# sc_vehicle_lane_shifter

===== src/rtl/sc_vehicle_lane_shifter_pkg.sv =====
// sc_vehicle_lane_shifter_pkg: shared defaults and rotation-direction encodings for the vehicle lane shifter
package sc_vehicle_lane_shifter_pkg;
  localparam int DATAWIDTH_BUS_DEF = 8;
  localparam int PRESC_WIDTH_DEF   = 26;
  localparam int PRESC_SEL1_DEF    = 25000000;
  localparam int PRESC_SEL0_DEF    = 12500000;
  localparam int DIR_TO_MSB        = 0;
  localparam int DIR_TO_LSB        = 1;
endpackage


===== src/rtl/sc_vel_prescaler.sv =====
// sc_vel_prescaler: speed prescaler, counts enabled cycles and fires when the selected limit is reached
//   clk/rst : clock, async active-high reset
//   clr     : clear counter (load), overrides enable
//   en      : count enable
//   sel     : 1 = PRESC_SEL1 limit, 0 = PRESC_SEL0 limit
//   fire    : combinational, high on the enabled cycle the counter wraps
module sc_vel_prescaler
  import sc_vehicle_lane_shifter_pkg::*;
#(
  parameter int PRESC_WIDTH = PRESC_WIDTH_DEF,
  parameter int PRESC_SEL1  = PRESC_SEL1_DEF,
  parameter int PRESC_SEL0  = PRESC_SEL0_DEF
) (
  input  logic clk,
  input  logic rst,
  input  logic clr,
  input  logic en,
  input  logic sel,
  output logic fire
);
  logic [PRESC_WIDTH-1:0] cnt_q, cnt_d, last;
  // >= rather than == so a switch to a shorter limit mid-count fires instead of wrapping
  always_comb begin
    last  = sel ? PRESC_WIDTH'(PRESC_SEL1 - 1) : PRESC_WIDTH'(PRESC_SEL0 - 1);
    fire  = !clr && en && (cnt_q >= last);
    cnt_d = (clr || fire) ? '0 : en ? cnt_q + PRESC_WIDTH'(1) : cnt_q;
  end
  always_ff @(posedge clk or posedge rst)
    if (rst) cnt_q <= '0;
    else     cnt_q <= cnt_d;
endmodule


===== src/rtl/sc_vehicle_lane_shifter.sv =====
// sc_vehicle_lane_shifter: one circular lane of vehicles, loaded from a pattern and rotated per speed tick, with sticky frog collision
//   SC_VEHICLE_LANE_CLOCK_50 / SC_VEHICLE_LANE_RESET : clock, async active-high reset
//   SC_VEHICLE_LANE_LOAD_IN / PATTERN_IN             : load pattern, clear prescaler and collision
//   SC_VEHICLE_LANE_VEL_SELECT_IN / HAB_VEL_IN       : speed select, shift enable
//   SC_VEHICLE_LANE_FROG_MASK_IN                     : frog cell in this lane
//   SC_VEHICLE_LANE_LANE_OUT / TICK_OUT / COLLISION_OUT : registered lane, shift pulse, sticky overlap
module sc_vehicle_lane_shifter
  import sc_vehicle_lane_shifter_pkg::*;
#(
  parameter int DATAWIDTH_BUS = DATAWIDTH_BUS_DEF,
  parameter int PRESC_WIDTH   = PRESC_WIDTH_DEF,
  parameter int PRESC_SEL1    = PRESC_SEL1_DEF,
  parameter int PRESC_SEL0    = PRESC_SEL0_DEF,
  parameter int DIRECTION     = DIR_TO_MSB
) (
  input  logic                     SC_VEHICLE_LANE_CLOCK_50,
  input  logic                     SC_VEHICLE_LANE_RESET,
  input  logic                     SC_VEHICLE_LANE_LOAD_IN,
  input  logic [DATAWIDTH_BUS-1:0] SC_VEHICLE_LANE_PATTERN_IN,
  input  logic                     SC_VEHICLE_LANE_VEL_SELECT_IN,
  input  logic                     SC_VEHICLE_LANE_HAB_VEL_IN,
  input  logic [DATAWIDTH_BUS-1:0] SC_VEHICLE_LANE_FROG_MASK_IN,
  output logic [DATAWIDTH_BUS-1:0] SC_VEHICLE_LANE_LANE_OUT,
  output logic                     SC_VEHICLE_LANE_TICK_OUT,
  output logic                     SC_VEHICLE_LANE_COLLISION_OUT
);
  localparam int W = DATAWIDTH_BUS;
  logic [W-1:0] lane_q, lane_d, rot;
  logic         tick_q, tick_d, coll_q, coll_d, fire;
  sc_vel_prescaler #(
    .PRESC_WIDTH(PRESC_WIDTH),
    .PRESC_SEL1 (PRESC_SEL1),
    .PRESC_SEL0 (PRESC_SEL0)
  ) u_presc (
    .clk (SC_VEHICLE_LANE_CLOCK_50),
    .rst (SC_VEHICLE_LANE_RESET),
    .clr (SC_VEHICLE_LANE_LOAD_IN),
    .en  (SC_VEHICLE_LANE_HAB_VEL_IN),
    .sel (SC_VEHICLE_LANE_VEL_SELECT_IN),
    .fire(fire)
  );
  // collision looks at the registered lane, not the value about to be shifted in
  always_comb begin
    rot    = (DIRECTION == DIR_TO_LSB) ? {lane_q[0], lane_q[W-1:1]} : {lane_q[W-2:0], lane_q[W-1]};
    lane_d = SC_VEHICLE_LANE_LOAD_IN ? SC_VEHICLE_LANE_PATTERN_IN : fire ? rot : lane_q;
    tick_d = fire;
    coll_d = SC_VEHICLE_LANE_LOAD_IN ? 1'b0 : coll_q | (|(lane_q & SC_VEHICLE_LANE_FROG_MASK_IN));
  end
  always_ff @(posedge SC_VEHICLE_LANE_CLOCK_50 or posedge SC_VEHICLE_LANE_RESET)
    if (SC_VEHICLE_LANE_RESET) begin
      lane_q <= '0;
      tick_q <= 1'b0;
      coll_q <= 1'b0;
    end else begin
      lane_q <= lane_d;
      tick_q <= tick_d;
      coll_q <= coll_d;
    end
  assign SC_VEHICLE_LANE_LANE_OUT      = lane_q;
  assign SC_VEHICLE_LANE_TICK_OUT      = tick_q;
  assign SC_VEHICLE_LANE_COLLISION_OUT = coll_q;
endmodule

===== config.mk =====
export PLATFORM = sky130hd
export DESIGN_NAME = sc_vehicle_lane_shifter
export DESIGN_NICKNAME = d
export VERILOG_FILES = /design/src/rtl/sc_vehicle_lane_shifter_pkg.sv /design/src/rtl/sc_vel_prescaler.sv /design/src/rtl/sc_vehicle_lane_shifter.sv
export SDC_FILE = /design/constraint.sdc
export NUM_CORES = 1
export LEC_CHECK = 0
export CAP_MARGIN = 10
export CORE_MARGIN = 2
export CORE_UTILIZATION = 45
export DETAILED_ROUTE_END_ITERATION = 6
export DONT_BUFFER_PORTS = 1
export GPL_ROUTABILITY_DRIVEN = 0
export SYNTH_ARGS = -nofsm -noshare
export SYNTH_HDL_FRONTEND = slang
export SYNTH_SLANG_ARGS = --single-unit

===== constraint.sdc =====
create_clock -name SC_VEHICLE_LANE_CLOCK_50 -period 2 [get_ports SC_VEHICLE_LANE_CLOCK_50]
set_input_delay 0.3 -clock SC_VEHICLE_LANE_CLOCK_50 [delete_from_list [all_inputs] [get_ports SC_VEHICLE_LANE_CLOCK_50]]
set_output_delay 0.3 -clock SC_VEHICLE_LANE_CLOCK_50 [all_outputs]
set_load 0.005 [all_outputs]

# register_file

`src/rtl/register_file.sv`:
```
// -----------------------------------------------------------------------------
// register_file
//
// Purpose:
//   A NUM_REGS x DATA_WIDTH register file with two combinational read ports
//   and one synchronous write port. The storage has no reset of its own.
//   Instead, a two-state controller sweeps zeros through every register after
//   reset, or after a clear_all request, before it reports ready and accepts
//   writes. Reads return zero while the file is not ready. When a read address
//   matches a write that is accepted in the same cycle, the read returns the
//   incoming write data.
//
// Ports:
//   clk            in   single clock, all state changes on the rising edge
//   rst            in   asynchronous active-high reset
//   write_enable   in   write request this cycle
//   write_address  in   [ADDR_WIDTH-1:0] register to write
//   write_data     in   [DATA_WIDTH-1:0] value to write
//   read_reg_0     in   [ADDR_WIDTH-1:0] read port 0 address
//   read_reg_1     in   [ADDR_WIDTH-1:0] read port 1 address
//   clear_all      in   synchronous request to re-zero every register
//   read_data_0    out  [DATA_WIDTH-1:0] port 0 read value (combinational)
//   read_data_1    out  [DATA_WIDTH-1:0] port 1 read value (combinational)
//   ready          out  registered; 1 = file initialised, writes accepted
//   write_dropped  out  registered one-cycle pulse; a write was refused
// -----------------------------------------------------------------------------
module register_file #(
    parameter int DATA_WIDTH = 32,
    parameter int ADDR_WIDTH = 5
) (
    input  logic                  clk,
    input  logic                  rst,
    input  logic                  write_enable,
    input  logic [ADDR_WIDTH-1:0] write_address,
    input  logic [DATA_WIDTH-1:0] write_data,
    input  logic [ADDR_WIDTH-1:0] read_reg_0,
    input  logic [ADDR_WIDTH-1:0] read_reg_1,
    input  logic                  clear_all,
    output logic [DATA_WIDTH-1:0] read_data_0,
    output logic [DATA_WIDTH-1:0] read_data_1,
    output logic                  ready,
    output logic                  write_dropped
);

    localparam int NUM_REGS = 2 ** ADDR_WIDTH;
    localparam logic [ADDR_WIDTH-1:0] LAST_ADDR = ADDR_WIDTH'(NUM_REGS - 1);

    typedef enum logic {
        ST_INIT,
        ST_READY
    } state_t;

    state_t                  state;
    logic [ADDR_WIDTH-1:0]   clear_count;
    logic [DATA_WIDTH-1:0]   regs [NUM_REGS];

    // A write lands only in READY and only when no clear is requested.
    // Any other write request is refused and reported one cycle later.
    logic write_accept;
    logic write_refuse;

    assign write_accept = (state == ST_READY) && write_enable && !clear_all;
    assign write_refuse = write_enable && ((state == ST_INIT) || clear_all);

    // -------------------------------------------------------------------------
    // Controller: sweep state, sweep pointer and the registered status outputs.
    // -------------------------------------------------------------------------
    // NOTE: all registered state uses non-blocking assignments, so every flop
    // samples values from before the edge, whatever the statement order.
    always_ff @(posedge clk or posedge rst) begin
        if (rst) begin
            state         <= ST_INIT;
            clear_count   <= '0;
            ready         <= 1'b0;
            write_dropped <= 1'b0;
        end else begin
            write_dropped <= write_refuse;
            case (state)
                ST_INIT: begin
                    // clear_all is ignored here; the sweep simply runs on.
                    // After the last register the pointer wraps back to 0.
                    clear_count <= clear_count + 1'b1;
                    if (clear_count == LAST_ADDR) begin
                        state <= ST_READY;
                        ready <= 1'b1;
                    end
                end
                ST_READY: begin
                    if (clear_all) begin
                        state       <= ST_INIT;
                        clear_count <= '0;
                        ready       <= 1'b0;
                    end
                end
                default: begin
                    state       <= ST_INIT;
                    clear_count <= '0;
                    ready       <= 1'b0;
                end
            endcase
        end
    end

    // -------------------------------------------------------------------------
    // Storage.
    // -------------------------------------------------------------------------
    // NOTE: the array has no reset branch. Resetting it would force every bit
    // to become a resettable flop and rule out a RAM implementation. The INIT
    // sweep gives the defined contents, and reads are held at zero until the
    // sweep has finished.
    always_ff @(posedge clk) begin
        if (state == ST_INIT) begin
            regs[clear_count] <= '0;
        end else if (write_accept) begin
            regs[write_address] <= write_data;
        end
    end

    // -------------------------------------------------------------------------
    // Read ports: zero until ready, then array contents with write bypass.
    // -------------------------------------------------------------------------
    // NOTE: each output gets a default at the top of the block. That way no
    // path leaves it unassigned and no latch is inferred.
    always_comb begin
        read_data_0 = '0;
        if (ready) begin
            if (write_accept && (read_reg_0 == write_address)) begin
                read_data_0 = write_data;
            end else begin
                read_data_0 = regs[read_reg_0];
            end
        end
    end

    always_comb begin
        read_data_1 = '0;
        if (ready) begin
            if (write_accept && (read_reg_1 == write_address)) begin
                read_data_1 = write_data;
            end else begin
                read_data_1 = regs[read_reg_1];
            end
        end
    end

endmodule

```
`config.mk`:
```
export PLATFORM = sky130hd
export DESIGN_NAME = register_file
export DESIGN_NICKNAME = d
export VERILOG_FILES = /design/src/rtl/register_file.sv
export SDC_FILE = /design/constraint.sdc
export NUM_CORES = 1
export LEC_CHECK = 0
export CAP_MARGIN = 20
export CELL_PAD_IN_SITES_DETAIL_PLACEMENT = 1
export CELL_PAD_IN_SITES_GLOBAL_PLACEMENT = 1
export CORE_UTILIZATION = 45
export CTS_CLUSTER_SIZE = 10
export DETAILED_ROUTE_END_ITERATION = 6
export GPL_ROUTABILITY_DRIVEN = 0
export MAX_ROUTING_LAYER = met4
export PLACE_DENSITY = 0.67
export SYNTH_ARGS = -nofsm -noshare
export SYNTH_HDL_FRONTEND = slang
export SYNTH_SLANG_ARGS = --single-unit
```
`constraint.sdc`:
```
create_clock -name clk -period 5.4 [get_ports clk]
set_input_delay 1.62 -clock clk [delete_from_list [all_inputs] [get_ports clk]]
set_output_delay 1.62 -clock clk [all_outputs]
set_load 0.005 [all_outputs]
```
Figure 1. Clock network drawn from the DEF (sc_vehicle_lane_shifter).
Bar = 20 µm.
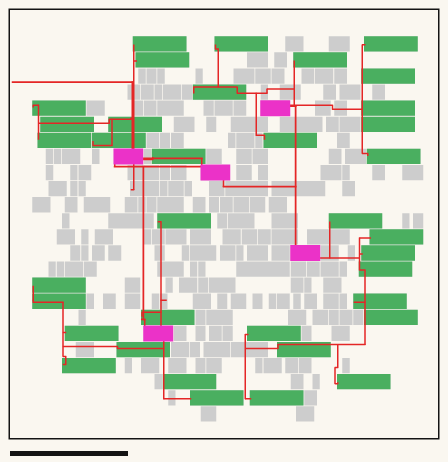
Key: clock wires = red [length 438 µm]; flip-flops = green [count 36]; cells driving clock nets = magenta [count 5]
Position of the flops: spread over the die. There are 6 routed clock nets.
clock group share of total power: 0.377
Clock Skews: 0.004861 ns

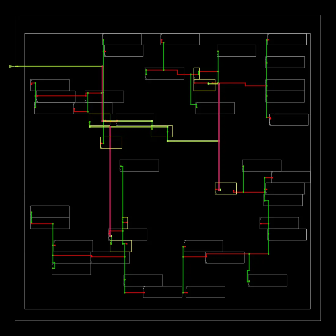
Figure 2: sc_vehicle_lane_shifter, clock nets.
clk_buf instances: 8
Flops: 36

==> run summary, sc_vehicle_lane_shifter <==
impl run done, here's what came out: FILL cells=401, status=finished with violations, f_max=495.8 MHz, Reg with most FFs=u_presc.cnt_q, Clk pin slew, worst setup/hold paths=0.07 ns, area of the multi-input gates=1177 µm², port bufs=0, violated checks=setup timing, internal power=1.072 mW, Core ar.=4414 µm², max reg flops=26, logic share of the area=0.4801, endpoints failing setup=1, grt total ovfl=0, Commonest Layout Cell=dfrtp_1, Pwr per Cell Area=565.9 nW/µm², final setup margin=-0.01699 ns
[sc_vehicle_lane_shifter: cells in the mapped netlist, drive strengths merged (3+ instances only)]
library cell	number
dfrtp	36
nor2	30
nand4	16
xor2	15
nand3	14
nand2	13
ha	10
a21oi	9
a221o	8
inv	7
nor2b	7
and3	6
buf	5
nor3	5
xnor2	5
a31oi	3
nor4	3
o21ai	3
[sc_vehicle_lane_shifter: layer usage]
metal / track usage / up-vias
met3: 0.04306 / 9
met5: 0 / -
met1: 0.2562 / 857
met2: 0.3303 / 38
met4: 0.07338 / 0
li1: - / 824
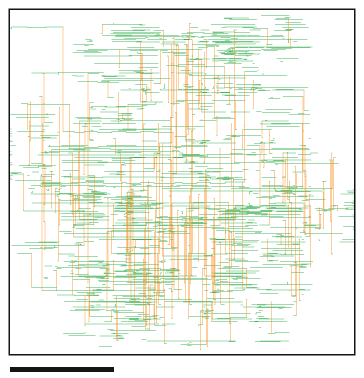
Figure 3: register_file, signal wires by layer.
Bar = 100 µm. Two of the layers only.
Key: met4 = orange [wire length 10,400 µm]; met3 = green [wire length 18,700 µm]
via count: 32,529
Total GRT Usage: 0.3515
WL/cell: 40.04 µm
overall routed net length: 186,500 µm

==> run summary, register_file <==
impl run done, here's what came out: final setup margin=-0.08306 ns, metal2 WL=88,510 µm, Die H=331.0 µm, Reg-to-Reg Start=state$_DFF_PP0_, violated checks=setup timing, Post-CTS Hold Buffers=0, top cell family by delay on the critical path=buffers and inverters, status=finished with violations, leading area contributor after synthesis=edfxtp_1, internal power=15.68 mW, largest cells by area after synthesis=edfxtp_1 63%, mux4_2 20%, mux2i_1 3.5%, hpwl dp=113,400 µm, post-CTS setup buffers=56, syn nets=2,628, global-route wire length before repair=257,700 µm, startpoint types=input port, Post-Syn Area=48,700 µm², CP Data Arrival Time=3.86 ns, placed cell areas=55,690 µm², Clk pin slew, worst setup/hold paths=0.06 ns, area grow syn2layout=27.57%, clk buf depth=3, AO/OA Area Share=0.06953, CTS Buf Count=116, largest family of logic cells by area=multiplexers, endpoints failing setup=5, Hold WS=0.6033 ns, grt total ovfl=0, Max-area cell share=0.6314
register_file: cell usage after synthesis, types with 8 or more instances:
cell type and count:
edfxtp_1 1024, mux4_2 443, mux2i_1 172, a22oi_1 100, a21oi_1 90, buf_2 79, clkbuf_1 55, a221oi_1 49
nor2_1 49, a221o_1 47, a211oi_1 42, and2_1 40, nand2_1 40, nor2b_1 39, a211o_1 33, buf_6 29
buf_4 28, nor3_1 26, o22ai_1 21, o21ai_0 18, inv_1 15, nand2b_1 13, o21ai_1 13, buf_1 11
clkinv_1 10, nor3b_1 9, xnor2_1 9, dfrtp_1 8

# mioc_flop_bank_ctrl

Figure 4. Clock nets (mioc_flop_bank_ctrl).
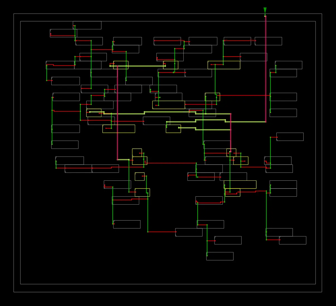

==> src/rtl/mioc_flop_bank_ctrl.sv <==
// Sequencing controller for a bank of mioc flops: drives the async and clock pins
// with fixed pulse widths, then samples Q and reports a checked snapshot.
module mioc_flop_bank_ctrl #(
    parameter int WIDTH     = 8,
    parameter int PULSE_CYC = 2
) (
    input  logic             i_clk,
    input  logic             i_reset,
    input  logic             i_cmd_valid,
    output logic             o_cmd_ready,
    input  logic [1:0]       i_cmd_op,
    input  logic [WIDTH-1:0] i_cmd_data,
    output logic             o_rsp_valid,
    input  logic             i_rsp_ready,
    output logic [WIDTH-1:0] o_rsp_data,
    output logic             o_rsp_err,
    output logic [7:0]       o_err_cnt,
    output logic [WIDTH-1:0] o_fl_rst,
    output logic             o_fl_clk,
    output logic [WIDTH-1:0] o_fl_d,
    output logic [WIDTH-1:0] o_fl_set,
    input  logic [WIDTH-1:0] i_fl_q
);

    typedef enum logic [2:0] {
        S_IDLE,
        S_ASYNC,
        S_SETUP,
        S_FALL,
        S_RISE,
        S_VERIFY,
        S_RESP
    } state_t;

    localparam logic [1:0] OP_CLEAR  = 2'b00;
    localparam logic [1:0] OP_PRESET = 2'b01;
    localparam logic [1:0] OP_LOAD   = 2'b10;
    localparam logic [1:0] OP_READ   = 2'b11;

    localparam logic [3:0] PHASE_LOAD  = 4'(PULSE_CYC - 1);
    localparam logic [3:0] VERIFY_LOAD = 4'd1;

    state_t           r_state;
    state_t           w_stateNext;
    logic [3:0]       r_phase;
    logic [1:0]       r_op;
    logic [WIDTH-1:0] r_data;
    logic             r_rspValid;
    logic [WIDTH-1:0] r_rspData;
    logic             r_rspErr;
    logic [7:0]       r_errCnt;
    logic [WIDTH-1:0] r_flRst;
    logic [WIDTH-1:0] r_flSet;
    logic [WIDTH-1:0] r_flD;
    logic             r_flClk;

    logic             w_accept;
    logic             w_phaseDone;
    logic             w_entering;
    logic             w_mismatch;
    logic             w_respond;
    logic [1:0]       w_op;
    logic [WIDTH-1:0] w_data;
    logic [WIDTH-1:0] w_flRstNext;
    logic [WIDTH-1:0] w_flSetNext;
    logic [WIDTH-1:0] w_flDNext;
    logic             w_flClkNext;

    assign w_accept    = (r_state == S_IDLE) && i_cmd_valid;
    assign w_phaseDone = (r_phase == 4'd0);
    assign w_entering  = (w_stateNext != r_state);
    assign w_respond   = (r_state == S_VERIFY) && (w_stateNext == S_RESP);
    assign w_op        = w_accept ? i_cmd_op : r_op;
    assign w_data      = w_accept ? i_cmd_data : r_data;

    // VERIFY spans two cycles: one settle cycle after the bank pins are released,
    // then Q is sampled on the edge that enters RESP.
    always_comb begin
        w_stateNext = r_state;
        case (r_state)
            S_IDLE: begin
                if (i_cmd_valid) begin
                    case (i_cmd_op)
                        OP_LOAD: w_stateNext = S_SETUP;
                        OP_READ: w_stateNext = S_VERIFY;
                        default: w_stateNext = S_ASYNC;
                    endcase
                end
            end
            S_ASYNC:  if (w_phaseDone) w_stateNext = S_VERIFY;
            S_SETUP:  if (w_phaseDone) w_stateNext = S_FALL;
            S_FALL:   if (w_phaseDone) w_stateNext = S_RISE;
            S_RISE:   if (w_phaseDone) w_stateNext = S_VERIFY;
            S_VERIFY: if (w_phaseDone) w_stateNext = S_RESP;
            S_RESP:   if (i_rsp_ready) w_stateNext = S_IDLE;
            default:  w_stateNext = S_IDLE;
        endcase
    end

    always_comb begin
        w_mismatch = 1'b0;
        case (r_op)
            OP_CLEAR:  w_mismatch = |(i_fl_q & r_data);
            OP_PRESET: w_mismatch = |(~i_fl_q & r_data);
            OP_LOAD:   w_mismatch = (i_fl_q != r_data);
            default:   w_mismatch = 1'b0;
        endcase
    end

    // Pin values are computed from the upcoming state so each registered pin
    // changes on the same edge as the state it belongs to.
    always_comb begin
        w_flRstNext = '0;
        w_flSetNext = '0;
        w_flDNext   = '0;
        w_flClkNext = (w_stateNext != S_FALL);
        if (w_stateNext == S_ASYNC && w_op == OP_CLEAR) begin
            w_flRstNext = w_data;
        end
        if (w_stateNext == S_ASYNC && w_op == OP_PRESET) begin
            w_flSetNext = w_data;
        end
        if (w_op == OP_LOAD && (w_stateNext == S_SETUP || w_stateNext == S_FALL ||
                                w_stateNext == S_RISE  || w_stateNext == S_VERIFY)) begin
            w_flDNext = w_data;
        end
    end

    always_ff @(posedge i_clk or posedge i_reset) begin
        if (i_reset) begin
            r_state    <= S_IDLE;
            r_phase    <= 4'd0;
            r_op       <= OP_CLEAR;
            r_data     <= '0;
            r_rspValid <= 1'b0;
            r_rspData  <= '0;
            r_rspErr   <= 1'b0;
            r_errCnt   <= 8'd0;
            r_flRst    <= '1;
            r_flSet    <= '0;
            r_flD      <= '0;
            r_flClk    <= 1'b1;
        end else begin
            r_state <= w_stateNext;
            if (w_accept) begin
                r_op   <= i_cmd_op;
                r_data <= i_cmd_data;
            end
            if (w_entering) begin
                r_phase <= (w_stateNext == S_VERIFY) ? VERIFY_LOAD : PHASE_LOAD;
            end else if (!w_phaseDone) begin
                r_phase <= r_phase - 4'd1;
            end
            r_flRst <= w_flRstNext;
            r_flSet <= w_flSetNext;
            r_flD   <= w_flDNext;
            r_flClk <= w_flClkNext;
            if (w_respond) begin
                r_rspValid <= 1'b1;
                r_rspData  <= i_fl_q;
                r_rspErr   <= w_mismatch;
                if (w_mismatch && r_errCnt != 8'hFF) begin
                    r_errCnt <= r_errCnt + 8'd1;
                end
            end else if (r_state == S_RESP && i_rsp_ready) begin
                r_rspValid <= 1'b0;
            end
        end
    end

    assign o_cmd_ready = (r_state == S_IDLE);
    assign o_rsp_valid = r_rspValid;
    assign o_rsp_data  = r_rspData;
    assign o_rsp_err   = r_rspErr;
    assign o_err_cnt   = r_errCnt;
    assign o_fl_rst    = r_flRst;
    assign o_fl_set    = r_flSet;
    assign o_fl_d      = r_flD;
    assign o_fl_clk    = r_flClk;

endmodule

==> config.mk <==
export PLATFORM = sky130hd
export DESIGN_NAME = mioc_flop_bank_ctrl
export DESIGN_NICKNAME = d
export VERILOG_FILES = /design/src/rtl/mioc_flop_bank_ctrl.sv
export SDC_FILE = /design/constraint.sdc
export NUM_CORES = 1
export LEC_CHECK = 0
export CAP_MARGIN = 20
export CORE_ASPECT_RATIO = 0.9
export CORE_MARGIN = 2
export CORE_UTILIZATION = 32
export CTS_BUF_LIST = sky130_fd_sc_hd__clkbuf_4 sky130_fd_sc_hd__clkbuf_8 sky130_fd_sc_hd__clkbuf_16
export CTS_CLUSTER_SIZE = 40
export DETAILED_ROUTE_END_ITERATION = 10
export GPL_TIMING_DRIVEN = 0
export PLACE_DENSITY = 0.64
export SYNTH_ARGS = -nofsm -noshare
export SYNTH_HDL_FRONTEND = slang
export SYNTH_SLANG_ARGS = --single-unit
==> constraint.sdc <==
create_clock -name i_clk -period 4 [get_ports i_clk]
set_input_delay 0.8 -clock i_clk [delete_from_list [all_inputs] [get_ports i_clk]]
set_output_delay 0.8 -clock i_clk [all_outputs]
set_load 0.005 [all_outputs]
# sketch_reader_flat

**src/rtl/sketch_reader_if.sv**
```systemverilog
// Output stream of the bottom-k sketch reader.
//   out_valid     : an entry is presented (producer -> consumer)
//   out_ready     : consumer accepts the entry (consumer -> producer)
//   out_signature : presented signature
//   out_index     : presented index
//   out_rank      : 0-based ascending position of the entry
//   out_last      : presented entry is the final one of the read-out
// master = producer (sketch_reader), slave = consumer.
interface sketch_reader_if #(
  parameter int SIGNATURE_WIDTH = 32,
  parameter int INDEX_WIDTH     = 10,
  parameter int LOG_COMPARATORS = 3
);
  logic                       out_valid;
  logic                       out_ready;
  logic [SIGNATURE_WIDTH-1:0] out_signature;
  logic [INDEX_WIDTH-1:0]     out_index;
  logic [LOG_COMPARATORS-1:0] out_rank;
  logic                       out_last;

  modport master (
    output out_valid, out_signature, out_index, out_rank, out_last,
    input  out_ready
  );

  modport slave (
    input  out_valid, out_signature, out_index, out_rank, out_last,
    output out_ready
  );
endinterface

```
**src/rtl/sketch_reader.sv**
```systemverilog
// Read-out side of the bottom-k MinHash sorter. A start pulse snapshots the
// sorter's signature/index arrays; the non-empty entries (signature != all
// ones) are then streamed in ascending signature order, ties resolved by the
// lowest slot number, one entry per SELECT/EMIT pair.
// Ports:
//   clk, rst      : clock, asynchronous active-high reset
//   start         : read-out request, sampled only in IDLE
//   signatures_in : sorter signature array
//   indices_in    : sorter index array
//   busy          : high from the snapshot until done
//   entry_count   : number of non-empty entries in the snapshot
//   stream        : valid/ready output stream (sketch_reader_if.master)
//   done          : one-cycle pulse when the read-out completes
module sketch_reader #(
  parameter int SIGNATURE_WIDTH = 32,
  parameter int INDEX_WIDTH     = 10,
  parameter int NUM_COMPARATORS = 8,
  parameter int LOG_COMPARATORS = 3
) (
  input  logic                       clk,
  input  logic                       rst,
  input  logic                       start,
  input  logic [SIGNATURE_WIDTH-1:0] signatures_in [NUM_COMPARATORS],
  input  logic [INDEX_WIDTH-1:0]     indices_in    [NUM_COMPARATORS],
  output logic                       busy,
  output logic [LOG_COMPARATORS:0]   entry_count,
  sketch_reader_if.master            stream,
  output logic                       done
);

  typedef enum logic [1:0] {IDLE, SELECT, EMIT} state_t;

  state_t state, state_next;

  logic [SIGNATURE_WIDTH-1:0] sig_q [NUM_COMPARATORS];
  logic [INDEX_WIDTH-1:0]     idx_q [NUM_COMPARATORS];
  logic [NUM_COMPARATORS-1:0] pending;

  logic [NUM_COMPARATORS-1:0] snap_mask;
  logic [LOG_COMPARATORS:0]   snap_count;
  logic [LOG_COMPARATORS:0]   pend_count;
  logic                       pending_one;
  logic                       win_found;
  logic [LOG_COMPARATORS-1:0] win_slot;
  logic [SIGNATURE_WIDTH-1:0] win_sig;

  logic snap_take, sel_take, hs_take;

  // Non-empty mask and its popcount, taken straight from the live inputs.
  always_comb begin
    snap_mask  = '0;
    snap_count = '0;
    for (int unsigned i = 0; i < NUM_COMPARATORS; i++) begin
      snap_mask[i] = (signatures_in[i] != '1);
      snap_count   = snap_count + {{LOG_COMPARATORS{1'b0}}, snap_mask[i]};
    end
  end

  // Argmin over pending slots; strict '<' scanning upward keeps the lowest
  // slot on equal signatures.
  always_comb begin
    win_found  = 1'b0;
    win_slot   = '0;
    win_sig    = '1;
    pend_count = '0;
    for (int unsigned i = 0; i < NUM_COMPARATORS; i++) begin
      pend_count = pend_count + {{LOG_COMPARATORS{1'b0}}, pending[i]};
      if (pending[i] && (!win_found || sig_q[i] < win_sig)) begin
        win_found = 1'b1;
        win_slot  = LOG_COMPARATORS'(i);
        win_sig   = sig_q[i];
      end
    end
    pending_one = (pend_count == {{LOG_COMPARATORS{1'b0}}, 1'b1});
  end

  always_ff @(posedge clk or posedge rst) begin
    if (rst) state <= IDLE;
    else     state <= state_next;
  end

  always_comb begin
    state_next = state;
    snap_take  = 1'b0;
    sel_take   = 1'b0;
    hs_take    = 1'b0;
    case (state)
      IDLE: begin
        if (start) begin
          snap_take  = 1'b1;
          state_next = (snap_mask == '0) ? IDLE : SELECT;
        end
      end
      SELECT: begin
        sel_take   = 1'b1;
        state_next = EMIT;
      end
      EMIT: begin
        if (stream.out_valid && stream.out_ready) begin
          hs_take    = 1'b1;
          state_next = stream.out_last ? IDLE : SELECT;
        end
      end
      default: state_next = IDLE;
    endcase
  end

  always_ff @(posedge clk or posedge rst) begin
    if (rst) begin
      for (int unsigned i = 0; i < NUM_COMPARATORS; i++) begin
        sig_q[i] <= '0;
        idx_q[i] <= '0;
      end
      pending              <= '0;
      entry_count          <= '0;
      busy                 <= 1'b0;
      done                 <= 1'b0;
      stream.out_valid     <= 1'b0;
      stream.out_last      <= 1'b0;
      stream.out_signature <= '0;
      stream.out_index     <= '0;
      stream.out_rank      <= '0;
    end else begin
      done <= 1'b0;

      if (snap_take) begin
        for (int unsigned i = 0; i < NUM_COMPARATORS; i++) begin
          sig_q[i] <= signatures_in[i];
          idx_q[i] <= indices_in[i];
        end
        pending         <= snap_mask;
        entry_count     <= snap_count;
        stream.out_rank <= '0;
        if (snap_mask == '0) begin
          done <= 1'b1;
          busy <= 1'b0;
        end else begin
          busy <= 1'b1;
        end
      end

      if (sel_take) begin
        stream.out_signature <= sig_q[win_slot];
        stream.out_index     <= idx_q[win_slot];
        stream.out_valid     <= 1'b1;
        stream.out_last      <= pending_one;
      end

      // pending is untouched between SELECT and the handshake, so win_slot
      // still names the presented entry here.
      if (hs_take) begin
        pending[win_slot] <= 1'b0;
        stream.out_valid  <= 1'b0;
        if (stream.out_last) begin
          done <= 1'b1;
          busy <= 1'b0;
        end else begin
          stream.out_rank <= stream.out_rank + 1'b1;
        end
      end
    end
  end

endmodule
```
**src/flat_wrapper.sv**
```systemverilog
// flat-port wrapper written by rule: the top's interface ports become plain ports
module sketch_reader_flat 
#(
  parameter int SIGNATURE_WIDTH = 32,
  parameter int INDEX_WIDTH     = 10,
  parameter int NUM_COMPARATORS = 8,
  parameter int LOG_COMPARATORS = 3
)
  (clk, rst, start, signatures_in, indices_in, busy, entry_count, done, stream_out_valid, stream_out_signature, stream_out_index, stream_out_rank, stream_out_last, stream_out_ready);
  sketch_reader_if #(.SIGNATURE_WIDTH(SIGNATURE_WIDTH), .INDEX_WIDTH(INDEX_WIDTH), .LOG_COMPARATORS(LOG_COMPARATORS)) stream_i ();
  input  logic clk;
  input  logic rst;
  input  logic start;
  input  logic [SIGNATURE_WIDTH-1:0] signatures_in[NUM_COMPARATORS];
  input  logic [INDEX_WIDTH-1:0] indices_in[NUM_COMPARATORS];
  output logic busy;
  output logic [LOG_COMPARATORS:0] entry_count;
  output logic done;
  output wire logic [$bits(stream_i.out_valid)-1:0] stream_out_valid;
  output wire logic [$bits(stream_i.out_signature)-1:0] stream_out_signature;
  output wire logic [$bits(stream_i.out_index)-1:0] stream_out_index;
  output wire logic [$bits(stream_i.out_rank)-1:0] stream_out_rank;
  output wire logic [$bits(stream_i.out_last)-1:0] stream_out_last;
  input wire logic [$bits(stream_i.out_ready)-1:0] stream_out_ready;
  assign stream_out_valid = stream_i.out_valid;
  assign stream_out_signature = stream_i.out_signature;
  assign stream_out_index = stream_i.out_index;
  assign stream_out_rank = stream_i.out_rank;
  assign stream_out_last = stream_i.out_last;
  assign stream_i.out_ready = stream_out_ready;
  sketch_reader #(.SIGNATURE_WIDTH(SIGNATURE_WIDTH), .INDEX_WIDTH(INDEX_WIDTH), .NUM_COMPARATORS(NUM_COMPARATORS), .LOG_COMPARATORS(LOG_COMPARATORS)) u_core (.clk(clk), .rst(rst), .start(start), .signatures_in(signatures_in), .indices_in(indices_in), .busy(busy), .entry_count(entry_count), .stream(stream_i), .done(done));
endmodule
```
**config.mk**
```make
export PLATFORM = sky130hd
export DESIGN_NAME = sketch_reader_flat
export DESIGN_NICKNAME = d
export VERILOG_FILES = /design/src/rtl/sketch_reader_if.sv /design/src/rtl/sketch_reader.sv /design/src/flat_wrapper.sv
export SDC_FILE = /design/constraint.sdc
export NUM_CORES = 2
export LEC_CHECK = 0
export CAP_MARGIN = 5
export CORE_UTILIZATION = 30
export CTS_BUF_LIST = sky130_fd_sc_hd__clkbuf_4 sky130_fd_sc_hd__clkbuf_8
export CTS_CLUSTER_SIZE = 8
export DETAILED_ROUTE_END_ITERATION = 8
export PLACE_DENSITY = 0.61
export SLEW_MARGIN = 25
export SYNTH_ARGS = -nofsm -noshare
export SYNTH_HDL_FRONTEND = slang
export SYNTH_SLANG_ARGS = --single-unit
```
**constraint.sdc**
```tcl
create_clock -name clk -period 23.3 [get_ports clk]
set_clock_uncertainty 0.15 [all_clocks]
set_input_delay 5.825 -clock clk [delete_from_list [all_inputs] [get_ports clk]]
set_output_delay 5.825 -clock clk [all_outputs]
set_load 0.1 [all_outputs]
```
# cp0_exception_unit

$ cat src/rtl/cp0_exception_unit_pkg.sv
// Shared CP0 definitions: register numbers, field positions, exception codes
// and the handler-state encoding.
package cp0_exception_unit_pkg;

    localparam logic [4:0] CP0_SR    = 5'd12;
    localparam logic [4:0] CP0_CAUSE = 5'd13;
    localparam logic [4:0] CP0_EPC   = 5'd14;
    localparam logic [4:0] CP0_PRID  = 5'd15;

    localparam int unsigned SR_IM_LO     = 10;
    localparam int unsigned SR_IM_HI     = 15;
    localparam int unsigned SR_EXL       = 1;
    localparam int unsigned SR_IE        = 0;
    localparam int unsigned CAUSE_BD     = 31;
    localparam int unsigned CAUSE_IP_LO  = 10;
    localparam int unsigned CAUSE_IP_HI  = 15;
    localparam int unsigned CAUSE_EXC_LO = 2;
    localparam int unsigned CAUSE_EXC_HI = 6;

    // ExcCode is kept as plain constants because exccode_m may carry any value.
    localparam logic [4:0] EXC_INT  = 5'd0;
    localparam logic [4:0] EXC_ADEL = 5'd4;
    localparam logic [4:0] EXC_ADES = 5'd5;
    localparam logic [4:0] EXC_RI   = 5'd10;
    localparam logic [4:0] EXC_OV   = 5'd12;

    typedef enum logic {
        NORMAL  = 1'b0,
        HANDLER = 1'b1
    } handler_state_t;

    // Word-aligned EPC bits [31:2]; a delay-slot victim restarts at its branch.
    function automatic logic [29:0] epc_word(input logic [31:0] pc, input logic bd);
        return bd ? (pc[31:2] - 30'd1) : pc[31:2];
    endfunction

endpackage

$ cat src/rtl/cp0_int_arbiter.sv
// Combinational interrupt/exception qualification and priority for CP0.
module cp0_int_arbiter
    import cp0_exception_unit_pkg::*;
(
    input  logic [5:0] hwint,
    input  logic [5:0] im,
    input  logic       ie,
    input  logic       exl,
    input  logic [4:0] exccode_m,
    output logic       irq,
    output logic       exc,
    output logic       int_req,
    output logic [4:0] next_exccode
);

    always_comb begin
        irq          = (|(hwint & im)) & ie & ~exl;
        exc          = (exccode_m != 5'd0) & ~exl;
        int_req      = irq | exc;
        // An interrupt outranks a synchronous exception in the same cycle.
        next_exccode = irq ? EXC_INT : exccode_m;
    end

endmodule

$ cat src/rtl/cp0_exception_unit.sv
// Coprocessor-0 at the M stage: SR/Cause/EPC/PRId storage, mfc0/mtc0/eret
// servicing and exception/interrupt entry.
module cp0_exception_unit
    import cp0_exception_unit_pkg::*;
#(
    parameter logic [31:0] PRID_VALUE   = 32'h0000_2019,
    parameter logic [31:0] HANDLER_ADDR = 32'h0000_4180
) (
    input  logic        clk,
    input  logic        reset,
    input  logic [4:0]  cp0_addr,
    input  logic [31:0] cp0_wdata,
    input  logic        cp0_we,
    input  logic [31:0] pc_m,
    input  logic        bd_m,
    input  logic [4:0]  exccode_m,
    input  logic        eret_m,
    input  logic [5:0]  hwint,
    output logic        int_req,
    output logic [31:0] handler_pc,
    output logic [31:0] epc_out,
    output logic [31:0] cp0_rdata,
    output logic        exl
);

    handler_state_t state, state_next;

    logic [5:0]  sr_im;
    logic        sr_ie;
    logic        cause_bd;
    logic [5:0]  cause_ip;
    logic [4:0]  cause_exc;
    logic [29:0] epc_q;

    logic        irq;
    logic        exc;
    logic [4:0]  next_exccode;
    logic        mtc0_en;

    logic unused_pc_lsb;
    assign unused_pc_lsb = ^pc_m[1:0];

    cp0_int_arbiter u_arbiter (
        .hwint        (hwint),
        .im           (sr_im),
        .ie           (sr_ie),
        .exl          (exl),
        .exccode_m    (exccode_m),
        .irq          (irq),
        .exc          (exc),
        .int_req      (int_req),
        .next_exccode (next_exccode)
    );

    assign mtc0_en = cp0_we & ~int_req;

    // SR.EXL is held as the handler state so entry/exit is explicit.
    always_ff @(posedge clk) begin
        if (reset) begin
            state <= NORMAL;
        end else begin
            state <= state_next;
        end
    end

    always_comb begin
        state_next = state;
        if (int_req) begin
            state_next = HANDLER;
        end else if (eret_m) begin
            state_next = NORMAL;
        end else if (mtc0_en && cp0_addr == CP0_SR) begin
            state_next = cp0_wdata[SR_EXL] ? HANDLER : NORMAL;
        end
    end

    always_comb begin
        exl = (state == HANDLER);
    end

    always_ff @(posedge clk) begin
        if (reset) begin
            sr_im     <= '0;
            sr_ie     <= 1'b0;
            cause_bd  <= 1'b0;
            cause_ip  <= '0;
            cause_exc <= '0;
            epc_q     <= '0;
        end else begin
            cause_ip <= hwint;
            if (int_req) begin
                cause_exc <= next_exccode;
                cause_bd  <= bd_m;
                epc_q     <= epc_word(pc_m, bd_m);
            end else if (mtc0_en) begin
                case (cp0_addr)
                    CP0_SR: begin
                        sr_im <= cp0_wdata[SR_IM_HI:SR_IM_LO];
                        sr_ie <= cp0_wdata[SR_IE];
                    end
                    CP0_EPC: epc_q <= cp0_wdata[31:2];
                    default: ;
                endcase
            end
        end
    end

    always_comb begin
        cp0_rdata = '0;
        case (cp0_addr)
            CP0_SR:    cp0_rdata = {16'b0, sr_im, 8'b0, exl, sr_ie};
            CP0_CAUSE: cp0_rdata = {cause_bd, 15'b0, cause_ip, 3'b0, cause_exc, 2'b0};
            CP0_EPC:   cp0_rdata = {epc_q, 2'b00};
            CP0_PRID:  cp0_rdata = PRID_VALUE;
            default:   cp0_rdata = '0;
        endcase
    end

    assign epc_out    = {epc_q, 2'b00};
    assign handler_pc = HANDLER_ADDR;

endmodule

$ cat config.mk
export PLATFORM = sky130hd
export DESIGN_NAME = cp0_exception_unit
export DESIGN_NICKNAME = d
export VERILOG_FILES = /design/src/rtl/cp0_exception_unit_pkg.sv /design/src/rtl/cp0_int_arbiter.sv /design/src/rtl/cp0_exception_unit.sv
export SDC_FILE = /design/constraint.sdc
export NUM_CORES = 1
export LEC_CHECK = 0
export CORE_UTILIZATION = 37
export DETAILED_ROUTE_END_ITERATION = 10
export PLACE_DENSITY = 0.83
export SLEW_MARGIN = 10
export SYNTH_ARGS = -nofsm -noshare
export SYNTH_HDL_FRONTEND = slang
export SYNTH_SLANG_ARGS = --single-unit
$ cat constraint.sdc
create_clock -name clk -period 1.88 [get_ports clk]
set_input_delay 0.282 -clock clk [delete_from_list [all_inputs] [get_ports clk]]
set_output_delay 0.282 -clock clk [all_outputs]
set_load 0.05 [all_outputs]

==> screenshots <==
Clock network drawn from the DEF.
shot_01.png
Bar = 20 µm.
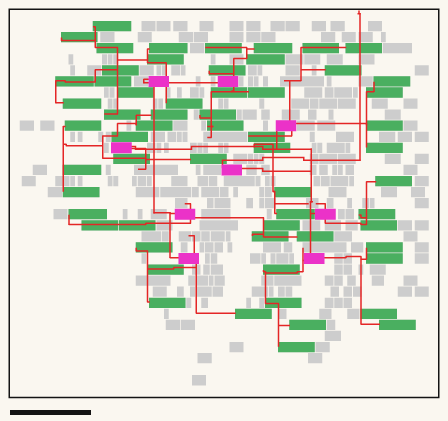
shot_02.png
Bar = 20 µm.
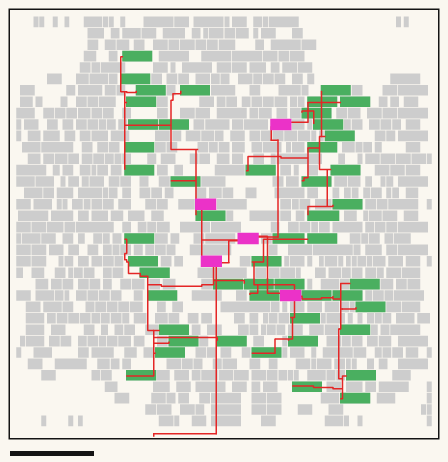
shot_03.png
Bar = 100 µm.
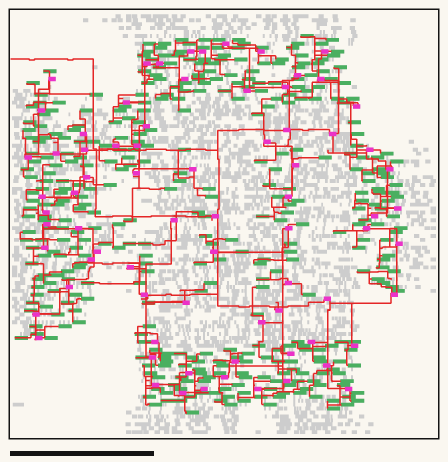
shot_03.png comes from sketch_reader_flat.
shot_02.png comes from cp0_exception_unit.
shot_01.png comes from mioc_flop_bank_ctrl.
- largest die: shot_03.png
- fewest sequential cells: shot_02.png

Key to shot_02.png:
Key: flip-flops = green [count 50]; cells driving clock nets = magenta [count 5]; clock wires = red [length 563 µm]
There are 6 routed clock nets.

Figure 5. Clock nets (cp0_exception_unit).
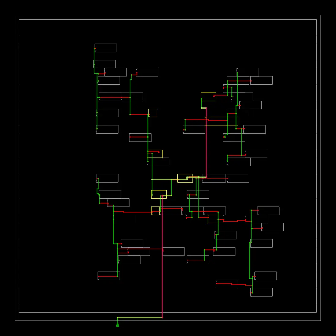
clk_buf instances: 5
Flops: 50
Late-Pin Clk Latency: 0.30 ns

==> run summary, cp0_exception_unit <==
impl run done, here's what came out: prevailing post-synth register cell=dfxtp_1, status=complete, no violations, Worst Hold Depth=2, tapcell count=133, Total GRT Usage=0.2720, EDFF count, synth=0, largest net degree at the start of global routing=31, placed cell count=808, CP Capture Type=output port, Post-synth seq share=0.2699, leading area contributor after synthesis=dfxtp_1, yosys stat chip area=3709 µm², Util after Layout=0.7034, post-route antenna net violation count=0
cp0_exception_unit: Yosys cell counts (all sizes together) (2+ instances only):
master	number
or4	12
o41ai	19
inv	5
o21ai	9
a311oi	6
clkbuf	35
or3	12
xor2	5
a21boi	25
and3b	2
o211a	2
nor3	10
mux2i	12
nor2	19
o21a	6
and3	45
nand2	28
nor3b	3
a31oi	17
nor4	16
buf	39
conb	2
nand4	6
nand3b	3
or2	5
or3b	7
nor2b	10
xnor2	6
dfxtp	50
a21oi	14
a211oi	10
nand3	12
a22oi	7
o31ai	9
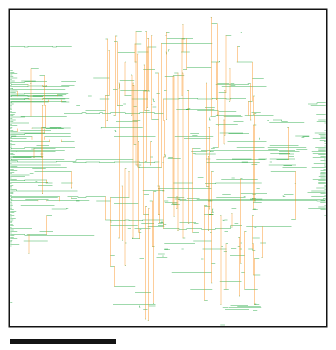
Figure 6: sketch_reader_flat, signal wires by layer.
Bar = 100 µm. Two of the layers only.
Key: met3 = green [wire length 6,310 µm]; met4 = orange [wire length 5,490 µm]
WL/cell: 21.18 µm
Total GRT Usage: 0.2258
via count: 24,887

==> run summary, sketch_reader_flat <==
impl run done, here's what came out: Hold WS=0.3235 ns, setup tns final=0 ns, FILL cells=8,864, Post-Syn Area=26,070 µm², Reg with most FFs=u_core.sig_q, fin cells=4,827, critical path depth in cells=98, largest family of logic cells by area=simple AND/OR/NAND/NOR gates, yosys simple share=0.2604, port bufs=392, XOR Share, Synth=0.001344, placed cell count=4,683, FA/HA/MAJ Cells, Area Fraction=0.1126, relative slew slack=0.2486, yosys stat chip area=26,070 µm², Synth top cell by count=nand2_1, Hold Path Origin=u_core.idx_q[37]$_DFFE_PP0P_, slowest stage delay, CP=0.61 ns, tool warning count=37, post-CTS setup buffers=0, Final Hold Fails=0, Clock-cell share=0.04794, RSZ-0062 raised after global routing=false, status=complete, no violations
## sketch_reader_flat: routing by layer
metal	global-route usage	share of wire
met5	0	0.0020
met3	0.05040	0.062
met2	0.3861	0.49
met1	0.2647	0.40
met4	0.1140	0.054
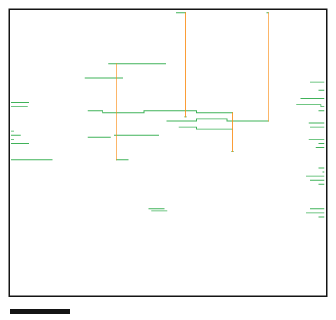
Figure 7: mioc_flop_bank_ctrl, signal wires by layer.
Bar = 20 µm. Two of the layers only.
Key: met3 = green [wire length 278 µm]; met4 = orange [wire length 116 µm]
WL/cell: 13.56 µm
Total GRT Usage: 0.1387

Notes on Figure 4 above:
CTS Buf Count: 9
CTS sink count: 60
Flops: 60

==> run summary, mioc_flop_bank_ctrl <==
impl run done, here's what came out: CTS H-tree lvls=3, die width=105.2 µm, Final Hold Fails=0, TritonCTS clock tree=built, logic share of the area=0.3213, placed cell areas=3772 µm², prevailing post-synth register cell=dfrtp_1, Post-CTS Hold Buffers=0, status=complete, no violations, placed cell count=463, CP Max Fanout=10, final net count=392, worst hold path type=register to register, Reg area=1513 µm², crit path launch=r_state[2]$_DFF_PP0_, Metal-1 WL=3040 µm, Commonest Layout Cell=clkdlybuf4s50_1, critical path endpoint=o_cmd_ready, DRT Pass-1 Iters=4, EDFF count, synth=0, Signal buf overhead=0.1804, hpwl dp=4829 µm, drt drc=0
## mioc_flop_bank_ctrl: metal layers
metal | up-vias | global-route usage
li1 | 1073 | -
met2 | 47 | 0.2129
met3 | 10 | 0.03828
met1 | 1033 | 0.1819
met4 | 0 | 0.06778
met5 | - | 0
## mioc_flop_bank_ctrl: through the flow
stage,hold WS [ns],utilization
finish,0.5066,0.4471
global route,0.5260,0.4471
CTS,0.5112,0.4471
detailed placement,0.4954,0.4172
global placement,0.4886,0.4150
floorplan,0.4928,-

# seq_gen

Figure 8. Signal wires by layer (seq_gen).
Bar = 20 µm. Two of the layers only.
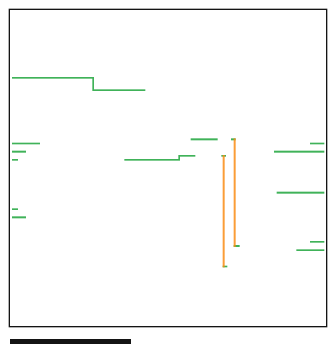

File: config.mk
export PLATFORM = sky130hd
export DESIGN_NAME = seq_gen
export DESIGN_NICKNAME = d
export VERILOG_FILES = /design/src/rtl/seq_pkg.sv /design/src/rtl/seq_gen.sv
export SDC_FILE = /design/constraint.sdc
export NUM_CORES = 1
export LEC_CHECK = 0
export CORE_MARGIN = 2
export CORE_UTILIZATION = 50
export DETAILED_ROUTE_END_ITERATION = 16
export GPL_ROUTABILITY_DRIVEN = 0
export GPL_TIMING_DRIVEN = 0
export PLACE_DENSITY = 0.84
export SYNTH_ARGS = -nofsm -noshare
export SYNTH_HDL_FRONTEND = slang
export SYNTH_SLANG_ARGS = --single-unit
File: constraint.sdc
create_clock -name clk -period 2.7 [get_ports clk]
set_input_delay 0.54 -clock clk [delete_from_list [all_inputs] [get_ports clk]]
set_output_delay 0.54 -clock clk [all_outputs]
set_load 0.01 [all_outputs]
File: src/rtl/seq_pkg.sv
// seq_pkg: shared state encodings and default sizes for the serial pattern generator
package seq_pkg;

    typedef enum logic [1:0] {
        IDLE  = 2'b00,
        SHIFT = 2'b01,
        DONE  = 2'b10
    } state_t;

    localparam int DEF_WIDTH = 8;
    localparam int DEF_RPT_W = 4;

endpackage

File: src/rtl/seq_gen.sv
// seq_gen: emits a captured bit pattern MSB-first, repeated rpt+1 times, as a registered serial stream
module seq_gen
    import seq_pkg::*;
#(
    parameter int WIDTH = DEF_WIDTH,
    parameter int RPT_W = DEF_RPT_W,
    localparam int LW   = $clog2(WIDTH)
) (
    input  logic             clk,
    input  logic             reset_n,
    input  logic             start,
    input  logic             stop,
    input  logic [WIDTH-1:0] pattern,
    input  logic [LW-1:0]    len,
    input  logic [RPT_W-1:0] rpt,
    output logic             out,
    output logic             out_valid,
    output logic             busy,
    output logic             done
);

    state_t             state, state_d;
    logic [WIDTH-1:0]   pat, pat_d;
    logic [LW-1:0]      len_q, len_d, idx, idx_d;
    logic [RPT_W-1:0]   cnt, cnt_d;
    logic               out_d, valid_d, busy_d, done_d;

    // state register
    always_ff @(posedge clk or negedge reset_n) begin
        if (!reset_n) state <= IDLE;
        else          state <= state_d;
    end

    // captured transmission parameters and the bit-index / pass counters
    always_ff @(posedge clk or negedge reset_n) begin
        if (!reset_n) begin
            pat   <= '0;
            len_q <= '0;
            idx   <= '0;
            cnt   <= '0;
        end else begin
            pat   <= pat_d;
            len_q <= len_d;
            idx   <= idx_d;
            cnt   <= cnt_d;
        end
    end

    // next state: accept start in IDLE, walk the index down, reload per pass, stop aborts
    always_comb begin
        state_d = state;
        pat_d   = pat;
        len_d   = len_q;
        idx_d   = idx;
        cnt_d   = cnt;
        case (state)
            IDLE: begin
                if (start && !stop) begin
                    state_d = SHIFT;
                    pat_d   = pattern;
                    len_d   = len;
                    idx_d   = len;
                    cnt_d   = rpt;
                end
            end
            SHIFT: begin
                if (stop)          state_d = IDLE;
                else if (idx != 0) idx_d   = idx - 1'b1;
                else if (cnt != 0) begin
                    idx_d = len_q;
                    cnt_d = cnt - 1'b1;
                end else           state_d = DONE;
            end
            DONE:    state_d = IDLE;
            default: state_d = IDLE;
        endcase
    end

    // outputs decoded from the upcoming state so they can be registered with no added latency
    always_comb begin
        valid_d = (state_d == SHIFT);
        busy_d  = (state_d == SHIFT);
        done_d  = (state_d == DONE);
        out_d   = valid_d & pat_d[idx_d];
    end

    // output registers
    always_ff @(posedge clk or negedge reset_n) begin
        if (!reset_n) begin
            out       <= 1'b0;
            out_valid <= 1'b0;
            busy      <= 1'b0;
            done      <= 1'b0;
        end else begin
            out       <= out_d;
            out_valid <= valid_d;
            busy      <= busy_d;
            done      <= done_d;
        end
    end

endmodule

# key_debounce

[src/rtl/key_debounce.sv]
// Per-key synchroniser and debounce FSM for active-low board push-buttons.
// Each key yields a clean pressed level plus press, release and long-press pulses.
module key_debounce #(
    parameter int NUM_KEYS          = 4,
    parameter int DEBOUNCE_CYCLES   = 1_000_000,
    parameter int LONG_PRESS_CYCLES = 100_000_000
) (
    input  logic                clk,
    input  logic                rst_n,
    input  logic [NUM_KEYS-1:0] key_n,
    output logic [NUM_KEYS-1:0] key_state,
    output logic [NUM_KEYS-1:0] key_press,
    output logic [NUM_KEYS-1:0] key_release,
    output logic [NUM_KEYS-1:0] key_long
);

    localparam int CNT_W  = (DEBOUNCE_CYCLES > 2) ? $clog2(DEBOUNCE_CYCLES) : 1;
    localparam int HOLD_W = $clog2(LONG_PRESS_CYCLES + 1);

    localparam logic [CNT_W-1:0]  CNT_LAST  = CNT_W'(DEBOUNCE_CYCLES - 1);
    localparam logic [HOLD_W-1:0] HOLD_FIRE = HOLD_W'(LONG_PRESS_CYCLES - 1);
    localparam logic [HOLD_W-1:0] HOLD_MAX  = HOLD_W'(LONG_PRESS_CYCLES);

    localparam logic [1:0] ST_RELEASED = 2'd0;
    localparam logic [1:0] ST_PRESS_DB = 2'd1;
    localparam logic [1:0] ST_PRESSED  = 2'd2;
    localparam logic [1:0] ST_REL_DB   = 2'd3;

    function automatic logic [HOLD_W-1:0] hold_sat_inc(input logic [HOLD_W-1:0] h);
        return (h >= HOLD_MAX) ? h : h + HOLD_W'(1);
    endfunction

    logic [NUM_KEYS-1:0] sync_p0;
    logic [NUM_KEYS-1:0] sync_p1;
    logic [NUM_KEYS-1:0] pressed_p1;

    logic [1:0]        state [NUM_KEYS];
    logic [CNT_W-1:0]  cnt   [NUM_KEYS];
    logic [HOLD_W-1:0] hold  [NUM_KEYS];

    // Stage p0/p1: two-flop synchroniser, idles at released (1)
    always_ff @(posedge clk) begin
        if (!rst_n) begin
            sync_p0 <= '1;
            sync_p1 <= '1;
        end else begin
            sync_p0 <= key_n;
            sync_p1 <= sync_p0;
        end
    end

    assign pressed_p1 = ~sync_p1;

    // Stage p2: per-key debounce FSM with registered level and pulses
    always_ff @(posedge clk) begin
        if (!rst_n) begin
            key_state   <= '0;
            key_press   <= '0;
            key_release <= '0;
            key_long    <= '0;
            for (int i = 0; i < NUM_KEYS; i++) begin
                state[i] <= ST_RELEASED;
                cnt[i]   <= '0;
                hold[i]  <= '0;
            end
        end else begin
            key_press   <= '0;
            key_release <= '0;
            key_long    <= '0;
            for (int i = 0; i < NUM_KEYS; i++) begin
                case (state[i])
                    ST_RELEASED: begin
                        if (pressed_p1[i]) begin
                            state[i] <= ST_PRESS_DB;
                            cnt[i]   <= '0;
                        end
                    end
                    ST_PRESS_DB: begin
                        if (!pressed_p1[i]) begin
                            state[i] <= ST_RELEASED;
                        end else if (cnt[i] == CNT_LAST) begin
                            state[i]     <= ST_PRESSED;
                            key_press[i] <= 1'b1;
                            key_state[i] <= 1'b1;
                            hold[i]      <= '0;
                        end else begin
                            cnt[i] <= cnt[i] + CNT_W'(1);
                        end
                    end
                    ST_PRESSED: begin
                        // hold stays frozen across a release bounce so key_long fires once per press
                        if (!pressed_p1[i]) begin
                            state[i] <= ST_REL_DB;
                            cnt[i]   <= '0;
                        end else begin
                            hold[i] <= hold_sat_inc(hold[i]);
                            if (hold[i] == HOLD_FIRE) begin
                                key_long[i] <= 1'b1;
                            end
                        end
                    end
                    ST_REL_DB: begin
                        if (pressed_p1[i]) begin
                            state[i] <= ST_PRESSED;
                        end else if (cnt[i] == CNT_LAST) begin
                            state[i]       <= ST_RELEASED;
                            key_release[i] <= 1'b1;
                            key_state[i]   <= 1'b0;
                        end else begin
                            cnt[i] <= cnt[i] + CNT_W'(1);
                        end
                    end
                    default: state[i] <= ST_RELEASED;
                endcase
            end
        end
    end

endmodule

[config.mk]
export PLATFORM = sky130hd
export DESIGN_NAME = key_debounce
export DESIGN_NICKNAME = d
export VERILOG_FILES = /design/src/rtl/key_debounce.sv
export SDC_FILE = /design/constraint.sdc
export NUM_CORES = 1
export LEC_CHECK = 0
export ABC_AREA = 1
export CAP_MARGIN = 10
export CORE_MARGIN = 4
export CORE_UTILIZATION = 55
export DETAILED_ROUTE_END_ITERATION = 6
export PLACE_DENSITY = 0.78
export SLEW_MARGIN = 10
export SYNTH_ARGS = -nofsm -noshare
export SYNTH_HDL_FRONTEND = slang
export SYNTH_SLANG_ARGS = --single-unit
[constraint.sdc]
create_clock -name clk -period 2.9 [get_ports clk]
set_input_delay 0.58 -clock clk [delete_from_list [all_inputs] [get_ports clk]]
set_output_delay 0.58 -clock clk [all_outputs]
set_load 0.1 [all_outputs]
# parking_slot_billing

`config.mk`:
```
export PLATFORM = sky130hd
export DESIGN_NAME = parking_slot_billing
export DESIGN_NICKNAME = d
export VERILOG_FILES = /design/src/rtl/parking_pkg.sv /design/src/rtl/parking_fee_calc.sv /design/src/rtl/parking_slot_billing.sv
export SDC_FILE = /design/constraint.sdc
export NUM_CORES = 1
export LEC_CHECK = 0
export CORE_MARGIN = 2
export CORE_UTILIZATION = 40
export CTS_BUF_LIST = sky130_fd_sc_hd__clkbuf_16
export DETAILED_ROUTE_END_ITERATION = 10
export GPL_TIMING_DRIVEN = 0
export PLACE_DENSITY = 0.64
export SYNTH_ARGS = -nofsm -noshare
export SYNTH_HDL_FRONTEND = slang
export SYNTH_HIERARCHICAL = 1
export SYNTH_SLANG_ARGS = --single-unit
```
`constraint.sdc`:
```
create_clock -name clk -period 7.1 [get_ports clk]
set_input_delay 2.13 -clock clk [delete_from_list [all_inputs] [get_ports clk]]
set_output_delay 2.13 -clock clk [all_outputs]
set_load 0.005 [all_outputs]
```
`src/rtl/parking_pkg.sv`:
```
// Shared types and the fee saturation helper for the parking tracker/billing block.
package parking_pkg;

  typedef enum logic {
    FREE     = 1'b0,
    OCCUPIED = 1'b1
  } slot_state_e;

  typedef enum logic [1:0] {
    ERR_ENTER_OCC = 2'd0,
    ERR_EXIT_FREE = 2'd1,
    ERR_BOTH      = 2'd2,
    ERR_RANGE     = 2'd3
  } err_code_e;

  localparam int unsigned FEE_CALC_W = 64;

  // Clamp a wide raw fee to the largest value representable in cost_w bits.
  function automatic logic [FEE_CALC_W-1:0] fee_saturate(
    input logic [FEE_CALC_W-1:0] raw,
    input int unsigned           cost_w
  );
    logic [FEE_CALC_W-1:0] max_fee;
    max_fee = (FEE_CALC_W'(1) << cost_w) - FEE_CALC_W'(1);
    return (raw > max_fee) ? max_fee : raw;
  endfunction

endpackage

```
`src/rtl/parking_fee_calc.sv`:
```
// Combinational fee: modulo-wrap elapsed ticks times RATE, saturated to COST_W bits.
// Grace period applies only when PARKING_GRACE_EN is defined.
module parking_fee_calc
  import parking_pkg::*;
#(
  parameter int unsigned TIME_W      = 10,
  parameter int unsigned COST_W      = 12,
  parameter int unsigned RATE        = 1,
  parameter int unsigned GRACE_TICKS = 5
) (
  input  logic [TIME_W-1:0] now,
  input  logic [TIME_W-1:0] stamp,
  output logic [COST_W-1:0] fee
);

`ifdef PARKING_GRACE_EN
  localparam logic [FEE_CALC_W-1:0] GRACE = FEE_CALC_W'(GRACE_TICKS);
`else
  // Grace disabled: parameter kept so both builds share one interface.
  localparam logic [FEE_CALC_W-1:0] GRACE = FEE_CALC_W'(GRACE_TICKS) & FEE_CALC_W'(0);
`endif

  logic [TIME_W-1:0]     dur;
  logic [FEE_CALC_W-1:0] billable;
  logic [FEE_CALC_W-1:0] raw;

  always_comb begin
    dur      = now - stamp;
    billable = (FEE_CALC_W'(dur) > GRACE) ? (FEE_CALC_W'(dur) - GRACE) : '0;
    raw      = billable * FEE_CALC_W'(RATE);
    fee      = COST_W'(fee_saturate(raw, COST_W));
  end

endmodule

```
`src/rtl/parking_slot_billing.sv`:
```
// Multi-bay occupancy tracker with tick-based timestamps and per-exit billing.
// Optional grace period selected by PARKING_GRACE_EN (see parking_fee_calc).
module parking_slot_billing
  import parking_pkg::*;
#(
  parameter int unsigned NUM_SLOTS   = 4,
  parameter int unsigned TIME_W      = 10,
  parameter int unsigned COST_W      = 12,
  parameter int unsigned RATE        = 1,
  parameter int unsigned GRACE_TICKS = 5,
  localparam int unsigned SLOT_W     = $clog2(NUM_SLOTS),
  localparam int unsigned FC_W       = $clog2(NUM_SLOTS + 1)
) (
  input  logic                 clk,
  input  logic                 reset,
  input  logic                 tick,
  input  logic                 car_enter,
  input  logic                 car_exit,
  input  logic [SLOT_W-1:0]    slot_id,
  output logic [NUM_SLOTS-1:0] slot_occupied,
  output logic [FC_W-1:0]      free_count,
  output logic                 full,
  output logic                 bill_valid,
  output logic [SLOT_W-1:0]    bill_slot,
  output logic [COST_W-1:0]    bill_cost,
  output logic                 err,
  output logic [1:0]           err_code
);

  slot_state_e       state_q [NUM_SLOTS];
  slot_state_e       state_n [NUM_SLOTS];
  logic [TIME_W-1:0] stamp_q [NUM_SLOTS];
  logic [TIME_W-1:0] stamp_n [NUM_SLOTS];

  logic [TIME_W-1:0] now_q, now_n;
  logic [FC_W-1:0]   free_q, free_n;
  logic              full_q, full_n;
  logic              bill_valid_q, bill_valid_n;
  logic [SLOT_W-1:0] bill_slot_q, bill_slot_n;
  logic [COST_W-1:0] bill_cost_q, bill_cost_n;
  logic              err_q, err_n;
  err_code_e         err_code_q, err_code_n;

  logic              in_range;
  logic [SLOT_W-1:0] idx;
  logic [TIME_W-1:0] stamp_sel;
  logic [COST_W-1:0] fee;

  // Out-of-range ids are steered to bay 0 so array reads stay in bounds.
  always_comb begin
    in_range  = 32'(slot_id) < NUM_SLOTS;
    idx       = in_range ? slot_id : '0;
    stamp_sel = stamp_q[idx];
  end

  parking_fee_calc #(
    .TIME_W     (TIME_W),
    .COST_W     (COST_W),
    .RATE       (RATE),
    .GRACE_TICKS(GRACE_TICKS)
  ) u_fee_calc (
    .now  (now_q),
    .stamp(stamp_sel),
    .fee  (fee)
  );

  // Next-state: conflicting request beats range check beats per-bay checks.
  always_comb begin
    state_n      = state_q;
    stamp_n      = stamp_q;
    now_n        = tick ? now_q + TIME_W'(1) : now_q;
    free_n       = free_q;
    bill_valid_n = 1'b0;
    bill_slot_n  = bill_slot_q;
    bill_cost_n  = bill_cost_q;
    err_n        = 1'b0;
    err_code_n   = err_code_q;

    if (car_enter && car_exit) begin
      err_n      = 1'b1;
      err_code_n = ERR_BOTH;
    end else if (car_enter || car_exit) begin
      if (!in_range) begin
        err_n      = 1'b1;
        err_code_n = ERR_RANGE;
      end else if (car_enter) begin
        if (state_q[idx] == OCCUPIED) begin
          err_n      = 1'b1;
          err_code_n = ERR_ENTER_OCC;
        end else begin
          state_n[idx] = OCCUPIED;
          stamp_n[idx] = now_q;
          free_n       = free_q - FC_W'(1);
        end
      end else begin
        if (state_q[idx] == FREE) begin
          err_n      = 1'b1;
          err_code_n = ERR_EXIT_FREE;
        end else begin
          state_n[idx] = FREE;
          free_n       = free_q + FC_W'(1);
          bill_valid_n = 1'b1;
          bill_slot_n  = idx;
          bill_cost_n  = fee;
        end
      end
    end

    full_n = (free_n == '0);
  end

  always_ff @(posedge clk or posedge reset) begin
    if (reset) begin
      for (int i = 0; i < int'(NUM_SLOTS); i++) begin
        state_q[i] <= FREE;
        stamp_q[i] <= '0;
      end
      now_q        <= '0;
      free_q       <= FC_W'(NUM_SLOTS);
      full_q       <= 1'b0;
      bill_valid_q <= 1'b0;
      bill_slot_q  <= '0;
      bill_cost_q  <= '0;
      err_q        <= 1'b0;
      err_code_q   <= ERR_ENTER_OCC;
    end else begin
      for (int i = 0; i < int'(NUM_SLOTS); i++) begin
        state_q[i] <= state_n[i];
        stamp_q[i] <= stamp_n[i];
      end
      now_q        <= now_n;
      free_q       <= free_n;
      full_q       <= full_n;
      bill_valid_q <= bill_valid_n;
      bill_slot_q  <= bill_slot_n;
      bill_cost_q  <= bill_cost_n;
      err_q        <= err_n;
      err_code_q   <= err_code_n;
    end
  end

  always_comb begin
    for (int i = 0; i < int'(NUM_SLOTS); i++) begin
      slot_occupied[i] = (state_q[i] == OCCUPIED);
    end
  end

  assign free_count = free_q;
  assign full       = full_q;
  assign bill_valid = bill_valid_q;
  assign bill_slot  = bill_slot_q;
  assign bill_cost  = bill_cost_q;
  assign err        = err_q;
  assign err_code   = err_code_q;

endmodule

```
Figure 9. Placed cells, one color a class (parking_slot_billing).
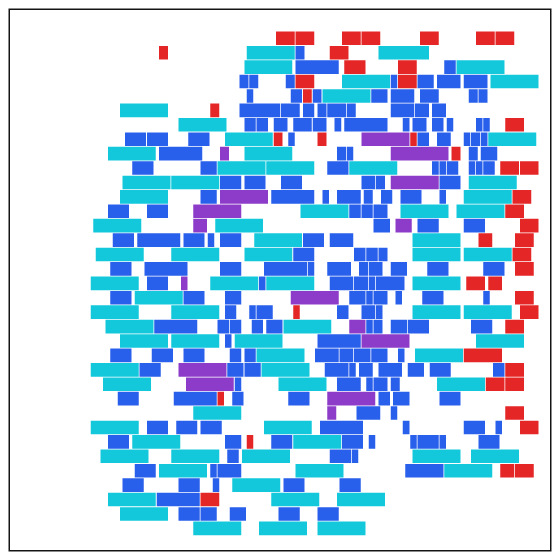
Key: flip-flops = cyan [cells 76, share of their area 43%]; all other logic = blue [cells 208, share of their area 42%]; other buffers and delay cells = red [cells 46, share of their area 9.2%]; clock drivers and dummy loads = purple [cells 16, share of their area 6.6%]
Core ar.: 9284 µm²
row count: 35
Util after Layout: 0.4982

==> run summary, parking_slot_billing <==
impl run done, here's what came out: slowest stage delay, CP=0.54 ns, Post-synth regs=76, fin cells=475, Clk power=0.444 mW, area grow syn2layout=20.66%, Synth cell types=48, CTS Buf Count=9, DRT Pass-1 Iters=4, status=complete, no violations, Post-Syn Area=3834 µm², initial antenna violation count=0, syn_area_per_cell=12.91 µm², clock group share of total power=0.232, Critical R2R Capture=bill_cost[8]$_DFFE_PP0P_, root buf cell=clkbuf_16, Cells after Synth=297, layout cell share with drive strength beyond 1=0.2803, WL/cell=15.51 µm, setup tns final=0 ns, Post-synth top cells=75 x dfrtp_1, 49 x mux2_2, 17 x inv_1, overall routed net length=7367 µm, Max Slew Vio Count=0, Sw Ratio=0.3270, Pwr Total=1.916 mW
parking_slot_billing: per-layer routing:
metal	track usage	share of wire	vias up
met3	0.03352	0.027	9
met5	0	0	-
li1	-	-	1155
met2	0.2505	0.48	31
met1	0.2095	0.48	1208
met4	0.04000	0.012	0
parking_slot_billing: through the flow:
stage / worst slack (ns) / instance area (µm²)
finish: 2.027 / 4626
detailed placement: 1.697 / 4332
global placement: 1.696 / 4309
global route: 1.841 / 4626
CTS: 2.022 / 4626
floorplan: 2.600 / 3837
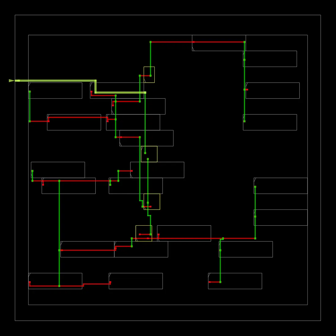
Figure 10: seq_gen, clock nets.
CTS sink count: 23
Clock Skews: 0.008677 ns
Flops: 23
Clk power: 0.158 mW
Late-Pin Clk Latency: 0.31 ns

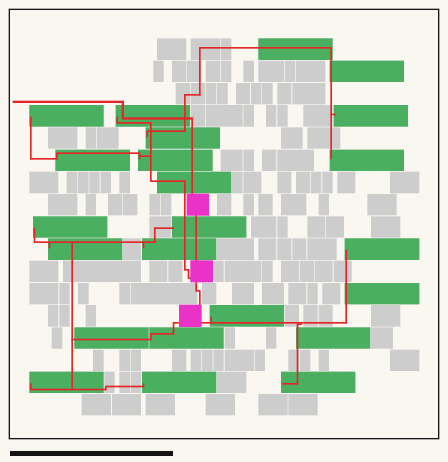
Figure 11: seq_gen, clock network drawn from the DEF.
Bar = 20 µm.
Key: clock wires = red [length 258 µm]; flip-flops = green [count 23]; cells driving clock nets = magenta [count 3]
There are 4 routed clock nets.
clock group share of total power: 0.172

## Picture notes: Figure 8
Key: met3 = green [wire length 75.6 µm]; met4 = orange [wire length 36.0 µm]
Total GRT Usage: 0.1996
via count: 999

==> run summary, seq_gen <==
impl run done, here's what came out: Seq area share=0.3948, Place WS=-0.2097 ns, tapcell count=28, GR Util met3=0.03143, placed cell areas=1426 µm², Post-Syn Area=1171 µm², EDFF count, synth=0, fp util=0.5294, CTS H-tree lvls=1, CP Capture Type=register, Vias/cell=5.429, Max Slew Vio Count=0, status=complete, no violations, Reg area=575.6 µm², post-CTS setup buffers=0, Combinational Gates=97, Cells after Synth=130, final instance area=1458 µm²
==> seq_gen: logic make-up (layout without fill, tap and decap cells) <==
kind of cell | count (synthesis) | count (layout) | share of synthesized area
AOI/OAI and AO/OA | 28 | 28 | 0.1549
adders and majority gates | 3 | 3 | 0.03205
buffers and inverters | 10 | 36 | 0.03526
DFF | 23 | 23 | 0.4915
muxes | 2 | 2 | 0.04167
and+or+nand+nor | 64 | 64 | 0.2447
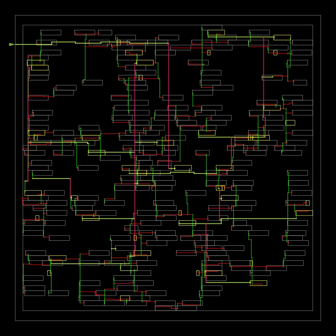
Figure 12: key_debounce, clock nets.
Clock Skews: 0.01864 ns
Clk power: 3.04 mW
CTS sink count: 220
Flops: 220

==> run summary, key_debounce <==
impl run done, here's what came out: critical path type=register to register, root buf cell=clkbuf_16, area of the multi-input gates=6485 µm², status=complete, no violations, asr flop ratio synth=0, hpwl dp=22,120 µm, clk_buf instances=37, io pins=22, Max Slew Vio Count=0, number of global-route vias before repair=10,999, Hold WS=0.4140 ns, reg-to-reg setup timing slack=0.65 ns, Flop pwr share=0.518, final instance area=15,110 µm², cycle use final=0.7763, AO/OA Area Share=0.05392, Vias/cell=5.340, R2R depth=8, largest family of logic cells by area=simple AND/OR/NAND/NOR gates
==> key_debounce: sequential cells by signal, summed over array words and instances (netlist names) <==
register / cells
key_press: 4
state: 8
key_state: 4
cnt: 80
key_release: 4
hold: 108
sync_p0: 4
sync_p1: 4
key_long: 4
==> key_debounce: routing by layer <==
layer  vias up  wire length, µm  GRT usage
met1      5335            13520     0.2927
met5         -                0          0
li1       5946                -          -
met2       335            14260     0.3612
met3        58             1627    0.02952
met4         0              708    0.05093

==> screenshots <==
Floorplan with the power grid.
image #1
Bar = 20 µm. Pins as bars on the die edge. Tap cells in gray.
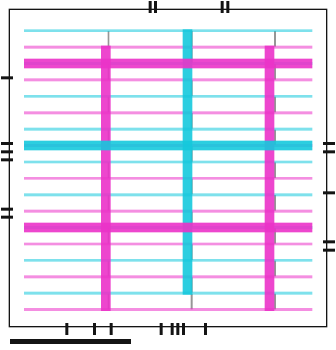
image #2
Bar = 20 µm. Pins as bars on the die edge. Tap cells in gray.
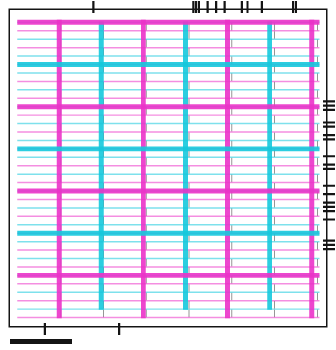
image #3
Bar = 50 µm. Pins as bars on the die edge. Tap cells in gray.
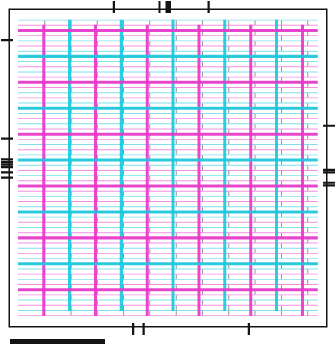
parking_slot_billing: image #2
key_debounce: image #3
seq_gen: image #1
The one with the smallest die is image #1.
The one with the most pins is image #2.

Key to image #2:
Key: VDD = cyan; VSS = magenta
7 straps on met4. 36 met1 rails follow the rows. 7 straps on met5. The core has 35 rows.


# dmem_port_ctrl

Figure 13. Placed cells, one color a class (dmem_port_ctrl).
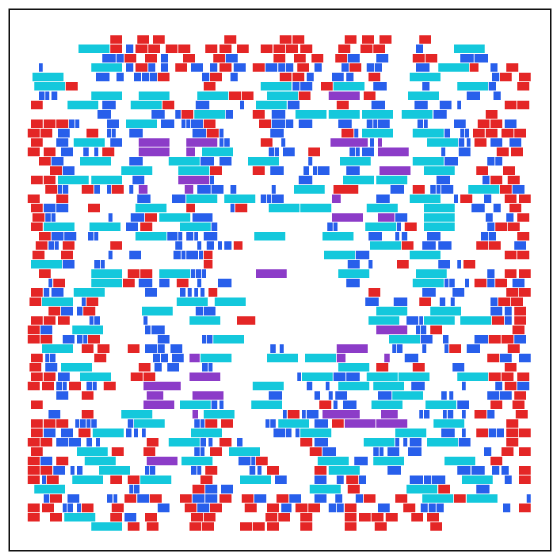

===== src/rtl/dmem_ctrl_pkg.sv =====
// Shared types and constants for the data-memory port controller.
// Owner encoding is chosen so that RR_INIT=0 selects requester B as last-served.
package dmem_ctrl_pkg;

    typedef enum logic [2:0] {
        StIdle,
        StRd,
        StRmwRd,
        StWr,
        StDone
    } state_e;

    localparam logic       OWNER_A = 1'b1;
    localparam logic       OWNER_B = 1'b0;
    localparam logic [3:0] BE_FULL = 4'hF;

endpackage


===== src/rtl/dmem_rr_arb2.sv =====
// Two-way combinational arbiter: round-robin on ties, or fixed priority to A when mode=1.
module dmem_rr_arb2
    import dmem_ctrl_pkg::*;
(
    input  logic req_a,
    input  logic req_b,
    input  logic last,
    input  logic mode,
    output logic grant_b
);

    always_comb begin
        grant_b = 1'b0;
        if (req_b) begin
            if (!req_a) begin
                grant_b = 1'b1;
            end else if (!mode && (last == OWNER_A)) begin
                grant_b = 1'b1;
            end
        end
    end

endmodule


===== src/rtl/dmem_port_ctrl.sv =====
// Shares a single-port word memory between requesters A and B; partial-byte stores
// are turned into a read-modify-write sequence on the word-only memory.
module dmem_port_ctrl
    import dmem_ctrl_pkg::*;
#(
    parameter int unsigned ARB_MODE = 0,
    parameter int unsigned RR_INIT  = 0
) (
    input  logic        clk,
    input  logic        rst,

    input  logic        a_req,
    input  logic        a_we,
    input  logic [31:0] a_addr,
    input  logic [31:0] a_wdata,
    input  logic [3:0]  a_be,
    output logic        a_done,
    output logic [31:0] a_rdata,

    input  logic        b_req,
    input  logic        b_we,
    input  logic [31:0] b_addr,
    input  logic [31:0] b_wdata,
    input  logic [3:0]  b_be,
    output logic        b_done,
    output logic [31:0] b_rdata,

    output logic        busy,
    output logic        mem_ren,
    output logic        mem_wen,
    output logic [31:0] mem_addr,
    output logic [31:0] mem_data_i,
    input  logic [31:0] mem_data_o
);

    localparam logic ArbMode = (ARB_MODE != 0);
    localparam logic RrReset = (RR_INIT != 0) ? OWNER_A : OWNER_B;

    state_e      state_q, state_d;
    logic        owner_q, owner_d;
    logic        we_q, we_d;
    logic [31:0] addr_q, addr_d;
    logic [31:0] wdata_q, wdata_d;
    logic [3:0]  be_q, be_d;
    logic [31:0] merge_q, merge_d;
    logic [31:0] rdata_q, rdata_d;
    logic        rr_last_q, rr_last_d;

    logic        grant_b;
    logic        sel_we;
    logic [3:0]  sel_be;
    logic [31:0] merged;

    dmem_rr_arb2 u_arb (
        .req_a   (a_req),
        .req_b   (b_req),
        .last    (rr_last_q),
        .mode    (ArbMode),
        .grant_b (grant_b)
    );

    assign sel_we = grant_b ? b_we : a_we;
    assign sel_be = grant_b ? b_be : a_be;

    for (genvar i = 0; i < 4; i++) begin : g_lane
        assign merged[8*i +: 8] = be_q[i] ? wdata_q[8*i +: 8] : merge_q[8*i +: 8];
    end

    always_comb begin
        state_d   = state_q;
        owner_d   = owner_q;
        we_d      = we_q;
        addr_d    = addr_q;
        wdata_d   = wdata_q;
        be_d      = be_q;
        merge_d   = merge_q;
        rdata_d   = rdata_q;
        rr_last_d = rr_last_q;

        unique case (state_q)
            StIdle: begin
                if (a_req || b_req) begin
                    owner_d = grant_b ? OWNER_B : OWNER_A;
                    we_d    = sel_we;
                    addr_d  = grant_b ? b_addr : a_addr;
                    wdata_d = grant_b ? b_wdata : a_wdata;
                    be_d    = sel_be;
                    if (!sel_we) begin
                        state_d = StRd;
                    end else if (sel_be == BE_FULL) begin
                        state_d = StWr;
                    end else if (sel_be == 4'h0) begin
                        state_d = StDone;
                    end else begin
                        state_d = StRmwRd;
                    end
                end
            end
            StRd: begin
                rdata_d = mem_data_o;
                state_d = StDone;
            end
            StRmwRd: begin
                merge_d = mem_data_o;
                state_d = StWr;
            end
            StWr: begin
                state_d = StDone;
            end
            StDone: begin
                rr_last_d = owner_q;
                state_d   = StIdle;
            end
            default: begin
                state_d = StIdle;
            end
        endcase
    end

    always_ff @(posedge clk or posedge rst) begin
        if (rst) begin
            state_q   <= StIdle;
            owner_q   <= OWNER_B;
            we_q      <= 1'b0;
            addr_q    <= '0;
            wdata_q   <= '0;
            be_q      <= '0;
            merge_q   <= '0;
            rdata_q   <= '0;
            rr_last_q <= RrReset;
        end else begin
            state_q   <= state_d;
            owner_q   <= owner_d;
            we_q      <= we_d;
            addr_q    <= addr_d;
            wdata_q   <= wdata_d;
            be_q      <= be_d;
            merge_q   <= merge_d;
            rdata_q   <= rdata_d;
            rr_last_q <= rr_last_d;
        end
    end

    // Memory strobes depend on state only so a requester cannot glitch the memory.
    always_comb begin
        busy       = (state_q != StIdle);
        mem_ren    = (state_q == StRd) || (state_q == StRmwRd);
        mem_wen    = (state_q == StWr);
        mem_addr   = {addr_q[31:2], 2'b00};
        mem_data_i = (state_q == StWr) ? merged : 32'h0;
        a_done     = (state_q == StDone) && (owner_q == OWNER_A);
        b_done     = (state_q == StDone) && (owner_q == OWNER_B);
        a_rdata    = (a_done && !we_q) ? rdata_q : 32'h0;
        b_rdata    = (b_done && !we_q) ? rdata_q : 32'h0;
    end

endmodule

===== config.mk =====
export PLATFORM = sky130hd
export DESIGN_NAME = dmem_port_ctrl
export DESIGN_NICKNAME = d
export VERILOG_FILES = /design/src/rtl/dmem_ctrl_pkg.sv /design/src/rtl/dmem_rr_arb2.sv /design/src/rtl/dmem_port_ctrl.sv
export SDC_FILE = /design/constraint.sdc
export NUM_CORES = 1
export LEC_CHECK = 0
export CAP_MARGIN = 5
export CELL_PAD_IN_SITES_DETAIL_PLACEMENT = 0
export CELL_PAD_IN_SITES_GLOBAL_PLACEMENT = 1
export CORE_MARGIN = 5
export CORE_UTILIZATION = 31
export CTS_CLUSTER_DIAMETER = 100
export DETAILED_ROUTE_END_ITERATION = 10
export PLACE_DENSITY_LB_ADDON = 0.12
export SYNTH_ARGS = -nofsm -noshare
export SYNTH_HDL_FRONTEND = slang
export SYNTH_SLANG_ARGS = --single-unit

===== constraint.sdc =====
create_clock -name clk -period 6 [get_ports clk]
set_input_delay 1.2 -clock clk [delete_from_list [all_inputs] [get_ports clk]]
set_output_delay 1.2 -clock clk [all_outputs]
set_load 0.01 [all_outputs]

# host_tx_pkt_arb

`config.mk`:
```
export PLATFORM = sky130hd
export DESIGN_NAME = host_tx_pkt_arb
export DESIGN_NICKNAME = d
export VERILOG_FILES = /design/src/rtl/flexsoc_arb_pkg.sv /design/src/rtl/pkt_sync_fifo.sv /design/src/rtl/host_tx_pkt_arb.sv
export SDC_FILE = /design/constraint.sdc
export NUM_CORES = 1
export LEC_CHECK = 0
export CORE_MARGIN = 2
export CORE_UTILIZATION = 60
export CTS_CLUSTER_SIZE = 14
export DETAILED_ROUTE_END_ITERATION = 12
export PLACE_DENSITY = 0.81
export RECOVER_POWER = 100
export SLEW_MARGIN = 20
export SYNTH_ARGS = -nofsm -noshare
export SYNTH_HDL_FRONTEND = slang
export SYNTH_SLANG_ARGS = --single-unit
```
`constraint.sdc`:
```
create_clock -name CLK -period 3.7 [get_ports CLK]
set_clock_uncertainty 0.1 [all_clocks]
set_input_delay 0.74 -clock CLK [delete_from_list [all_inputs] [get_ports CLK]]
set_output_delay 0.74 -clock CLK [all_outputs]
set_load 0.05 [all_outputs]
```
`src/rtl/flexsoc_arb_pkg.sv`:
```
// Shared types and constants for the host TX packet arbiter.
// Holds the arbiter state encoding and the saturating drop-counter helper.
package flexsoc_arb_pkg;

  typedef enum logic [1:0] {
    IDLE    = 2'd0,
    SEND_C1 = 2'd1,
    SEND_C2 = 2'd2
  } arb_state_t;

  localparam logic [7:0] DROP_MAX = 8'hFF;

  // Adds 0..2 drops to the running count, clamping at DROP_MAX.
  function automatic logic [7:0] drop_sat_add(input logic [7:0] cur, input logic [1:0] inc);
    logic [8:0] sum;
    sum = {1'b0, cur} + {7'd0, inc};
    return sum[8] ? DROP_MAX : sum[7:0];
  endfunction

endpackage

```
`src/rtl/pkt_sync_fifo.sv`:
```
// Single-clock show-ahead FIFO holding {last, data} entries for one client.
// rd_data_o always presents the head entry; reads/writes are ignored when empty/full.
module pkt_sync_fifo #(
  parameter int WIDTH  = 9,
  parameter int AWIDTH = 4
) (
  input  logic              clk_i,
  input  logic              rst_i,
  input  logic              wr_en_i,
  input  logic [WIDTH-1:0]  wr_data_i,
  input  logic              rd_en_i,
  output logic [WIDTH-1:0]  rd_data_o,
  output logic              full_o,
  output logic              empty_o,
  output logic [AWIDTH:0]   count_o
);

  localparam int DEPTH = 1 << AWIDTH;
  localparam logic [AWIDTH:0] FULL_CNT = {1'b1, {AWIDTH{1'b0}}};

  logic [WIDTH-1:0]  mem_q [DEPTH];
  logic [AWIDTH-1:0] wr_ptr_q, wr_ptr_d;
  logic [AWIDTH-1:0] rd_ptr_q, rd_ptr_d;
  logic [AWIDTH:0]   count_q, count_d;
  logic              do_wr, do_rd;

  assign full_o    = (count_q == FULL_CNT);
  assign empty_o   = (count_q == '0);
  assign count_o   = count_q;
  assign rd_data_o = mem_q[rd_ptr_q];

  assign do_wr = wr_en_i && !full_o;
  assign do_rd = rd_en_i && !empty_o;

  always_comb begin
    wr_ptr_d = wr_ptr_q;
    rd_ptr_d = rd_ptr_q;
    count_d  = count_q;
    if (do_wr) begin
      wr_ptr_d = wr_ptr_q + AWIDTH'(1);
    end
    if (do_rd) begin
      rd_ptr_d = rd_ptr_q + AWIDTH'(1);
    end
    case ({do_wr, do_rd})
      2'b10:   count_d = count_q + (AWIDTH+1)'(1);
      2'b01:   count_d = count_q - (AWIDTH+1)'(1);
      default: count_d = count_q;
    endcase
  end

  always_ff @(posedge clk_i or posedge rst_i) begin
    if (rst_i) begin
      wr_ptr_q <= '0;
      rd_ptr_q <= '0;
      count_q  <= '0;
    end else begin
      wr_ptr_q <= wr_ptr_d;
      rd_ptr_q <= rd_ptr_d;
      count_q  <= count_d;
    end
  end

  // Storage needs no reset: the pointers and count define what is valid.
  always_ff @(posedge clk_i) begin
    if (do_wr) begin
      mem_q[wr_ptr_q] <= wr_data_i;
    end
  end

endmodule

```
`src/rtl/host_tx_pkt_arb.sv`:
```
// Packet-atomic arbiter feeding the TX dual-clock FIFO from the AHB3 host-master
// response stream (client 1) and the debug-bridge IRQ event stream (client 2).
module host_tx_pkt_arb
  import flexsoc_arb_pkg::*;
#(
  parameter int DWIDTH = 8,
  parameter int AWIDTH = 4,
  parameter int PCNT_W = AWIDTH + 1
) (
  input  logic              CLK,
  input  logic              RESET,
  input  logic              c1_wren,
  input  logic [DWIDTH-1:0] c1_wrdata,
  input  logic              c1_wrlast,
  output logic              c1_wrfull,
  input  logic              c2_wren,
  input  logic [DWIDTH-1:0] c2_wrdata,
  input  logic              c2_wrlast,
  output logic              c2_wrfull,
  input  logic              fifo_wrfull,
  output logic              fifo_wren,
  output logic [DWIDTH-1:0] fifo_wrdata,
  output logic [7:0]        dropped,
  output arb_state_t        dbg_state
);

  localparam logic [AWIDTH:0] BUF_DEPTH = {1'b1, {AWIDTH{1'b0}}};

  logic [DWIDTH:0] c1_rd, c2_rd;
  logic            c1_full, c1_empty, c2_full, c2_empty;
  logic [AWIDTH:0] c1_cnt, c2_cnt;
  logic            c1_pop, c2_pop;
  logic            c1_inc, c1_dec, c2_inc, c2_dec;
  logic            c1_drop, c2_drop;
  logic            c1_elig, c2_elig;

  arb_state_t        state_q;
  logic              rr_c2_q;
  logic              fifo_wren_q;
  logic [DWIDTH-1:0] fifo_wrdata_q;
  logic [7:0]        dropped_q, dropped_d;
  logic [PCNT_W-1:0] pcnt1_q, pcnt1_d, pcnt2_q, pcnt2_d;

  pkt_sync_fifo #(.WIDTH(DWIDTH + 1), .AWIDTH(AWIDTH)) u_c1_buf (
    .clk_i     (CLK),
    .rst_i     (RESET),
    .wr_en_i   (c1_wren),
    .wr_data_i ({c1_wrlast, c1_wrdata}),
    .rd_en_i   (c1_pop),
    .rd_data_o (c1_rd),
    .full_o    (c1_full),
    .empty_o   (c1_empty),
    .count_o   (c1_cnt)
  );

  pkt_sync_fifo #(.WIDTH(DWIDTH + 1), .AWIDTH(AWIDTH)) u_c2_buf (
    .clk_i     (CLK),
    .rst_i     (RESET),
    .wr_en_i   (c2_wren),
    .wr_data_i ({c2_wrlast, c2_wrdata}),
    .rd_en_i   (c2_pop),
    .rd_data_o (c2_rd),
    .full_o    (c2_full),
    .empty_o   (c2_empty),
    .count_o   (c2_cnt)
  );

  assign c1_pop = (state_q == SEND_C1) && !c1_empty && !fifo_wrfull;
  assign c2_pop = (state_q == SEND_C2) && !c2_empty && !fifo_wrfull;

  // A full buffer is eligible even without a complete packet, so packets
  // longer than the buffer are cut through instead of deadlocking.
  assign c1_elig = (pcnt1_q != '0) || (c1_cnt == BUF_DEPTH);
  assign c2_elig = (pcnt2_q != '0) || (c2_cnt == BUF_DEPTH);

  assign c1_drop = c1_wren && c1_full;
  assign c2_drop = c2_wren && c2_full;

  always_comb begin
    c1_inc  = c1_wren && !c1_full && c1_wrlast;
    c1_dec  = c1_pop && c1_rd[DWIDTH];
    c2_inc  = c2_wren && !c2_full && c2_wrlast;
    c2_dec  = c2_pop && c2_rd[DWIDTH];
    pcnt1_d = pcnt1_q;
    pcnt2_d = pcnt2_q;
    if (c1_inc && !c1_dec) begin
      pcnt1_d = pcnt1_q + PCNT_W'(1);
    end else if (c1_dec && !c1_inc) begin
      pcnt1_d = pcnt1_q - PCNT_W'(1);
    end
    if (c2_inc && !c2_dec) begin
      pcnt2_d = pcnt2_q + PCNT_W'(1);
    end else if (c2_dec && !c2_inc) begin
      pcnt2_d = pcnt2_q - PCNT_W'(1);
    end
    dropped_d = drop_sat_add(dropped_q, {1'b0, c1_drop} + {1'b0, c2_drop});
  end

  always_ff @(posedge CLK or posedge RESET) begin
    if (RESET) begin
      pcnt1_q   <= '0;
      pcnt2_q   <= '0;
      dropped_q <= '0;
    end else begin
      pcnt1_q   <= pcnt1_d;
      pcnt2_q   <= pcnt2_d;
      dropped_q <= dropped_d;
    end
  end

  // rr_c2_q set means client 2 wins the next tie; it flips when a packet ends.
  always_ff @(posedge CLK or posedge RESET) begin
    if (RESET) begin
      state_q       <= IDLE;
      rr_c2_q       <= 1'b0;
      fifo_wren_q   <= 1'b0;
      fifo_wrdata_q <= '0;
    end else begin
      case (state_q)
        IDLE: begin
          fifo_wren_q <= 1'b0;
          if (c1_elig && (!c2_elig || !rr_c2_q)) begin
            state_q <= SEND_C1;
          end else if (c2_elig) begin
            state_q <= SEND_C2;
          end
        end
        SEND_C1: begin
          fifo_wren_q <= c1_pop;
          if (c1_pop) begin
            fifo_wrdata_q <= c1_rd[DWIDTH-1:0];
            if (c1_rd[DWIDTH]) begin
              state_q <= IDLE;
              rr_c2_q <= 1'b1;
            end
          end
        end
        SEND_C2: begin
          fifo_wren_q <= c2_pop;
          if (c2_pop) begin
            fifo_wrdata_q <= c2_rd[DWIDTH-1:0];
            if (c2_rd[DWIDTH]) begin
              state_q <= IDLE;
              rr_c2_q <= 1'b0;
            end
          end
        end
        default: begin
          state_q     <= IDLE;
          fifo_wren_q <= 1'b0;
        end
      endcase
    end
  end

  assign c1_wrfull   = c1_full;
  assign c2_wrfull   = c2_full;
  assign fifo_wren   = fifo_wren_q;
  assign fifo_wrdata = fifo_wrdata_q;
  assign dropped     = dropped_q;
  assign dbg_state   = state_q;

endmodule

```
Figure 14. Signal wires by layer (dmem_port_ctrl).
Bar = 50 µm. Two of the layers only.
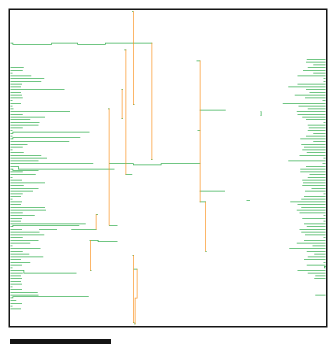
Key: met4 = orange [wire length 416 µm]; met3 = green [wire length 1,940 µm]
WL/cell: 17.56 µm
Total GRT Usage: 0.1652
via count: 5,445
overall routed net length: 20,750 µm

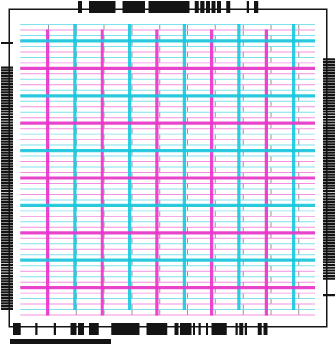
Figure 15: dmem_port_ctrl, floorplan with the power grid.
Bar = 50 µm. Pins as bars on the die edge. Tap cells in gray.
Key: VSS = magenta; VDD = cyan
275 tap cells. 10 straps on met4. 307 signal pins sit on the boundary. The core has 53 rows. 10 straps on met5.
Core ar.: 21,090 µm²
Die H: 156.8 µm
Worst IR Drop VDD: 0.0002206 V
die width: 156.8 µm

About Figure 13:
Key: all other logic = blue [cells 431, share of their area 30%]; flip-flops = cyan [cells 136, share of their area 33%]; clock drivers and dummy loads = purple [cells 32, share of their area 6.1%]; other buffers and delay cells = red [cells 308, share of their area 30%]
Util after Layout: 0.4989
final instance area: 10,520 µm²
row count: 53

==> run summary, dmem_port_ctrl <==
impl run done, here's what came out: AO/OA Area Share=0.05582, TritonCTS clock tree=built, Place WS=2.186 ns, total number of yosys warnings=0, reg-to-reg setup timing slack=3.67 ns, Reg-to-Reg Start=state_q[1]$_DFFE_PP0P_, commonest non-fill, non-tap cells in the layout=300 x clkdlybuf4s50_1, 136 x dfrtp_1, 103 x nor2_1, XOR Share, Synth=0, Post-synth top cells=136 x dfrtp_1, 105 x nor2_1, 100 x mux2i_1, crit path launch=state_q[1]$_DFFE_PP0P_, cycle use final=0.6270, Final GP Congestion=0.7951, grt total ovfl=0, Flops=136, CP Capture Type=output port, status=complete, no violations, hpwl dp=15,400 µm, Gate power share=0.399, RSZ-0062 raised after global routing=false, Clk pin slew, worst setup/hold paths=0.06 ns, area grow syn2layout=57.48%, routed wl met3=1941 µm, Cells after Synth=612
## dmem_port_ctrl: flip-flops by register name, summed over array words and instances, names as in the netlist
name	flops
rdata_q	32
rr_last_q	1
be_q	4
state_q	3
addr_q	30
we_q	1
merge_q	32
wdata_q	32
owner_q	1
## dmem_port_ctrl: power by group through the flow
stage | sequential [mW] | combinational [mW] | clock (mW)
after global placement | 1.72 | 1.86 | 0
after detailed placement | 1.74 | 1.89 | 0
after CTS | 1.73 | 1.90 | 1.11
final | 1.72 | 1.85 | 1.08
after floorplan | 1.63 | 1.21 | 0
after global routing | 1.79 | 2.05 | 1.16
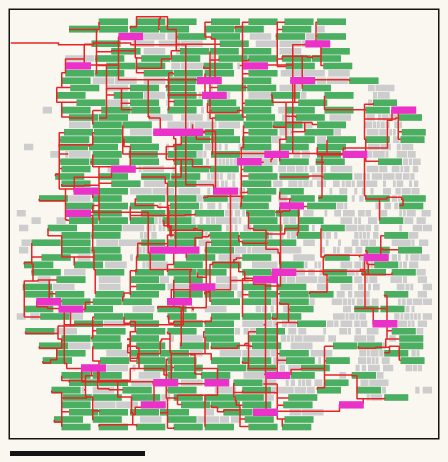
Figure 16: host_tx_pkt_arb, clock network drawn from the DEF.
Bar = 50 µm.
Key: clock wires = red [length 3,670 µm]; flip-flops = green [count 344]; cells driving clock nets = magenta [count 35]
There are 36 routed clock nets.
clock group share of total power: 0.266
Late-Pin Clk Latency: 0.52 ns
Clk power: 3.39 mW

==> run summary, host_tx_pkt_arb <==
impl run done, here's what came out: ordered list of cells on the worst path=or4_1 -> nor2_1 -> dlygate4sd3_1, CTS Buf Count=35, Max Slew Vio Count=45, CP Data Arrival Time=2.67 ns, die width=158.0 µm, Cells after Synth=781, layout cell share with drive strength beyond 1=0.1730, Largest regs=u_c1_buf.mem_q x144, u_c2_buf.mem_q x144, CP Max Fanout=9, violated checks=capacitance limit, slew limit, Critical R2R Capture=u_c2_buf.count_o[4]$_DFFE_PP0P_, Hold Path Origin=pcnt2_q[4]$_DFFE_PP0P_, final setup margin=0.1869 ns, asr flop ratio synth=0.1628, status=finished with violations, Mux area share=0.1437, critical path depth in cells=3, number of DRC violations after detailed-routing iteration 0=936, Util after Layout=0.6924, Seq area share=0.6204, Combinational Gates=379, Max-area cell share=0.6077, Pwr per Cell Area=787.5 nW/µm², Total GRT Usage=0.2507, commonest non-fill, non-tap cells in the layout=288 x edfxtp_1, 82 x mux4_2, 54 x dfrtp_1, MaxCap Viol Count=1, post-CTS setup buffers=0, Non-clock buffers=79
## host_tx_pkt_arb: power by group
group	leakage (nW)	total, mW	switching [mW]	internal [mW]
combinational	1.77	4.04	2.21	1.83
clock	0.541	3.39	1.42	1.97
sequential	3.27	5.33	0.499	4.83
total	5.58	12.8	4.13	8.63
## host_tx_pkt_arb: layer usage
metal / vias up / global-route usage / wire, µm
met1: 3898 / 0.3325 / 11460
met4: 0 / 0.07508 / 746
met3: 66 / 0.06105 / 2663
li1: 3248 / - / -
met5: - / 0 / 0
met2: 408 / 0.4180 / 15030

# hermes_vc_buffer_flat

Figure 17. Signal wires by layer (hermes_vc_buffer_flat).
Bar = 100 µm. Two of the layers only.
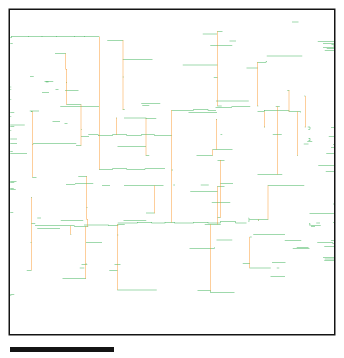

[config.mk]
export PLATFORM = sky130hd
export DESIGN_NAME = hermes_vc_buffer_flat
export DESIGN_NICKNAME = d
export VERILOG_FILES = /design/src/rtl/hermes_pkg.sv /design/src/rtl/hermes_vc_buffer_if.sv /design/src/rtl/hermes_vc_lane.sv /design/src/rtl/hermes_vc_buffer.sv /design/src/flat_wrapper.sv
export SDC_FILE = /design/constraint.sdc
export NUM_CORES = 1
export LEC_CHECK = 0
export ABC_CLOCK_PERIOD_IN_PS = 3500
export CAP_MARGIN = 10
export CORE_MARGIN = 2
export CORE_UTILIZATION = 25
export CTS_CLUSTER_DIAMETER = 150
export DETAILED_ROUTE_END_ITERATION = 8
export PLACE_DENSITY_LB_ADDON = 0.05
export SYNTH_ARGS = -nofsm -noshare
export SYNTH_HDL_FRONTEND = slang
export SYNTH_SLANG_ARGS = --single-unit
[constraint.sdc]
create_clock -name clock_rx -period 3.5 [get_ports clock_rx]
set_clock_uncertainty 0.1 [all_clocks]
set_input_delay 0.525 -clock clock_rx [delete_from_list [all_inputs] [get_ports clock_rx]]
set_output_delay 0.525 -clock clock_rx [all_outputs]
set_load 0.01 [all_outputs]
[src/rtl/hermes_pkg.sv]
// Shared types and defaults for the Hermes virtual-channel input buffer.
package hermes_pkg;

  localparam int unsigned DEF_FLIT_WIDTH = 16;
  localparam int unsigned DEF_DEPTH      = 16;
  localparam int unsigned DEF_NUM_VC     = 2;

  typedef enum logic [2:0] {
    ST_IDLE    = 3'd0,
    ST_HEADER  = 3'd1,
    ST_SENDHDR = 3'd2,
    ST_SIZE    = 3'd3,
    ST_PAYLOAD = 3'd4,
    ST_END     = 3'd5
  } lane_state_e;

  // Ceiling log2, usable in constant expressions.
  function automatic int unsigned clog2(input int unsigned v);
    int unsigned r;
    r = 0;
    for (int unsigned i = 0; i < 32; i++) begin
      if ((64'd1 << i) < 64'(v)) r = i + 1;
    end
    return r;
  endfunction

endpackage

[src/rtl/hermes_vc_buffer_if.sv]
// Router-side bus of the VC input buffer. HERMES_VCBUF_ERRCHK_EN adds err_o.
interface hermes_vc_buffer_if import hermes_pkg::*; #(
  parameter int unsigned FLIT_WIDTH = DEF_FLIT_WIDTH,
  parameter int unsigned NUM_VC     = DEF_NUM_VC,
  parameter int unsigned SEL_WIDTH  = (NUM_VC > 1) ? clog2(NUM_VC) : 1
);

  logic                         rx;
  logic [SEL_WIDTH-1:0]         lane_sel;
  logic [FLIT_WIDTH-1:0]        data_in;
  logic [NUM_VC-1:0]            credit_o;
  logic [NUM_VC-1:0]            h;
  logic [NUM_VC-1:0]            ack_h;
  logic [NUM_VC-1:0]            data_av;
  logic [NUM_VC*FLIT_WIDTH-1:0] data;
  logic [NUM_VC-1:0]            data_ack;
  logic [NUM_VC-1:0]            sender;
`ifdef HERMES_VCBUF_ERRCHK_EN
  logic [NUM_VC-1:0]            err_o;

  modport master (
    output rx, lane_sel, data_in, ack_h, data_ack,
    input  credit_o, h, data_av, data, sender, err_o
  );

  modport slave (
    input  rx, lane_sel, data_in, ack_h, data_ack,
    output credit_o, h, data_av, data, sender, err_o
  );
`else
  modport master (
    output rx, lane_sel, data_in, ack_h, data_ack,
    input  credit_o, h, data_av, data, sender
  );

  modport slave (
    input  rx, lane_sel, data_in, ack_h, data_ack,
    output credit_o, h, data_av, data, sender
  );
`endif

endinterface

[src/rtl/hermes_vc_lane.sv]
// One virtual-channel lane: DEPTH-entry flit FIFO plus packet-tracking FSM.
// HERMES_VCBUF_ERRCHK_EN adds the sticky err output.
module hermes_vc_lane import hermes_pkg::*; #(
  parameter int unsigned FLIT_WIDTH = DEF_FLIT_WIDTH,
  parameter int unsigned DEPTH      = DEF_DEPTH
) (
  input  logic                  clock_rx,
  input  logic                  reset,
  input  logic                  wr_req,
  input  logic [FLIT_WIDTH-1:0] din,
  output logic                  credit,
  output logic                  h,
  input  logic                  ack_h,
  output logic                  data_av,
  output logic [FLIT_WIDTH-1:0] dout,
  input  logic                  data_ack,
  output logic                  sender
`ifdef HERMES_VCBUF_ERRCHK_EN
  ,
  output logic                  err
`endif
);

  localparam int unsigned AW = clog2(DEPTH);
  localparam int unsigned CW = AW + 1;

  logic [FLIT_WIDTH-1:0] mem [DEPTH];
  logic [AW-1:0]         wr_ptr;
  logic [AW-1:0]         rd_ptr;
  logic [CW-1:0]         count;
  logic [FLIT_WIDTH-1:0] flit_cnt;
  lane_state_e           state;
  logic                  empty;
  logic                  wr_acc;
  logic                  pop;

  assign empty   = (count == '0);
  assign credit  = (count != CW'(DEPTH));
  assign wr_acc  = wr_req && credit;
  assign data_av = !empty &&
                   ((state == ST_SENDHDR) || (state == ST_SIZE) || (state == ST_PAYLOAD));
  assign pop     = data_ack && data_av;
  assign dout    = mem[rd_ptr];

  // Storage carries no reset; pointers define validity.
  always_ff @(posedge clock_rx) begin
    if (wr_acc) mem[wr_ptr] <= din;
  end

  // Pointers wrap naturally since DEPTH is a power of two.
  always_ff @(posedge clock_rx or posedge reset) begin
    if (reset) begin
      wr_ptr <= '0;
      rd_ptr <= '0;
      count  <= '0;
    end else begin
      if (wr_acc) wr_ptr <= wr_ptr + AW'(1);
      if (pop)    rd_ptr <= rd_ptr + AW'(1);
      case ({wr_acc, pop})
        2'b10:   count <= count + CW'(1);
        2'b01:   count <= count - CW'(1);
        default: count <= count;
      endcase
    end
  end

  // Packet FSM: request route for head flit, then track header/size/payload pops.
  always_ff @(posedge clock_rx or posedge reset) begin
    if (reset) begin
      state    <= ST_IDLE;
      h        <= 1'b0;
      sender   <= 1'b0;
      flit_cnt <= '0;
    end else begin
      case (state)
        ST_IDLE: begin
          if (!empty) begin
            h     <= 1'b1;
            state <= ST_HEADER;
          end
        end
        ST_HEADER: begin
          if (ack_h) begin
            h      <= 1'b0;
            sender <= 1'b1;
            state  <= ST_SENDHDR;
          end
        end
        ST_SENDHDR: begin
          if (pop) state <= ST_SIZE;
        end
        ST_SIZE: begin
          if (pop) begin
            flit_cnt <= dout;
            if (dout == '0) begin
              sender <= 1'b0;
              state  <= ST_END;
            end else begin
              state  <= ST_PAYLOAD;
            end
          end
        end
        ST_PAYLOAD: begin
          if (pop) begin
            flit_cnt <= flit_cnt - FLIT_WIDTH'(1);
            if (flit_cnt == FLIT_WIDTH'(1)) begin
              sender <= 1'b0;
              state  <= ST_END;
            end
          end
        end
        ST_END: begin
          state <= ST_IDLE;
        end
        default: begin
          state <= ST_IDLE;
        end
      endcase
    end
  end

`ifdef HERMES_VCBUF_ERRCHK_EN
  localparam int unsigned SIZE_LIMIT = DEPTH * 64;

  // Sticky: overflow attempt or implausible packet size.
  always_ff @(posedge clock_rx or posedge reset) begin
    if (reset) begin
      err <= 1'b0;
    end else if ((wr_req && !credit) ||
                 (pop && (state == ST_SIZE) && (32'(dout) > SIZE_LIMIT))) begin
      err <= 1'b1;
    end
  end
`endif

endmodule

[src/rtl/hermes_vc_buffer.sv]
// Hermes multi-lane VC input buffer: write demux into NUM_VC independent lanes.
// HERMES_VCBUF_ERRCHK_EN enables the per-lane sticky err_o output.
module hermes_vc_buffer import hermes_pkg::*; #(
  parameter int unsigned FLIT_WIDTH = DEF_FLIT_WIDTH,
  parameter int unsigned DEPTH      = DEF_DEPTH,
  parameter int unsigned NUM_VC     = DEF_NUM_VC
) (
  input  logic              clock_rx,
  input  logic              reset,
  hermes_vc_buffer_if.slave bus
);

  localparam int unsigned SEL_WIDTH = (NUM_VC > 1) ? clog2(NUM_VC) : 1;

  logic [NUM_VC-1:0]            credit;
  logic [NUM_VC-1:0]            hreq;
  logic [NUM_VC-1:0]            avail;
  logic [NUM_VC-1:0]            sending;
  logic [NUM_VC*FLIT_WIDTH-1:0] head;
`ifdef HERMES_VCBUF_ERRCHK_EN
  logic [NUM_VC-1:0]            err;
  assign bus.err_o = err;
`endif

  assign bus.credit_o = credit;
  assign bus.h        = hreq;
  assign bus.data_av  = avail;
  assign bus.sender   = sending;
  assign bus.data     = head;

  // An out-of-range lane_sel matches no lane, so the write is dropped.
  for (genvar i = 0; i < NUM_VC; i++) begin : g_lane
    logic wr_req;
    assign wr_req = bus.rx && (bus.lane_sel == SEL_WIDTH'(i));

    hermes_vc_lane #(
      .FLIT_WIDTH(FLIT_WIDTH),
      .DEPTH     (DEPTH)
    ) u_lane (
      .clock_rx (clock_rx),
      .reset    (reset),
      .wr_req   (wr_req),
      .din      (bus.data_in),
      .credit   (credit[i]),
      .h        (hreq[i]),
      .ack_h    (bus.ack_h[i]),
      .data_av  (avail[i]),
      .dout     (head[i*FLIT_WIDTH +: FLIT_WIDTH]),
      .data_ack (bus.data_ack[i]),
      .sender   (sending[i])
`ifdef HERMES_VCBUF_ERRCHK_EN
      ,
      .err      (err[i])
`endif
    );
  end

endmodule

[src/flat_wrapper.sv]
// flat-port wrapper written by rule: the top's interface ports become plain ports
module hermes_vc_buffer_flat import hermes_pkg::*;
#(
  parameter int unsigned FLIT_WIDTH = DEF_FLIT_WIDTH,
  parameter int unsigned DEPTH      = DEF_DEPTH,
  parameter int unsigned NUM_VC     = DEF_NUM_VC
)
  (clock_rx, reset, bus_rx, bus_lane_sel, bus_data_in, bus_ack_h, bus_data_ack, bus_credit_o, bus_h, bus_data_av, bus_data, bus_sender);
  hermes_vc_buffer_if #(.FLIT_WIDTH(FLIT_WIDTH), .NUM_VC(NUM_VC)) bus_i ();
  input  logic clock_rx;
  input  logic reset;
  input wire logic [$bits(bus_i.rx)-1:0] bus_rx;
  input wire logic [$bits(bus_i.lane_sel)-1:0] bus_lane_sel;
  input wire logic [$bits(bus_i.data_in)-1:0] bus_data_in;
  input wire logic [$bits(bus_i.ack_h)-1:0] bus_ack_h;
  input wire logic [$bits(bus_i.data_ack)-1:0] bus_data_ack;
  output wire logic [$bits(bus_i.credit_o)-1:0] bus_credit_o;
  output wire logic [$bits(bus_i.h)-1:0] bus_h;
  output wire logic [$bits(bus_i.data_av)-1:0] bus_data_av;
  output wire logic [$bits(bus_i.data)-1:0] bus_data;
  output wire logic [$bits(bus_i.sender)-1:0] bus_sender;
  assign bus_i.rx = bus_rx;
  assign bus_i.lane_sel = bus_lane_sel;
  assign bus_i.data_in = bus_data_in;
  assign bus_i.ack_h = bus_ack_h;
  assign bus_i.data_ack = bus_data_ack;
  assign bus_credit_o = bus_i.credit_o;
  assign bus_h = bus_i.h;
  assign bus_data_av = bus_i.data_av;
  assign bus_data = bus_i.data;
  assign bus_sender = bus_i.sender;
  hermes_vc_buffer #(.FLIT_WIDTH(FLIT_WIDTH), .DEPTH(DEPTH), .NUM_VC(NUM_VC)) u_core (.clock_rx(clock_rx), .reset(reset), .bus(bus_i));
endmodule
# temp_sense_osc_counter

[src/rtl/temp_sense_osc_counter.sv]
// Multi-channel ring-oscillator edge counter for temperature sensing.
// Channels are enabled one at a time, settled, and counted over a 2^n CLK_REF window.
module temp_sense_osc_counter #(
  parameter int NCH        = 2,
  parameter int CNT_W      = 16,
  parameter int SEL_W      = 3,
  parameter int MIN_LOG2   = 6,
  parameter int SETTLE_CYC = 8
) (
  input  logic                 CLK_REF,
  input  logic                 RESET_COUNTERn,
  input  logic                 en,
  input  logic                 start,
  input  logic                 cont,
  input  logic [SEL_W-1:0]     sel_conv_time,
  input  logic [NCH-1:0]       osc_out,
  output logic [NCH-1:0]       osc_en,
  output logic [NCH*CNT_W-1:0] dout,
  output logic [NCH-1:0]       ovf,
  output logic                 busy,
  output logic                 done
);

  // state  | meaning
  // IDLE   | oscillators off, waiting for en & start
  // SETTLE | selected oscillator running, edges ignored
  // COUNT  | counting synchronized rising edges for the window
  // STORE  | write count/sat to the channel slice, advance or finish

  localparam int CH_W         = (NCH > 1) ? $clog2(NCH) : 1;
  localparam int WIN_LOG2_MAX = (1 << SEL_W) - 1 + MIN_LOG2;
  localparam int TMR_W        = (WIN_LOG2_MAX > $clog2(SETTLE_CYC)) ?
                                WIN_LOG2_MAX : $clog2(SETTLE_CYC) + 1;

  localparam logic [TMR_W-1:0] SETTLE_M1 = TMR_W'(SETTLE_CYC - 1);
  localparam logic [CNT_W-1:0] CNT_MAX   = '1;
  localparam logic [CH_W-1:0]  CH_LAST   = CH_W'(NCH - 1);

  typedef enum logic [1:0] {S_IDLE, S_SETTLE, S_COUNT, S_STORE} state_t;

  state_t             state_q;
  logic [CH_W-1:0]    ch_q;
  logic [TMR_W-1:0]   tmr_q;
  logic [SEL_W-1:0]   sel_q;
  logic               cont_q;
  logic [CNT_W-1:0]   cnt_q;
  logic               sat_q;
  logic [NCH-1:0]     osc_en_q;
  logic [NCH*CNT_W-1:0] dout_q;
  logic [NCH-1:0]     ovf_q;
  logic               busy_q;
  logic               done_q;
  logic [NCH-1:0]     osc_s1_q, osc_s2_q, osc_s3_q;
  logic               edge_sel;

  // Window length minus one; at the largest select the shift wraps to zero, giving all-ones.
  function automatic logic [TMR_W-1:0] win_m1(input logic [SEL_W-1:0] s);
    logic [TMR_W-1:0] one;
    one = TMR_W'(1);
    return (one << (int'(s) + MIN_LOG2)) - one;
  endfunction

  function automatic logic [NCH-1:0] onehot(input logic [CH_W-1:0] c);
    logic [NCH-1:0] r;
    r = '0;
    for (int i = 0; i < NCH; i++)
      if (c == CH_W'(i)) r[i] = 1'b1;
    return r;
  endfunction

  always_ff @(posedge CLK_REF or negedge RESET_COUNTERn) begin
    if (!RESET_COUNTERn) begin
      osc_s1_q <= '0;
      osc_s2_q <= '0;
      osc_s3_q <= '0;
    end else begin
      osc_s1_q <= osc_out;
      osc_s2_q <= osc_s1_q;
      osc_s3_q <= osc_s2_q;
    end
  end

  always_comb begin
    edge_sel = 1'b0;
    for (int i = 0; i < NCH; i++)
      if (ch_q == CH_W'(i)) edge_sel = osc_s2_q[i] & ~osc_s3_q[i];
  end

  always_ff @(posedge CLK_REF or negedge RESET_COUNTERn) begin
    if (!RESET_COUNTERn) begin
      state_q  <= S_IDLE;
      ch_q     <= '0;
      tmr_q    <= '0;
      sel_q    <= '0;
      cont_q   <= 1'b0;
      cnt_q    <= '0;
      sat_q    <= 1'b0;
      osc_en_q <= '0;
      dout_q   <= '0;
      ovf_q    <= '0;
      busy_q   <= 1'b0;
      done_q   <= 1'b0;
    end else begin
      done_q <= 1'b0;
      case (state_q)
        S_IDLE: begin
          if (en && start) begin
            sel_q    <= sel_conv_time;
            cont_q   <= cont;
            ch_q     <= '0;
            tmr_q    <= SETTLE_M1;
            cnt_q    <= '0;
            sat_q    <= 1'b0;
            osc_en_q <= onehot('0);
            busy_q   <= 1'b1;
            state_q  <= S_SETTLE;
          end
        end
        S_SETTLE: begin
          if (!en) begin
            osc_en_q <= '0;
            busy_q   <= 1'b0;
            state_q  <= S_IDLE;
          end else if (tmr_q == '0) begin
            tmr_q   <= win_m1(sel_q);
            state_q <= S_COUNT;
          end else begin
            tmr_q <= tmr_q - 1'b1;
          end
        end
        S_COUNT: begin
          if (!en) begin
            osc_en_q <= '0;
            busy_q   <= 1'b0;
            state_q  <= S_IDLE;
          end else begin
            if (edge_sel) begin
              if (cnt_q == CNT_MAX) sat_q <= 1'b1;
              else                  cnt_q <= cnt_q + 1'b1;
            end
            if (tmr_q == '0) begin
              done_q  <= (ch_q == CH_LAST);
              state_q <= S_STORE;
            end else begin
              tmr_q <= tmr_q - 1'b1;
            end
          end
        end
        S_STORE: begin
          // The slice is written even if en drops in this very cycle.
          for (int i = 0; i < NCH; i++) begin
            if (ch_q == CH_W'(i)) begin
              dout_q[i*CNT_W +: CNT_W] <= cnt_q;
              ovf_q[i]                 <= sat_q;
            end
          end
          cnt_q <= '0;
          sat_q <= 1'b0;
          tmr_q <= SETTLE_M1;
          if (en && ch_q != CH_LAST) begin
            ch_q     <= ch_q + 1'b1;
            osc_en_q <= onehot(ch_q + 1'b1);
            state_q  <= S_SETTLE;
          end else if (en && cont && cont_q && ch_q == CH_LAST) begin
            ch_q     <= '0;
            sel_q    <= sel_conv_time;
            osc_en_q <= onehot('0);
            state_q  <= S_SETTLE;
          end else begin
            osc_en_q <= '0;
            busy_q   <= 1'b0;
            state_q  <= S_IDLE;
          end
        end
        default: begin
          osc_en_q <= '0;
          busy_q   <= 1'b0;
          state_q  <= S_IDLE;
        end
      endcase
    end
  end

  assign osc_en = osc_en_q;
  assign dout   = dout_q;
  assign ovf    = ovf_q;
  assign busy   = busy_q;
  assign done   = done_q;

endmodule
[config.mk]
export PLATFORM = sky130hd
export DESIGN_NAME = temp_sense_osc_counter
export DESIGN_NICKNAME = d
export VERILOG_FILES = /design/src/rtl/temp_sense_osc_counter.sv
export SDC_FILE = /design/constraint.sdc
export NUM_CORES = 1
export LEC_CHECK = 0
export ABC_AREA = 1
export CORE_UTILIZATION = 49
export CTS_CLUSTER_SIZE = 10
export DETAILED_ROUTE_END_ITERATION = 10
export PLACE_DENSITY_LB_ADDON = 0.08
export SYNTH_ARGS = -nofsm -noshare
export SYNTH_HDL_FRONTEND = slang
export SYNTH_SLANG_ARGS = --single-unit
export TNS_END_PERCENT = 1
[constraint.sdc]
create_clock -name CLK_REF -period 4.4 [get_ports CLK_REF]
set_clock_uncertainty 0.1 [all_clocks]
set_input_delay 0.88 -clock CLK_REF [delete_from_list [all_inputs] [get_ports CLK_REF]]
set_output_delay 0.88 -clock CLK_REF [all_outputs]
set_load 0.005 [all_outputs]

==> gallery <==
Clock nets.
(a)
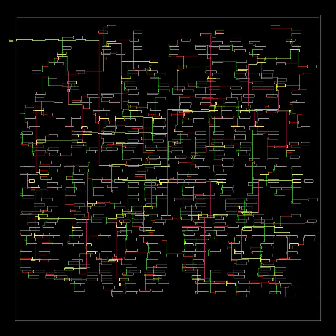
(b)
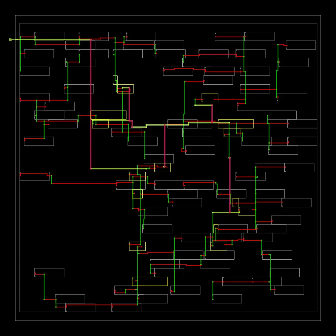
hermes_vc_buffer_flat is (a).
temp_sense_osc_counter is (b).
Of these, most clock buffers: (a)
Of these, most sequential cells: (a)

Figure 18. Floorplan with the power grid (hermes_vc_buffer_flat).
Bar = 100 µm. Pins as bars on the die edge. Tap cells in gray.
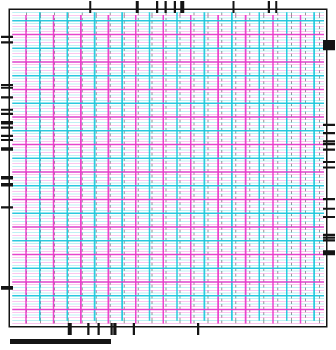
Key: VDD = cyan; VSS = magenta
22 straps on met4. 22 straps on met5. 64 signal pins sit on the boundary. 1,265 tap cells. The core has 113 rows.
Core ar.: 94,730 µm²
die width: 312.5 µm
Die H: 312.5 µm
Worst IR Drop VDD: 0.0003373 V

## Picture notes: Figure 17
Key: met3 = green [wire length 2,090 µm]; met4 = orange [wire length 1,310 µm]
WL/cell: 24.52 µm
via count: 13,162

==> run summary, hermes_vc_buffer_flat <==
impl run done, here's what came out: status=complete, no violations, final net count=1,607, sequential power=8.88 mW, Flop pwr share=0.349, non-clock inverter count=29, GR peak layer=met2, final setup margin=0.08304 ns, io pins=64, Psw=8.581 mW, CP Capture Type=output port, comb pwr=9.56 mW, endpoints failing setup=0, row count=113, DRT Pass-1 Iters=5, hpwl dp=44,200 µm, Final GP Congestion=0.7295, PostCTS Resize Cnt=80, area grow syn2layout=24.18%, Sw Ratio=0.3373, Synth cell types=62, diodes inserted=2, Pwr per Cell Area=860.9 nW/µm², EDFF count, synth=512, startpoint types=register, FILL cells=9,301, Commonest Layout Cell=edfxtp_1, Die Area=97,680 µm², Seq area share=0.5782, Post-synth seq share=0.7176
[hermes_vc_buffer_flat: critical path, cell delays in order, from the launching register on]
cell and delay, ns:
dfrtp_4 0.47, buf_16 0.14, buf_12 0.13, mux4_2 0.54
mux4_2 0.57, dlygate4sd2_1 0.32
[hermes_vc_buffer_flat: cell families (layout without fill, tap and decap cells)]
kind of cell,after synthesis,count (layout)
and+or+nand+nor,246,246
other,0,2
buffers and inverters,101,372
xor gates and xnor gates,22,22
AOI/OAI and AO/OA,223,223
muxes,147,147
DFF,580,580
adders and majority gates,24,24
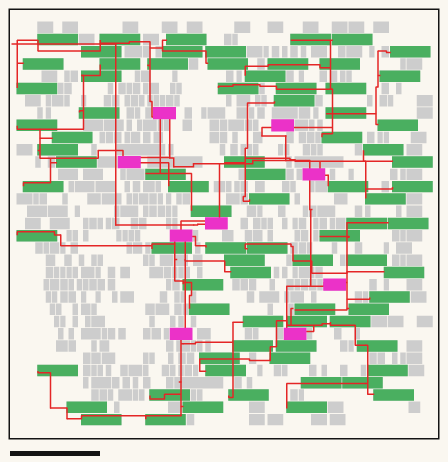
Figure 19: temp_sense_osc_counter, clock network drawn from the DEF.
Bar = 20 µm.
Key: clock wires = red [length 1,080 µm]; cells driving clock nets = magenta [count 9]; flip-flops = green [count 81]
There are 10 routed clock nets.
clock group share of total power: 0.253
Late-Pin Clk Latency: 0.35 ns
Clk power: 0.653 mW

==> run summary, temp_sense_osc_counter <==
impl run done, here's what came out: area of the multi-input gates=1894 µm², Critical R2R Capture=tmr_q[4]$_DFFE_PN0P_, Post-CTS Hold Buffers=0, Mux area share=0.002660, via count=3,484, final net count=583, leakage power=2.232 nW, largest net degree at the start of global routing=82, tapcell count=105, CTS Buf Count=9, critical path depth in cells=14, commonest non-fill, non-tap cells in the layout=119 x nand2_1, 81 x dfrtp_1, 68 x o21ai_0, status=complete, no violations, XOR Share, Synth=0.03311, Largest cell class=sequential cells, Post-synth regs=81, Core ar.=8299 µm², drt drc=0, Psw=0.9957 mW, fp util=0.5100
temp_sense_osc_counter: per-layer routing:
layer / up-vias / global-route usage / wire length [µm]
met5: - / 0 / 0
met1: 1641 / 0.2808 / 4207
li1: 1768 / - / -
met2: 64 / 0.3663 / 4307
met3: 11 / 0.04589 / 267
met4: 0 / 0.06692 / 88
temp_sense_osc_counter: stage by stage:
step           worst slack (ns)  total power, mW
6_report                  1.633            2.581
5_1_grt                   1.394            2.779
4_1_cts                   1.666            2.603
3_5_place_dp              1.335            1.938
3_3_place_gp              1.382            1.926
2_1_floorplan             2.054            1.665


==> screenshots <==
Signal wires by layer.
Plate I
Bar = 20 µm. Two of the layers only.
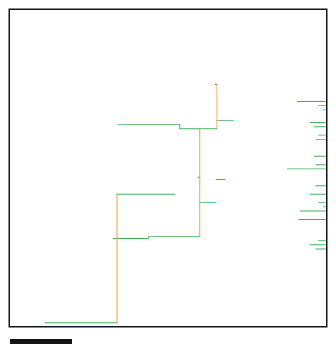
Plate II
Bar = 50 µm. Two of the layers only.
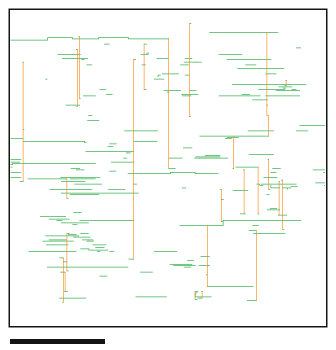
Plate III
Bar = 50 µm. Two of the layers only.
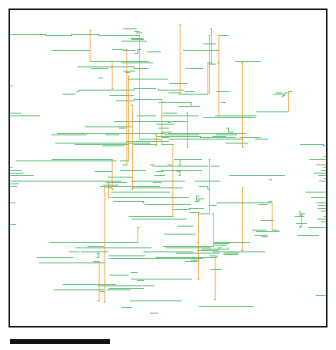
Plate IV
Bar = 20 µm. Two of the layers only.
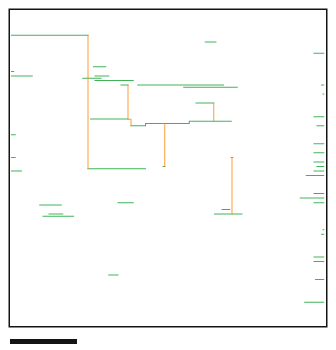
Plate V
Bar = 20 µm. Two of the layers only.
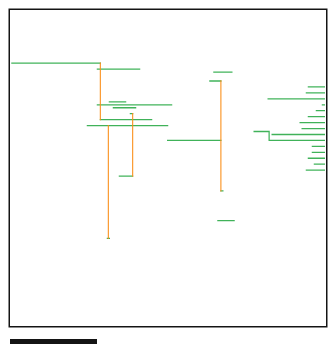
For sc_vehicle_lane_shifter, see Plate V.
For parking_slot_billing, see Plate I.
For host_tx_pkt_arb, see Plate III.
For temp_sense_osc_counter, see Plate IV.
For key_debounce, see Plate II.
The one with the least wire is Plate V.
The one with the smallest die is Plate V.

Key to Plate III:
Key: met3 = green [wire length 2,660 µm]; met4 = orange [wire length 747 µm]


==> layout pictures side by side <==
Clock network drawn from the DEF.
picture 1
Bar = 100 µm.
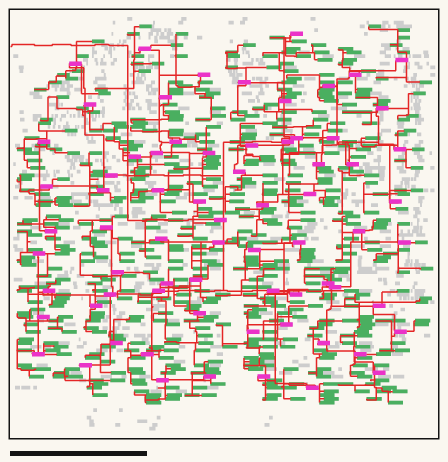
picture 2
Bar = 50 µm.
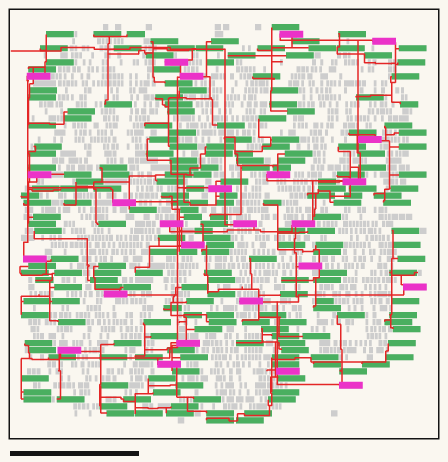
picture 3
Bar = 100 µm.
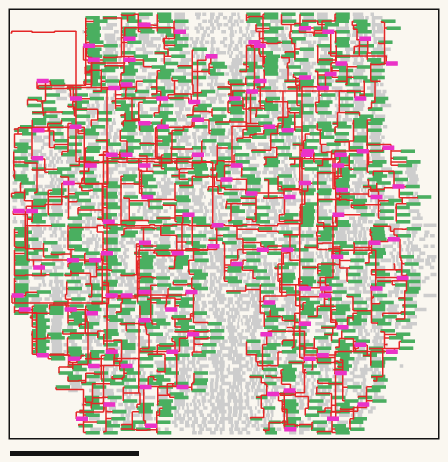
picture 4
Bar = 20 µm.
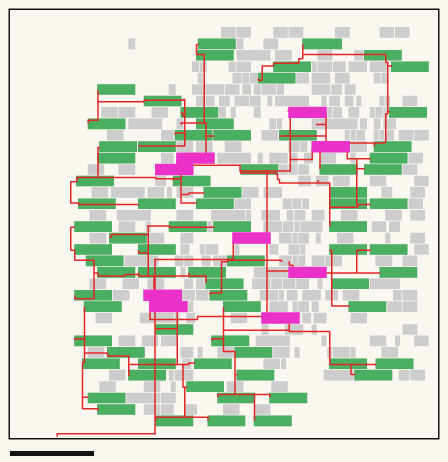
picture 5
Bar = 50 µm.
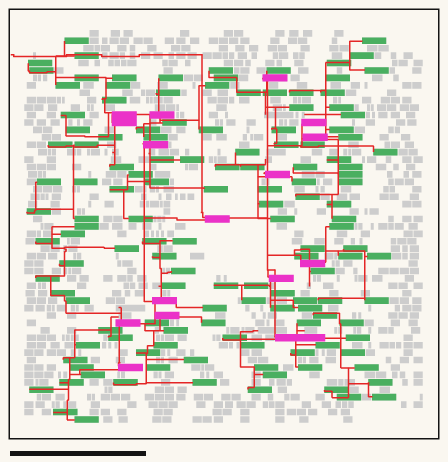
picture 3: register_file
picture 2: key_debounce
picture 1: hermes_vc_buffer_flat
picture 4: parking_slot_billing
picture 5: dmem_port_ctrl
- most sequential cells: picture 3
- smallest die: picture 4

Power is estimated from default activity; no workload was simulated.
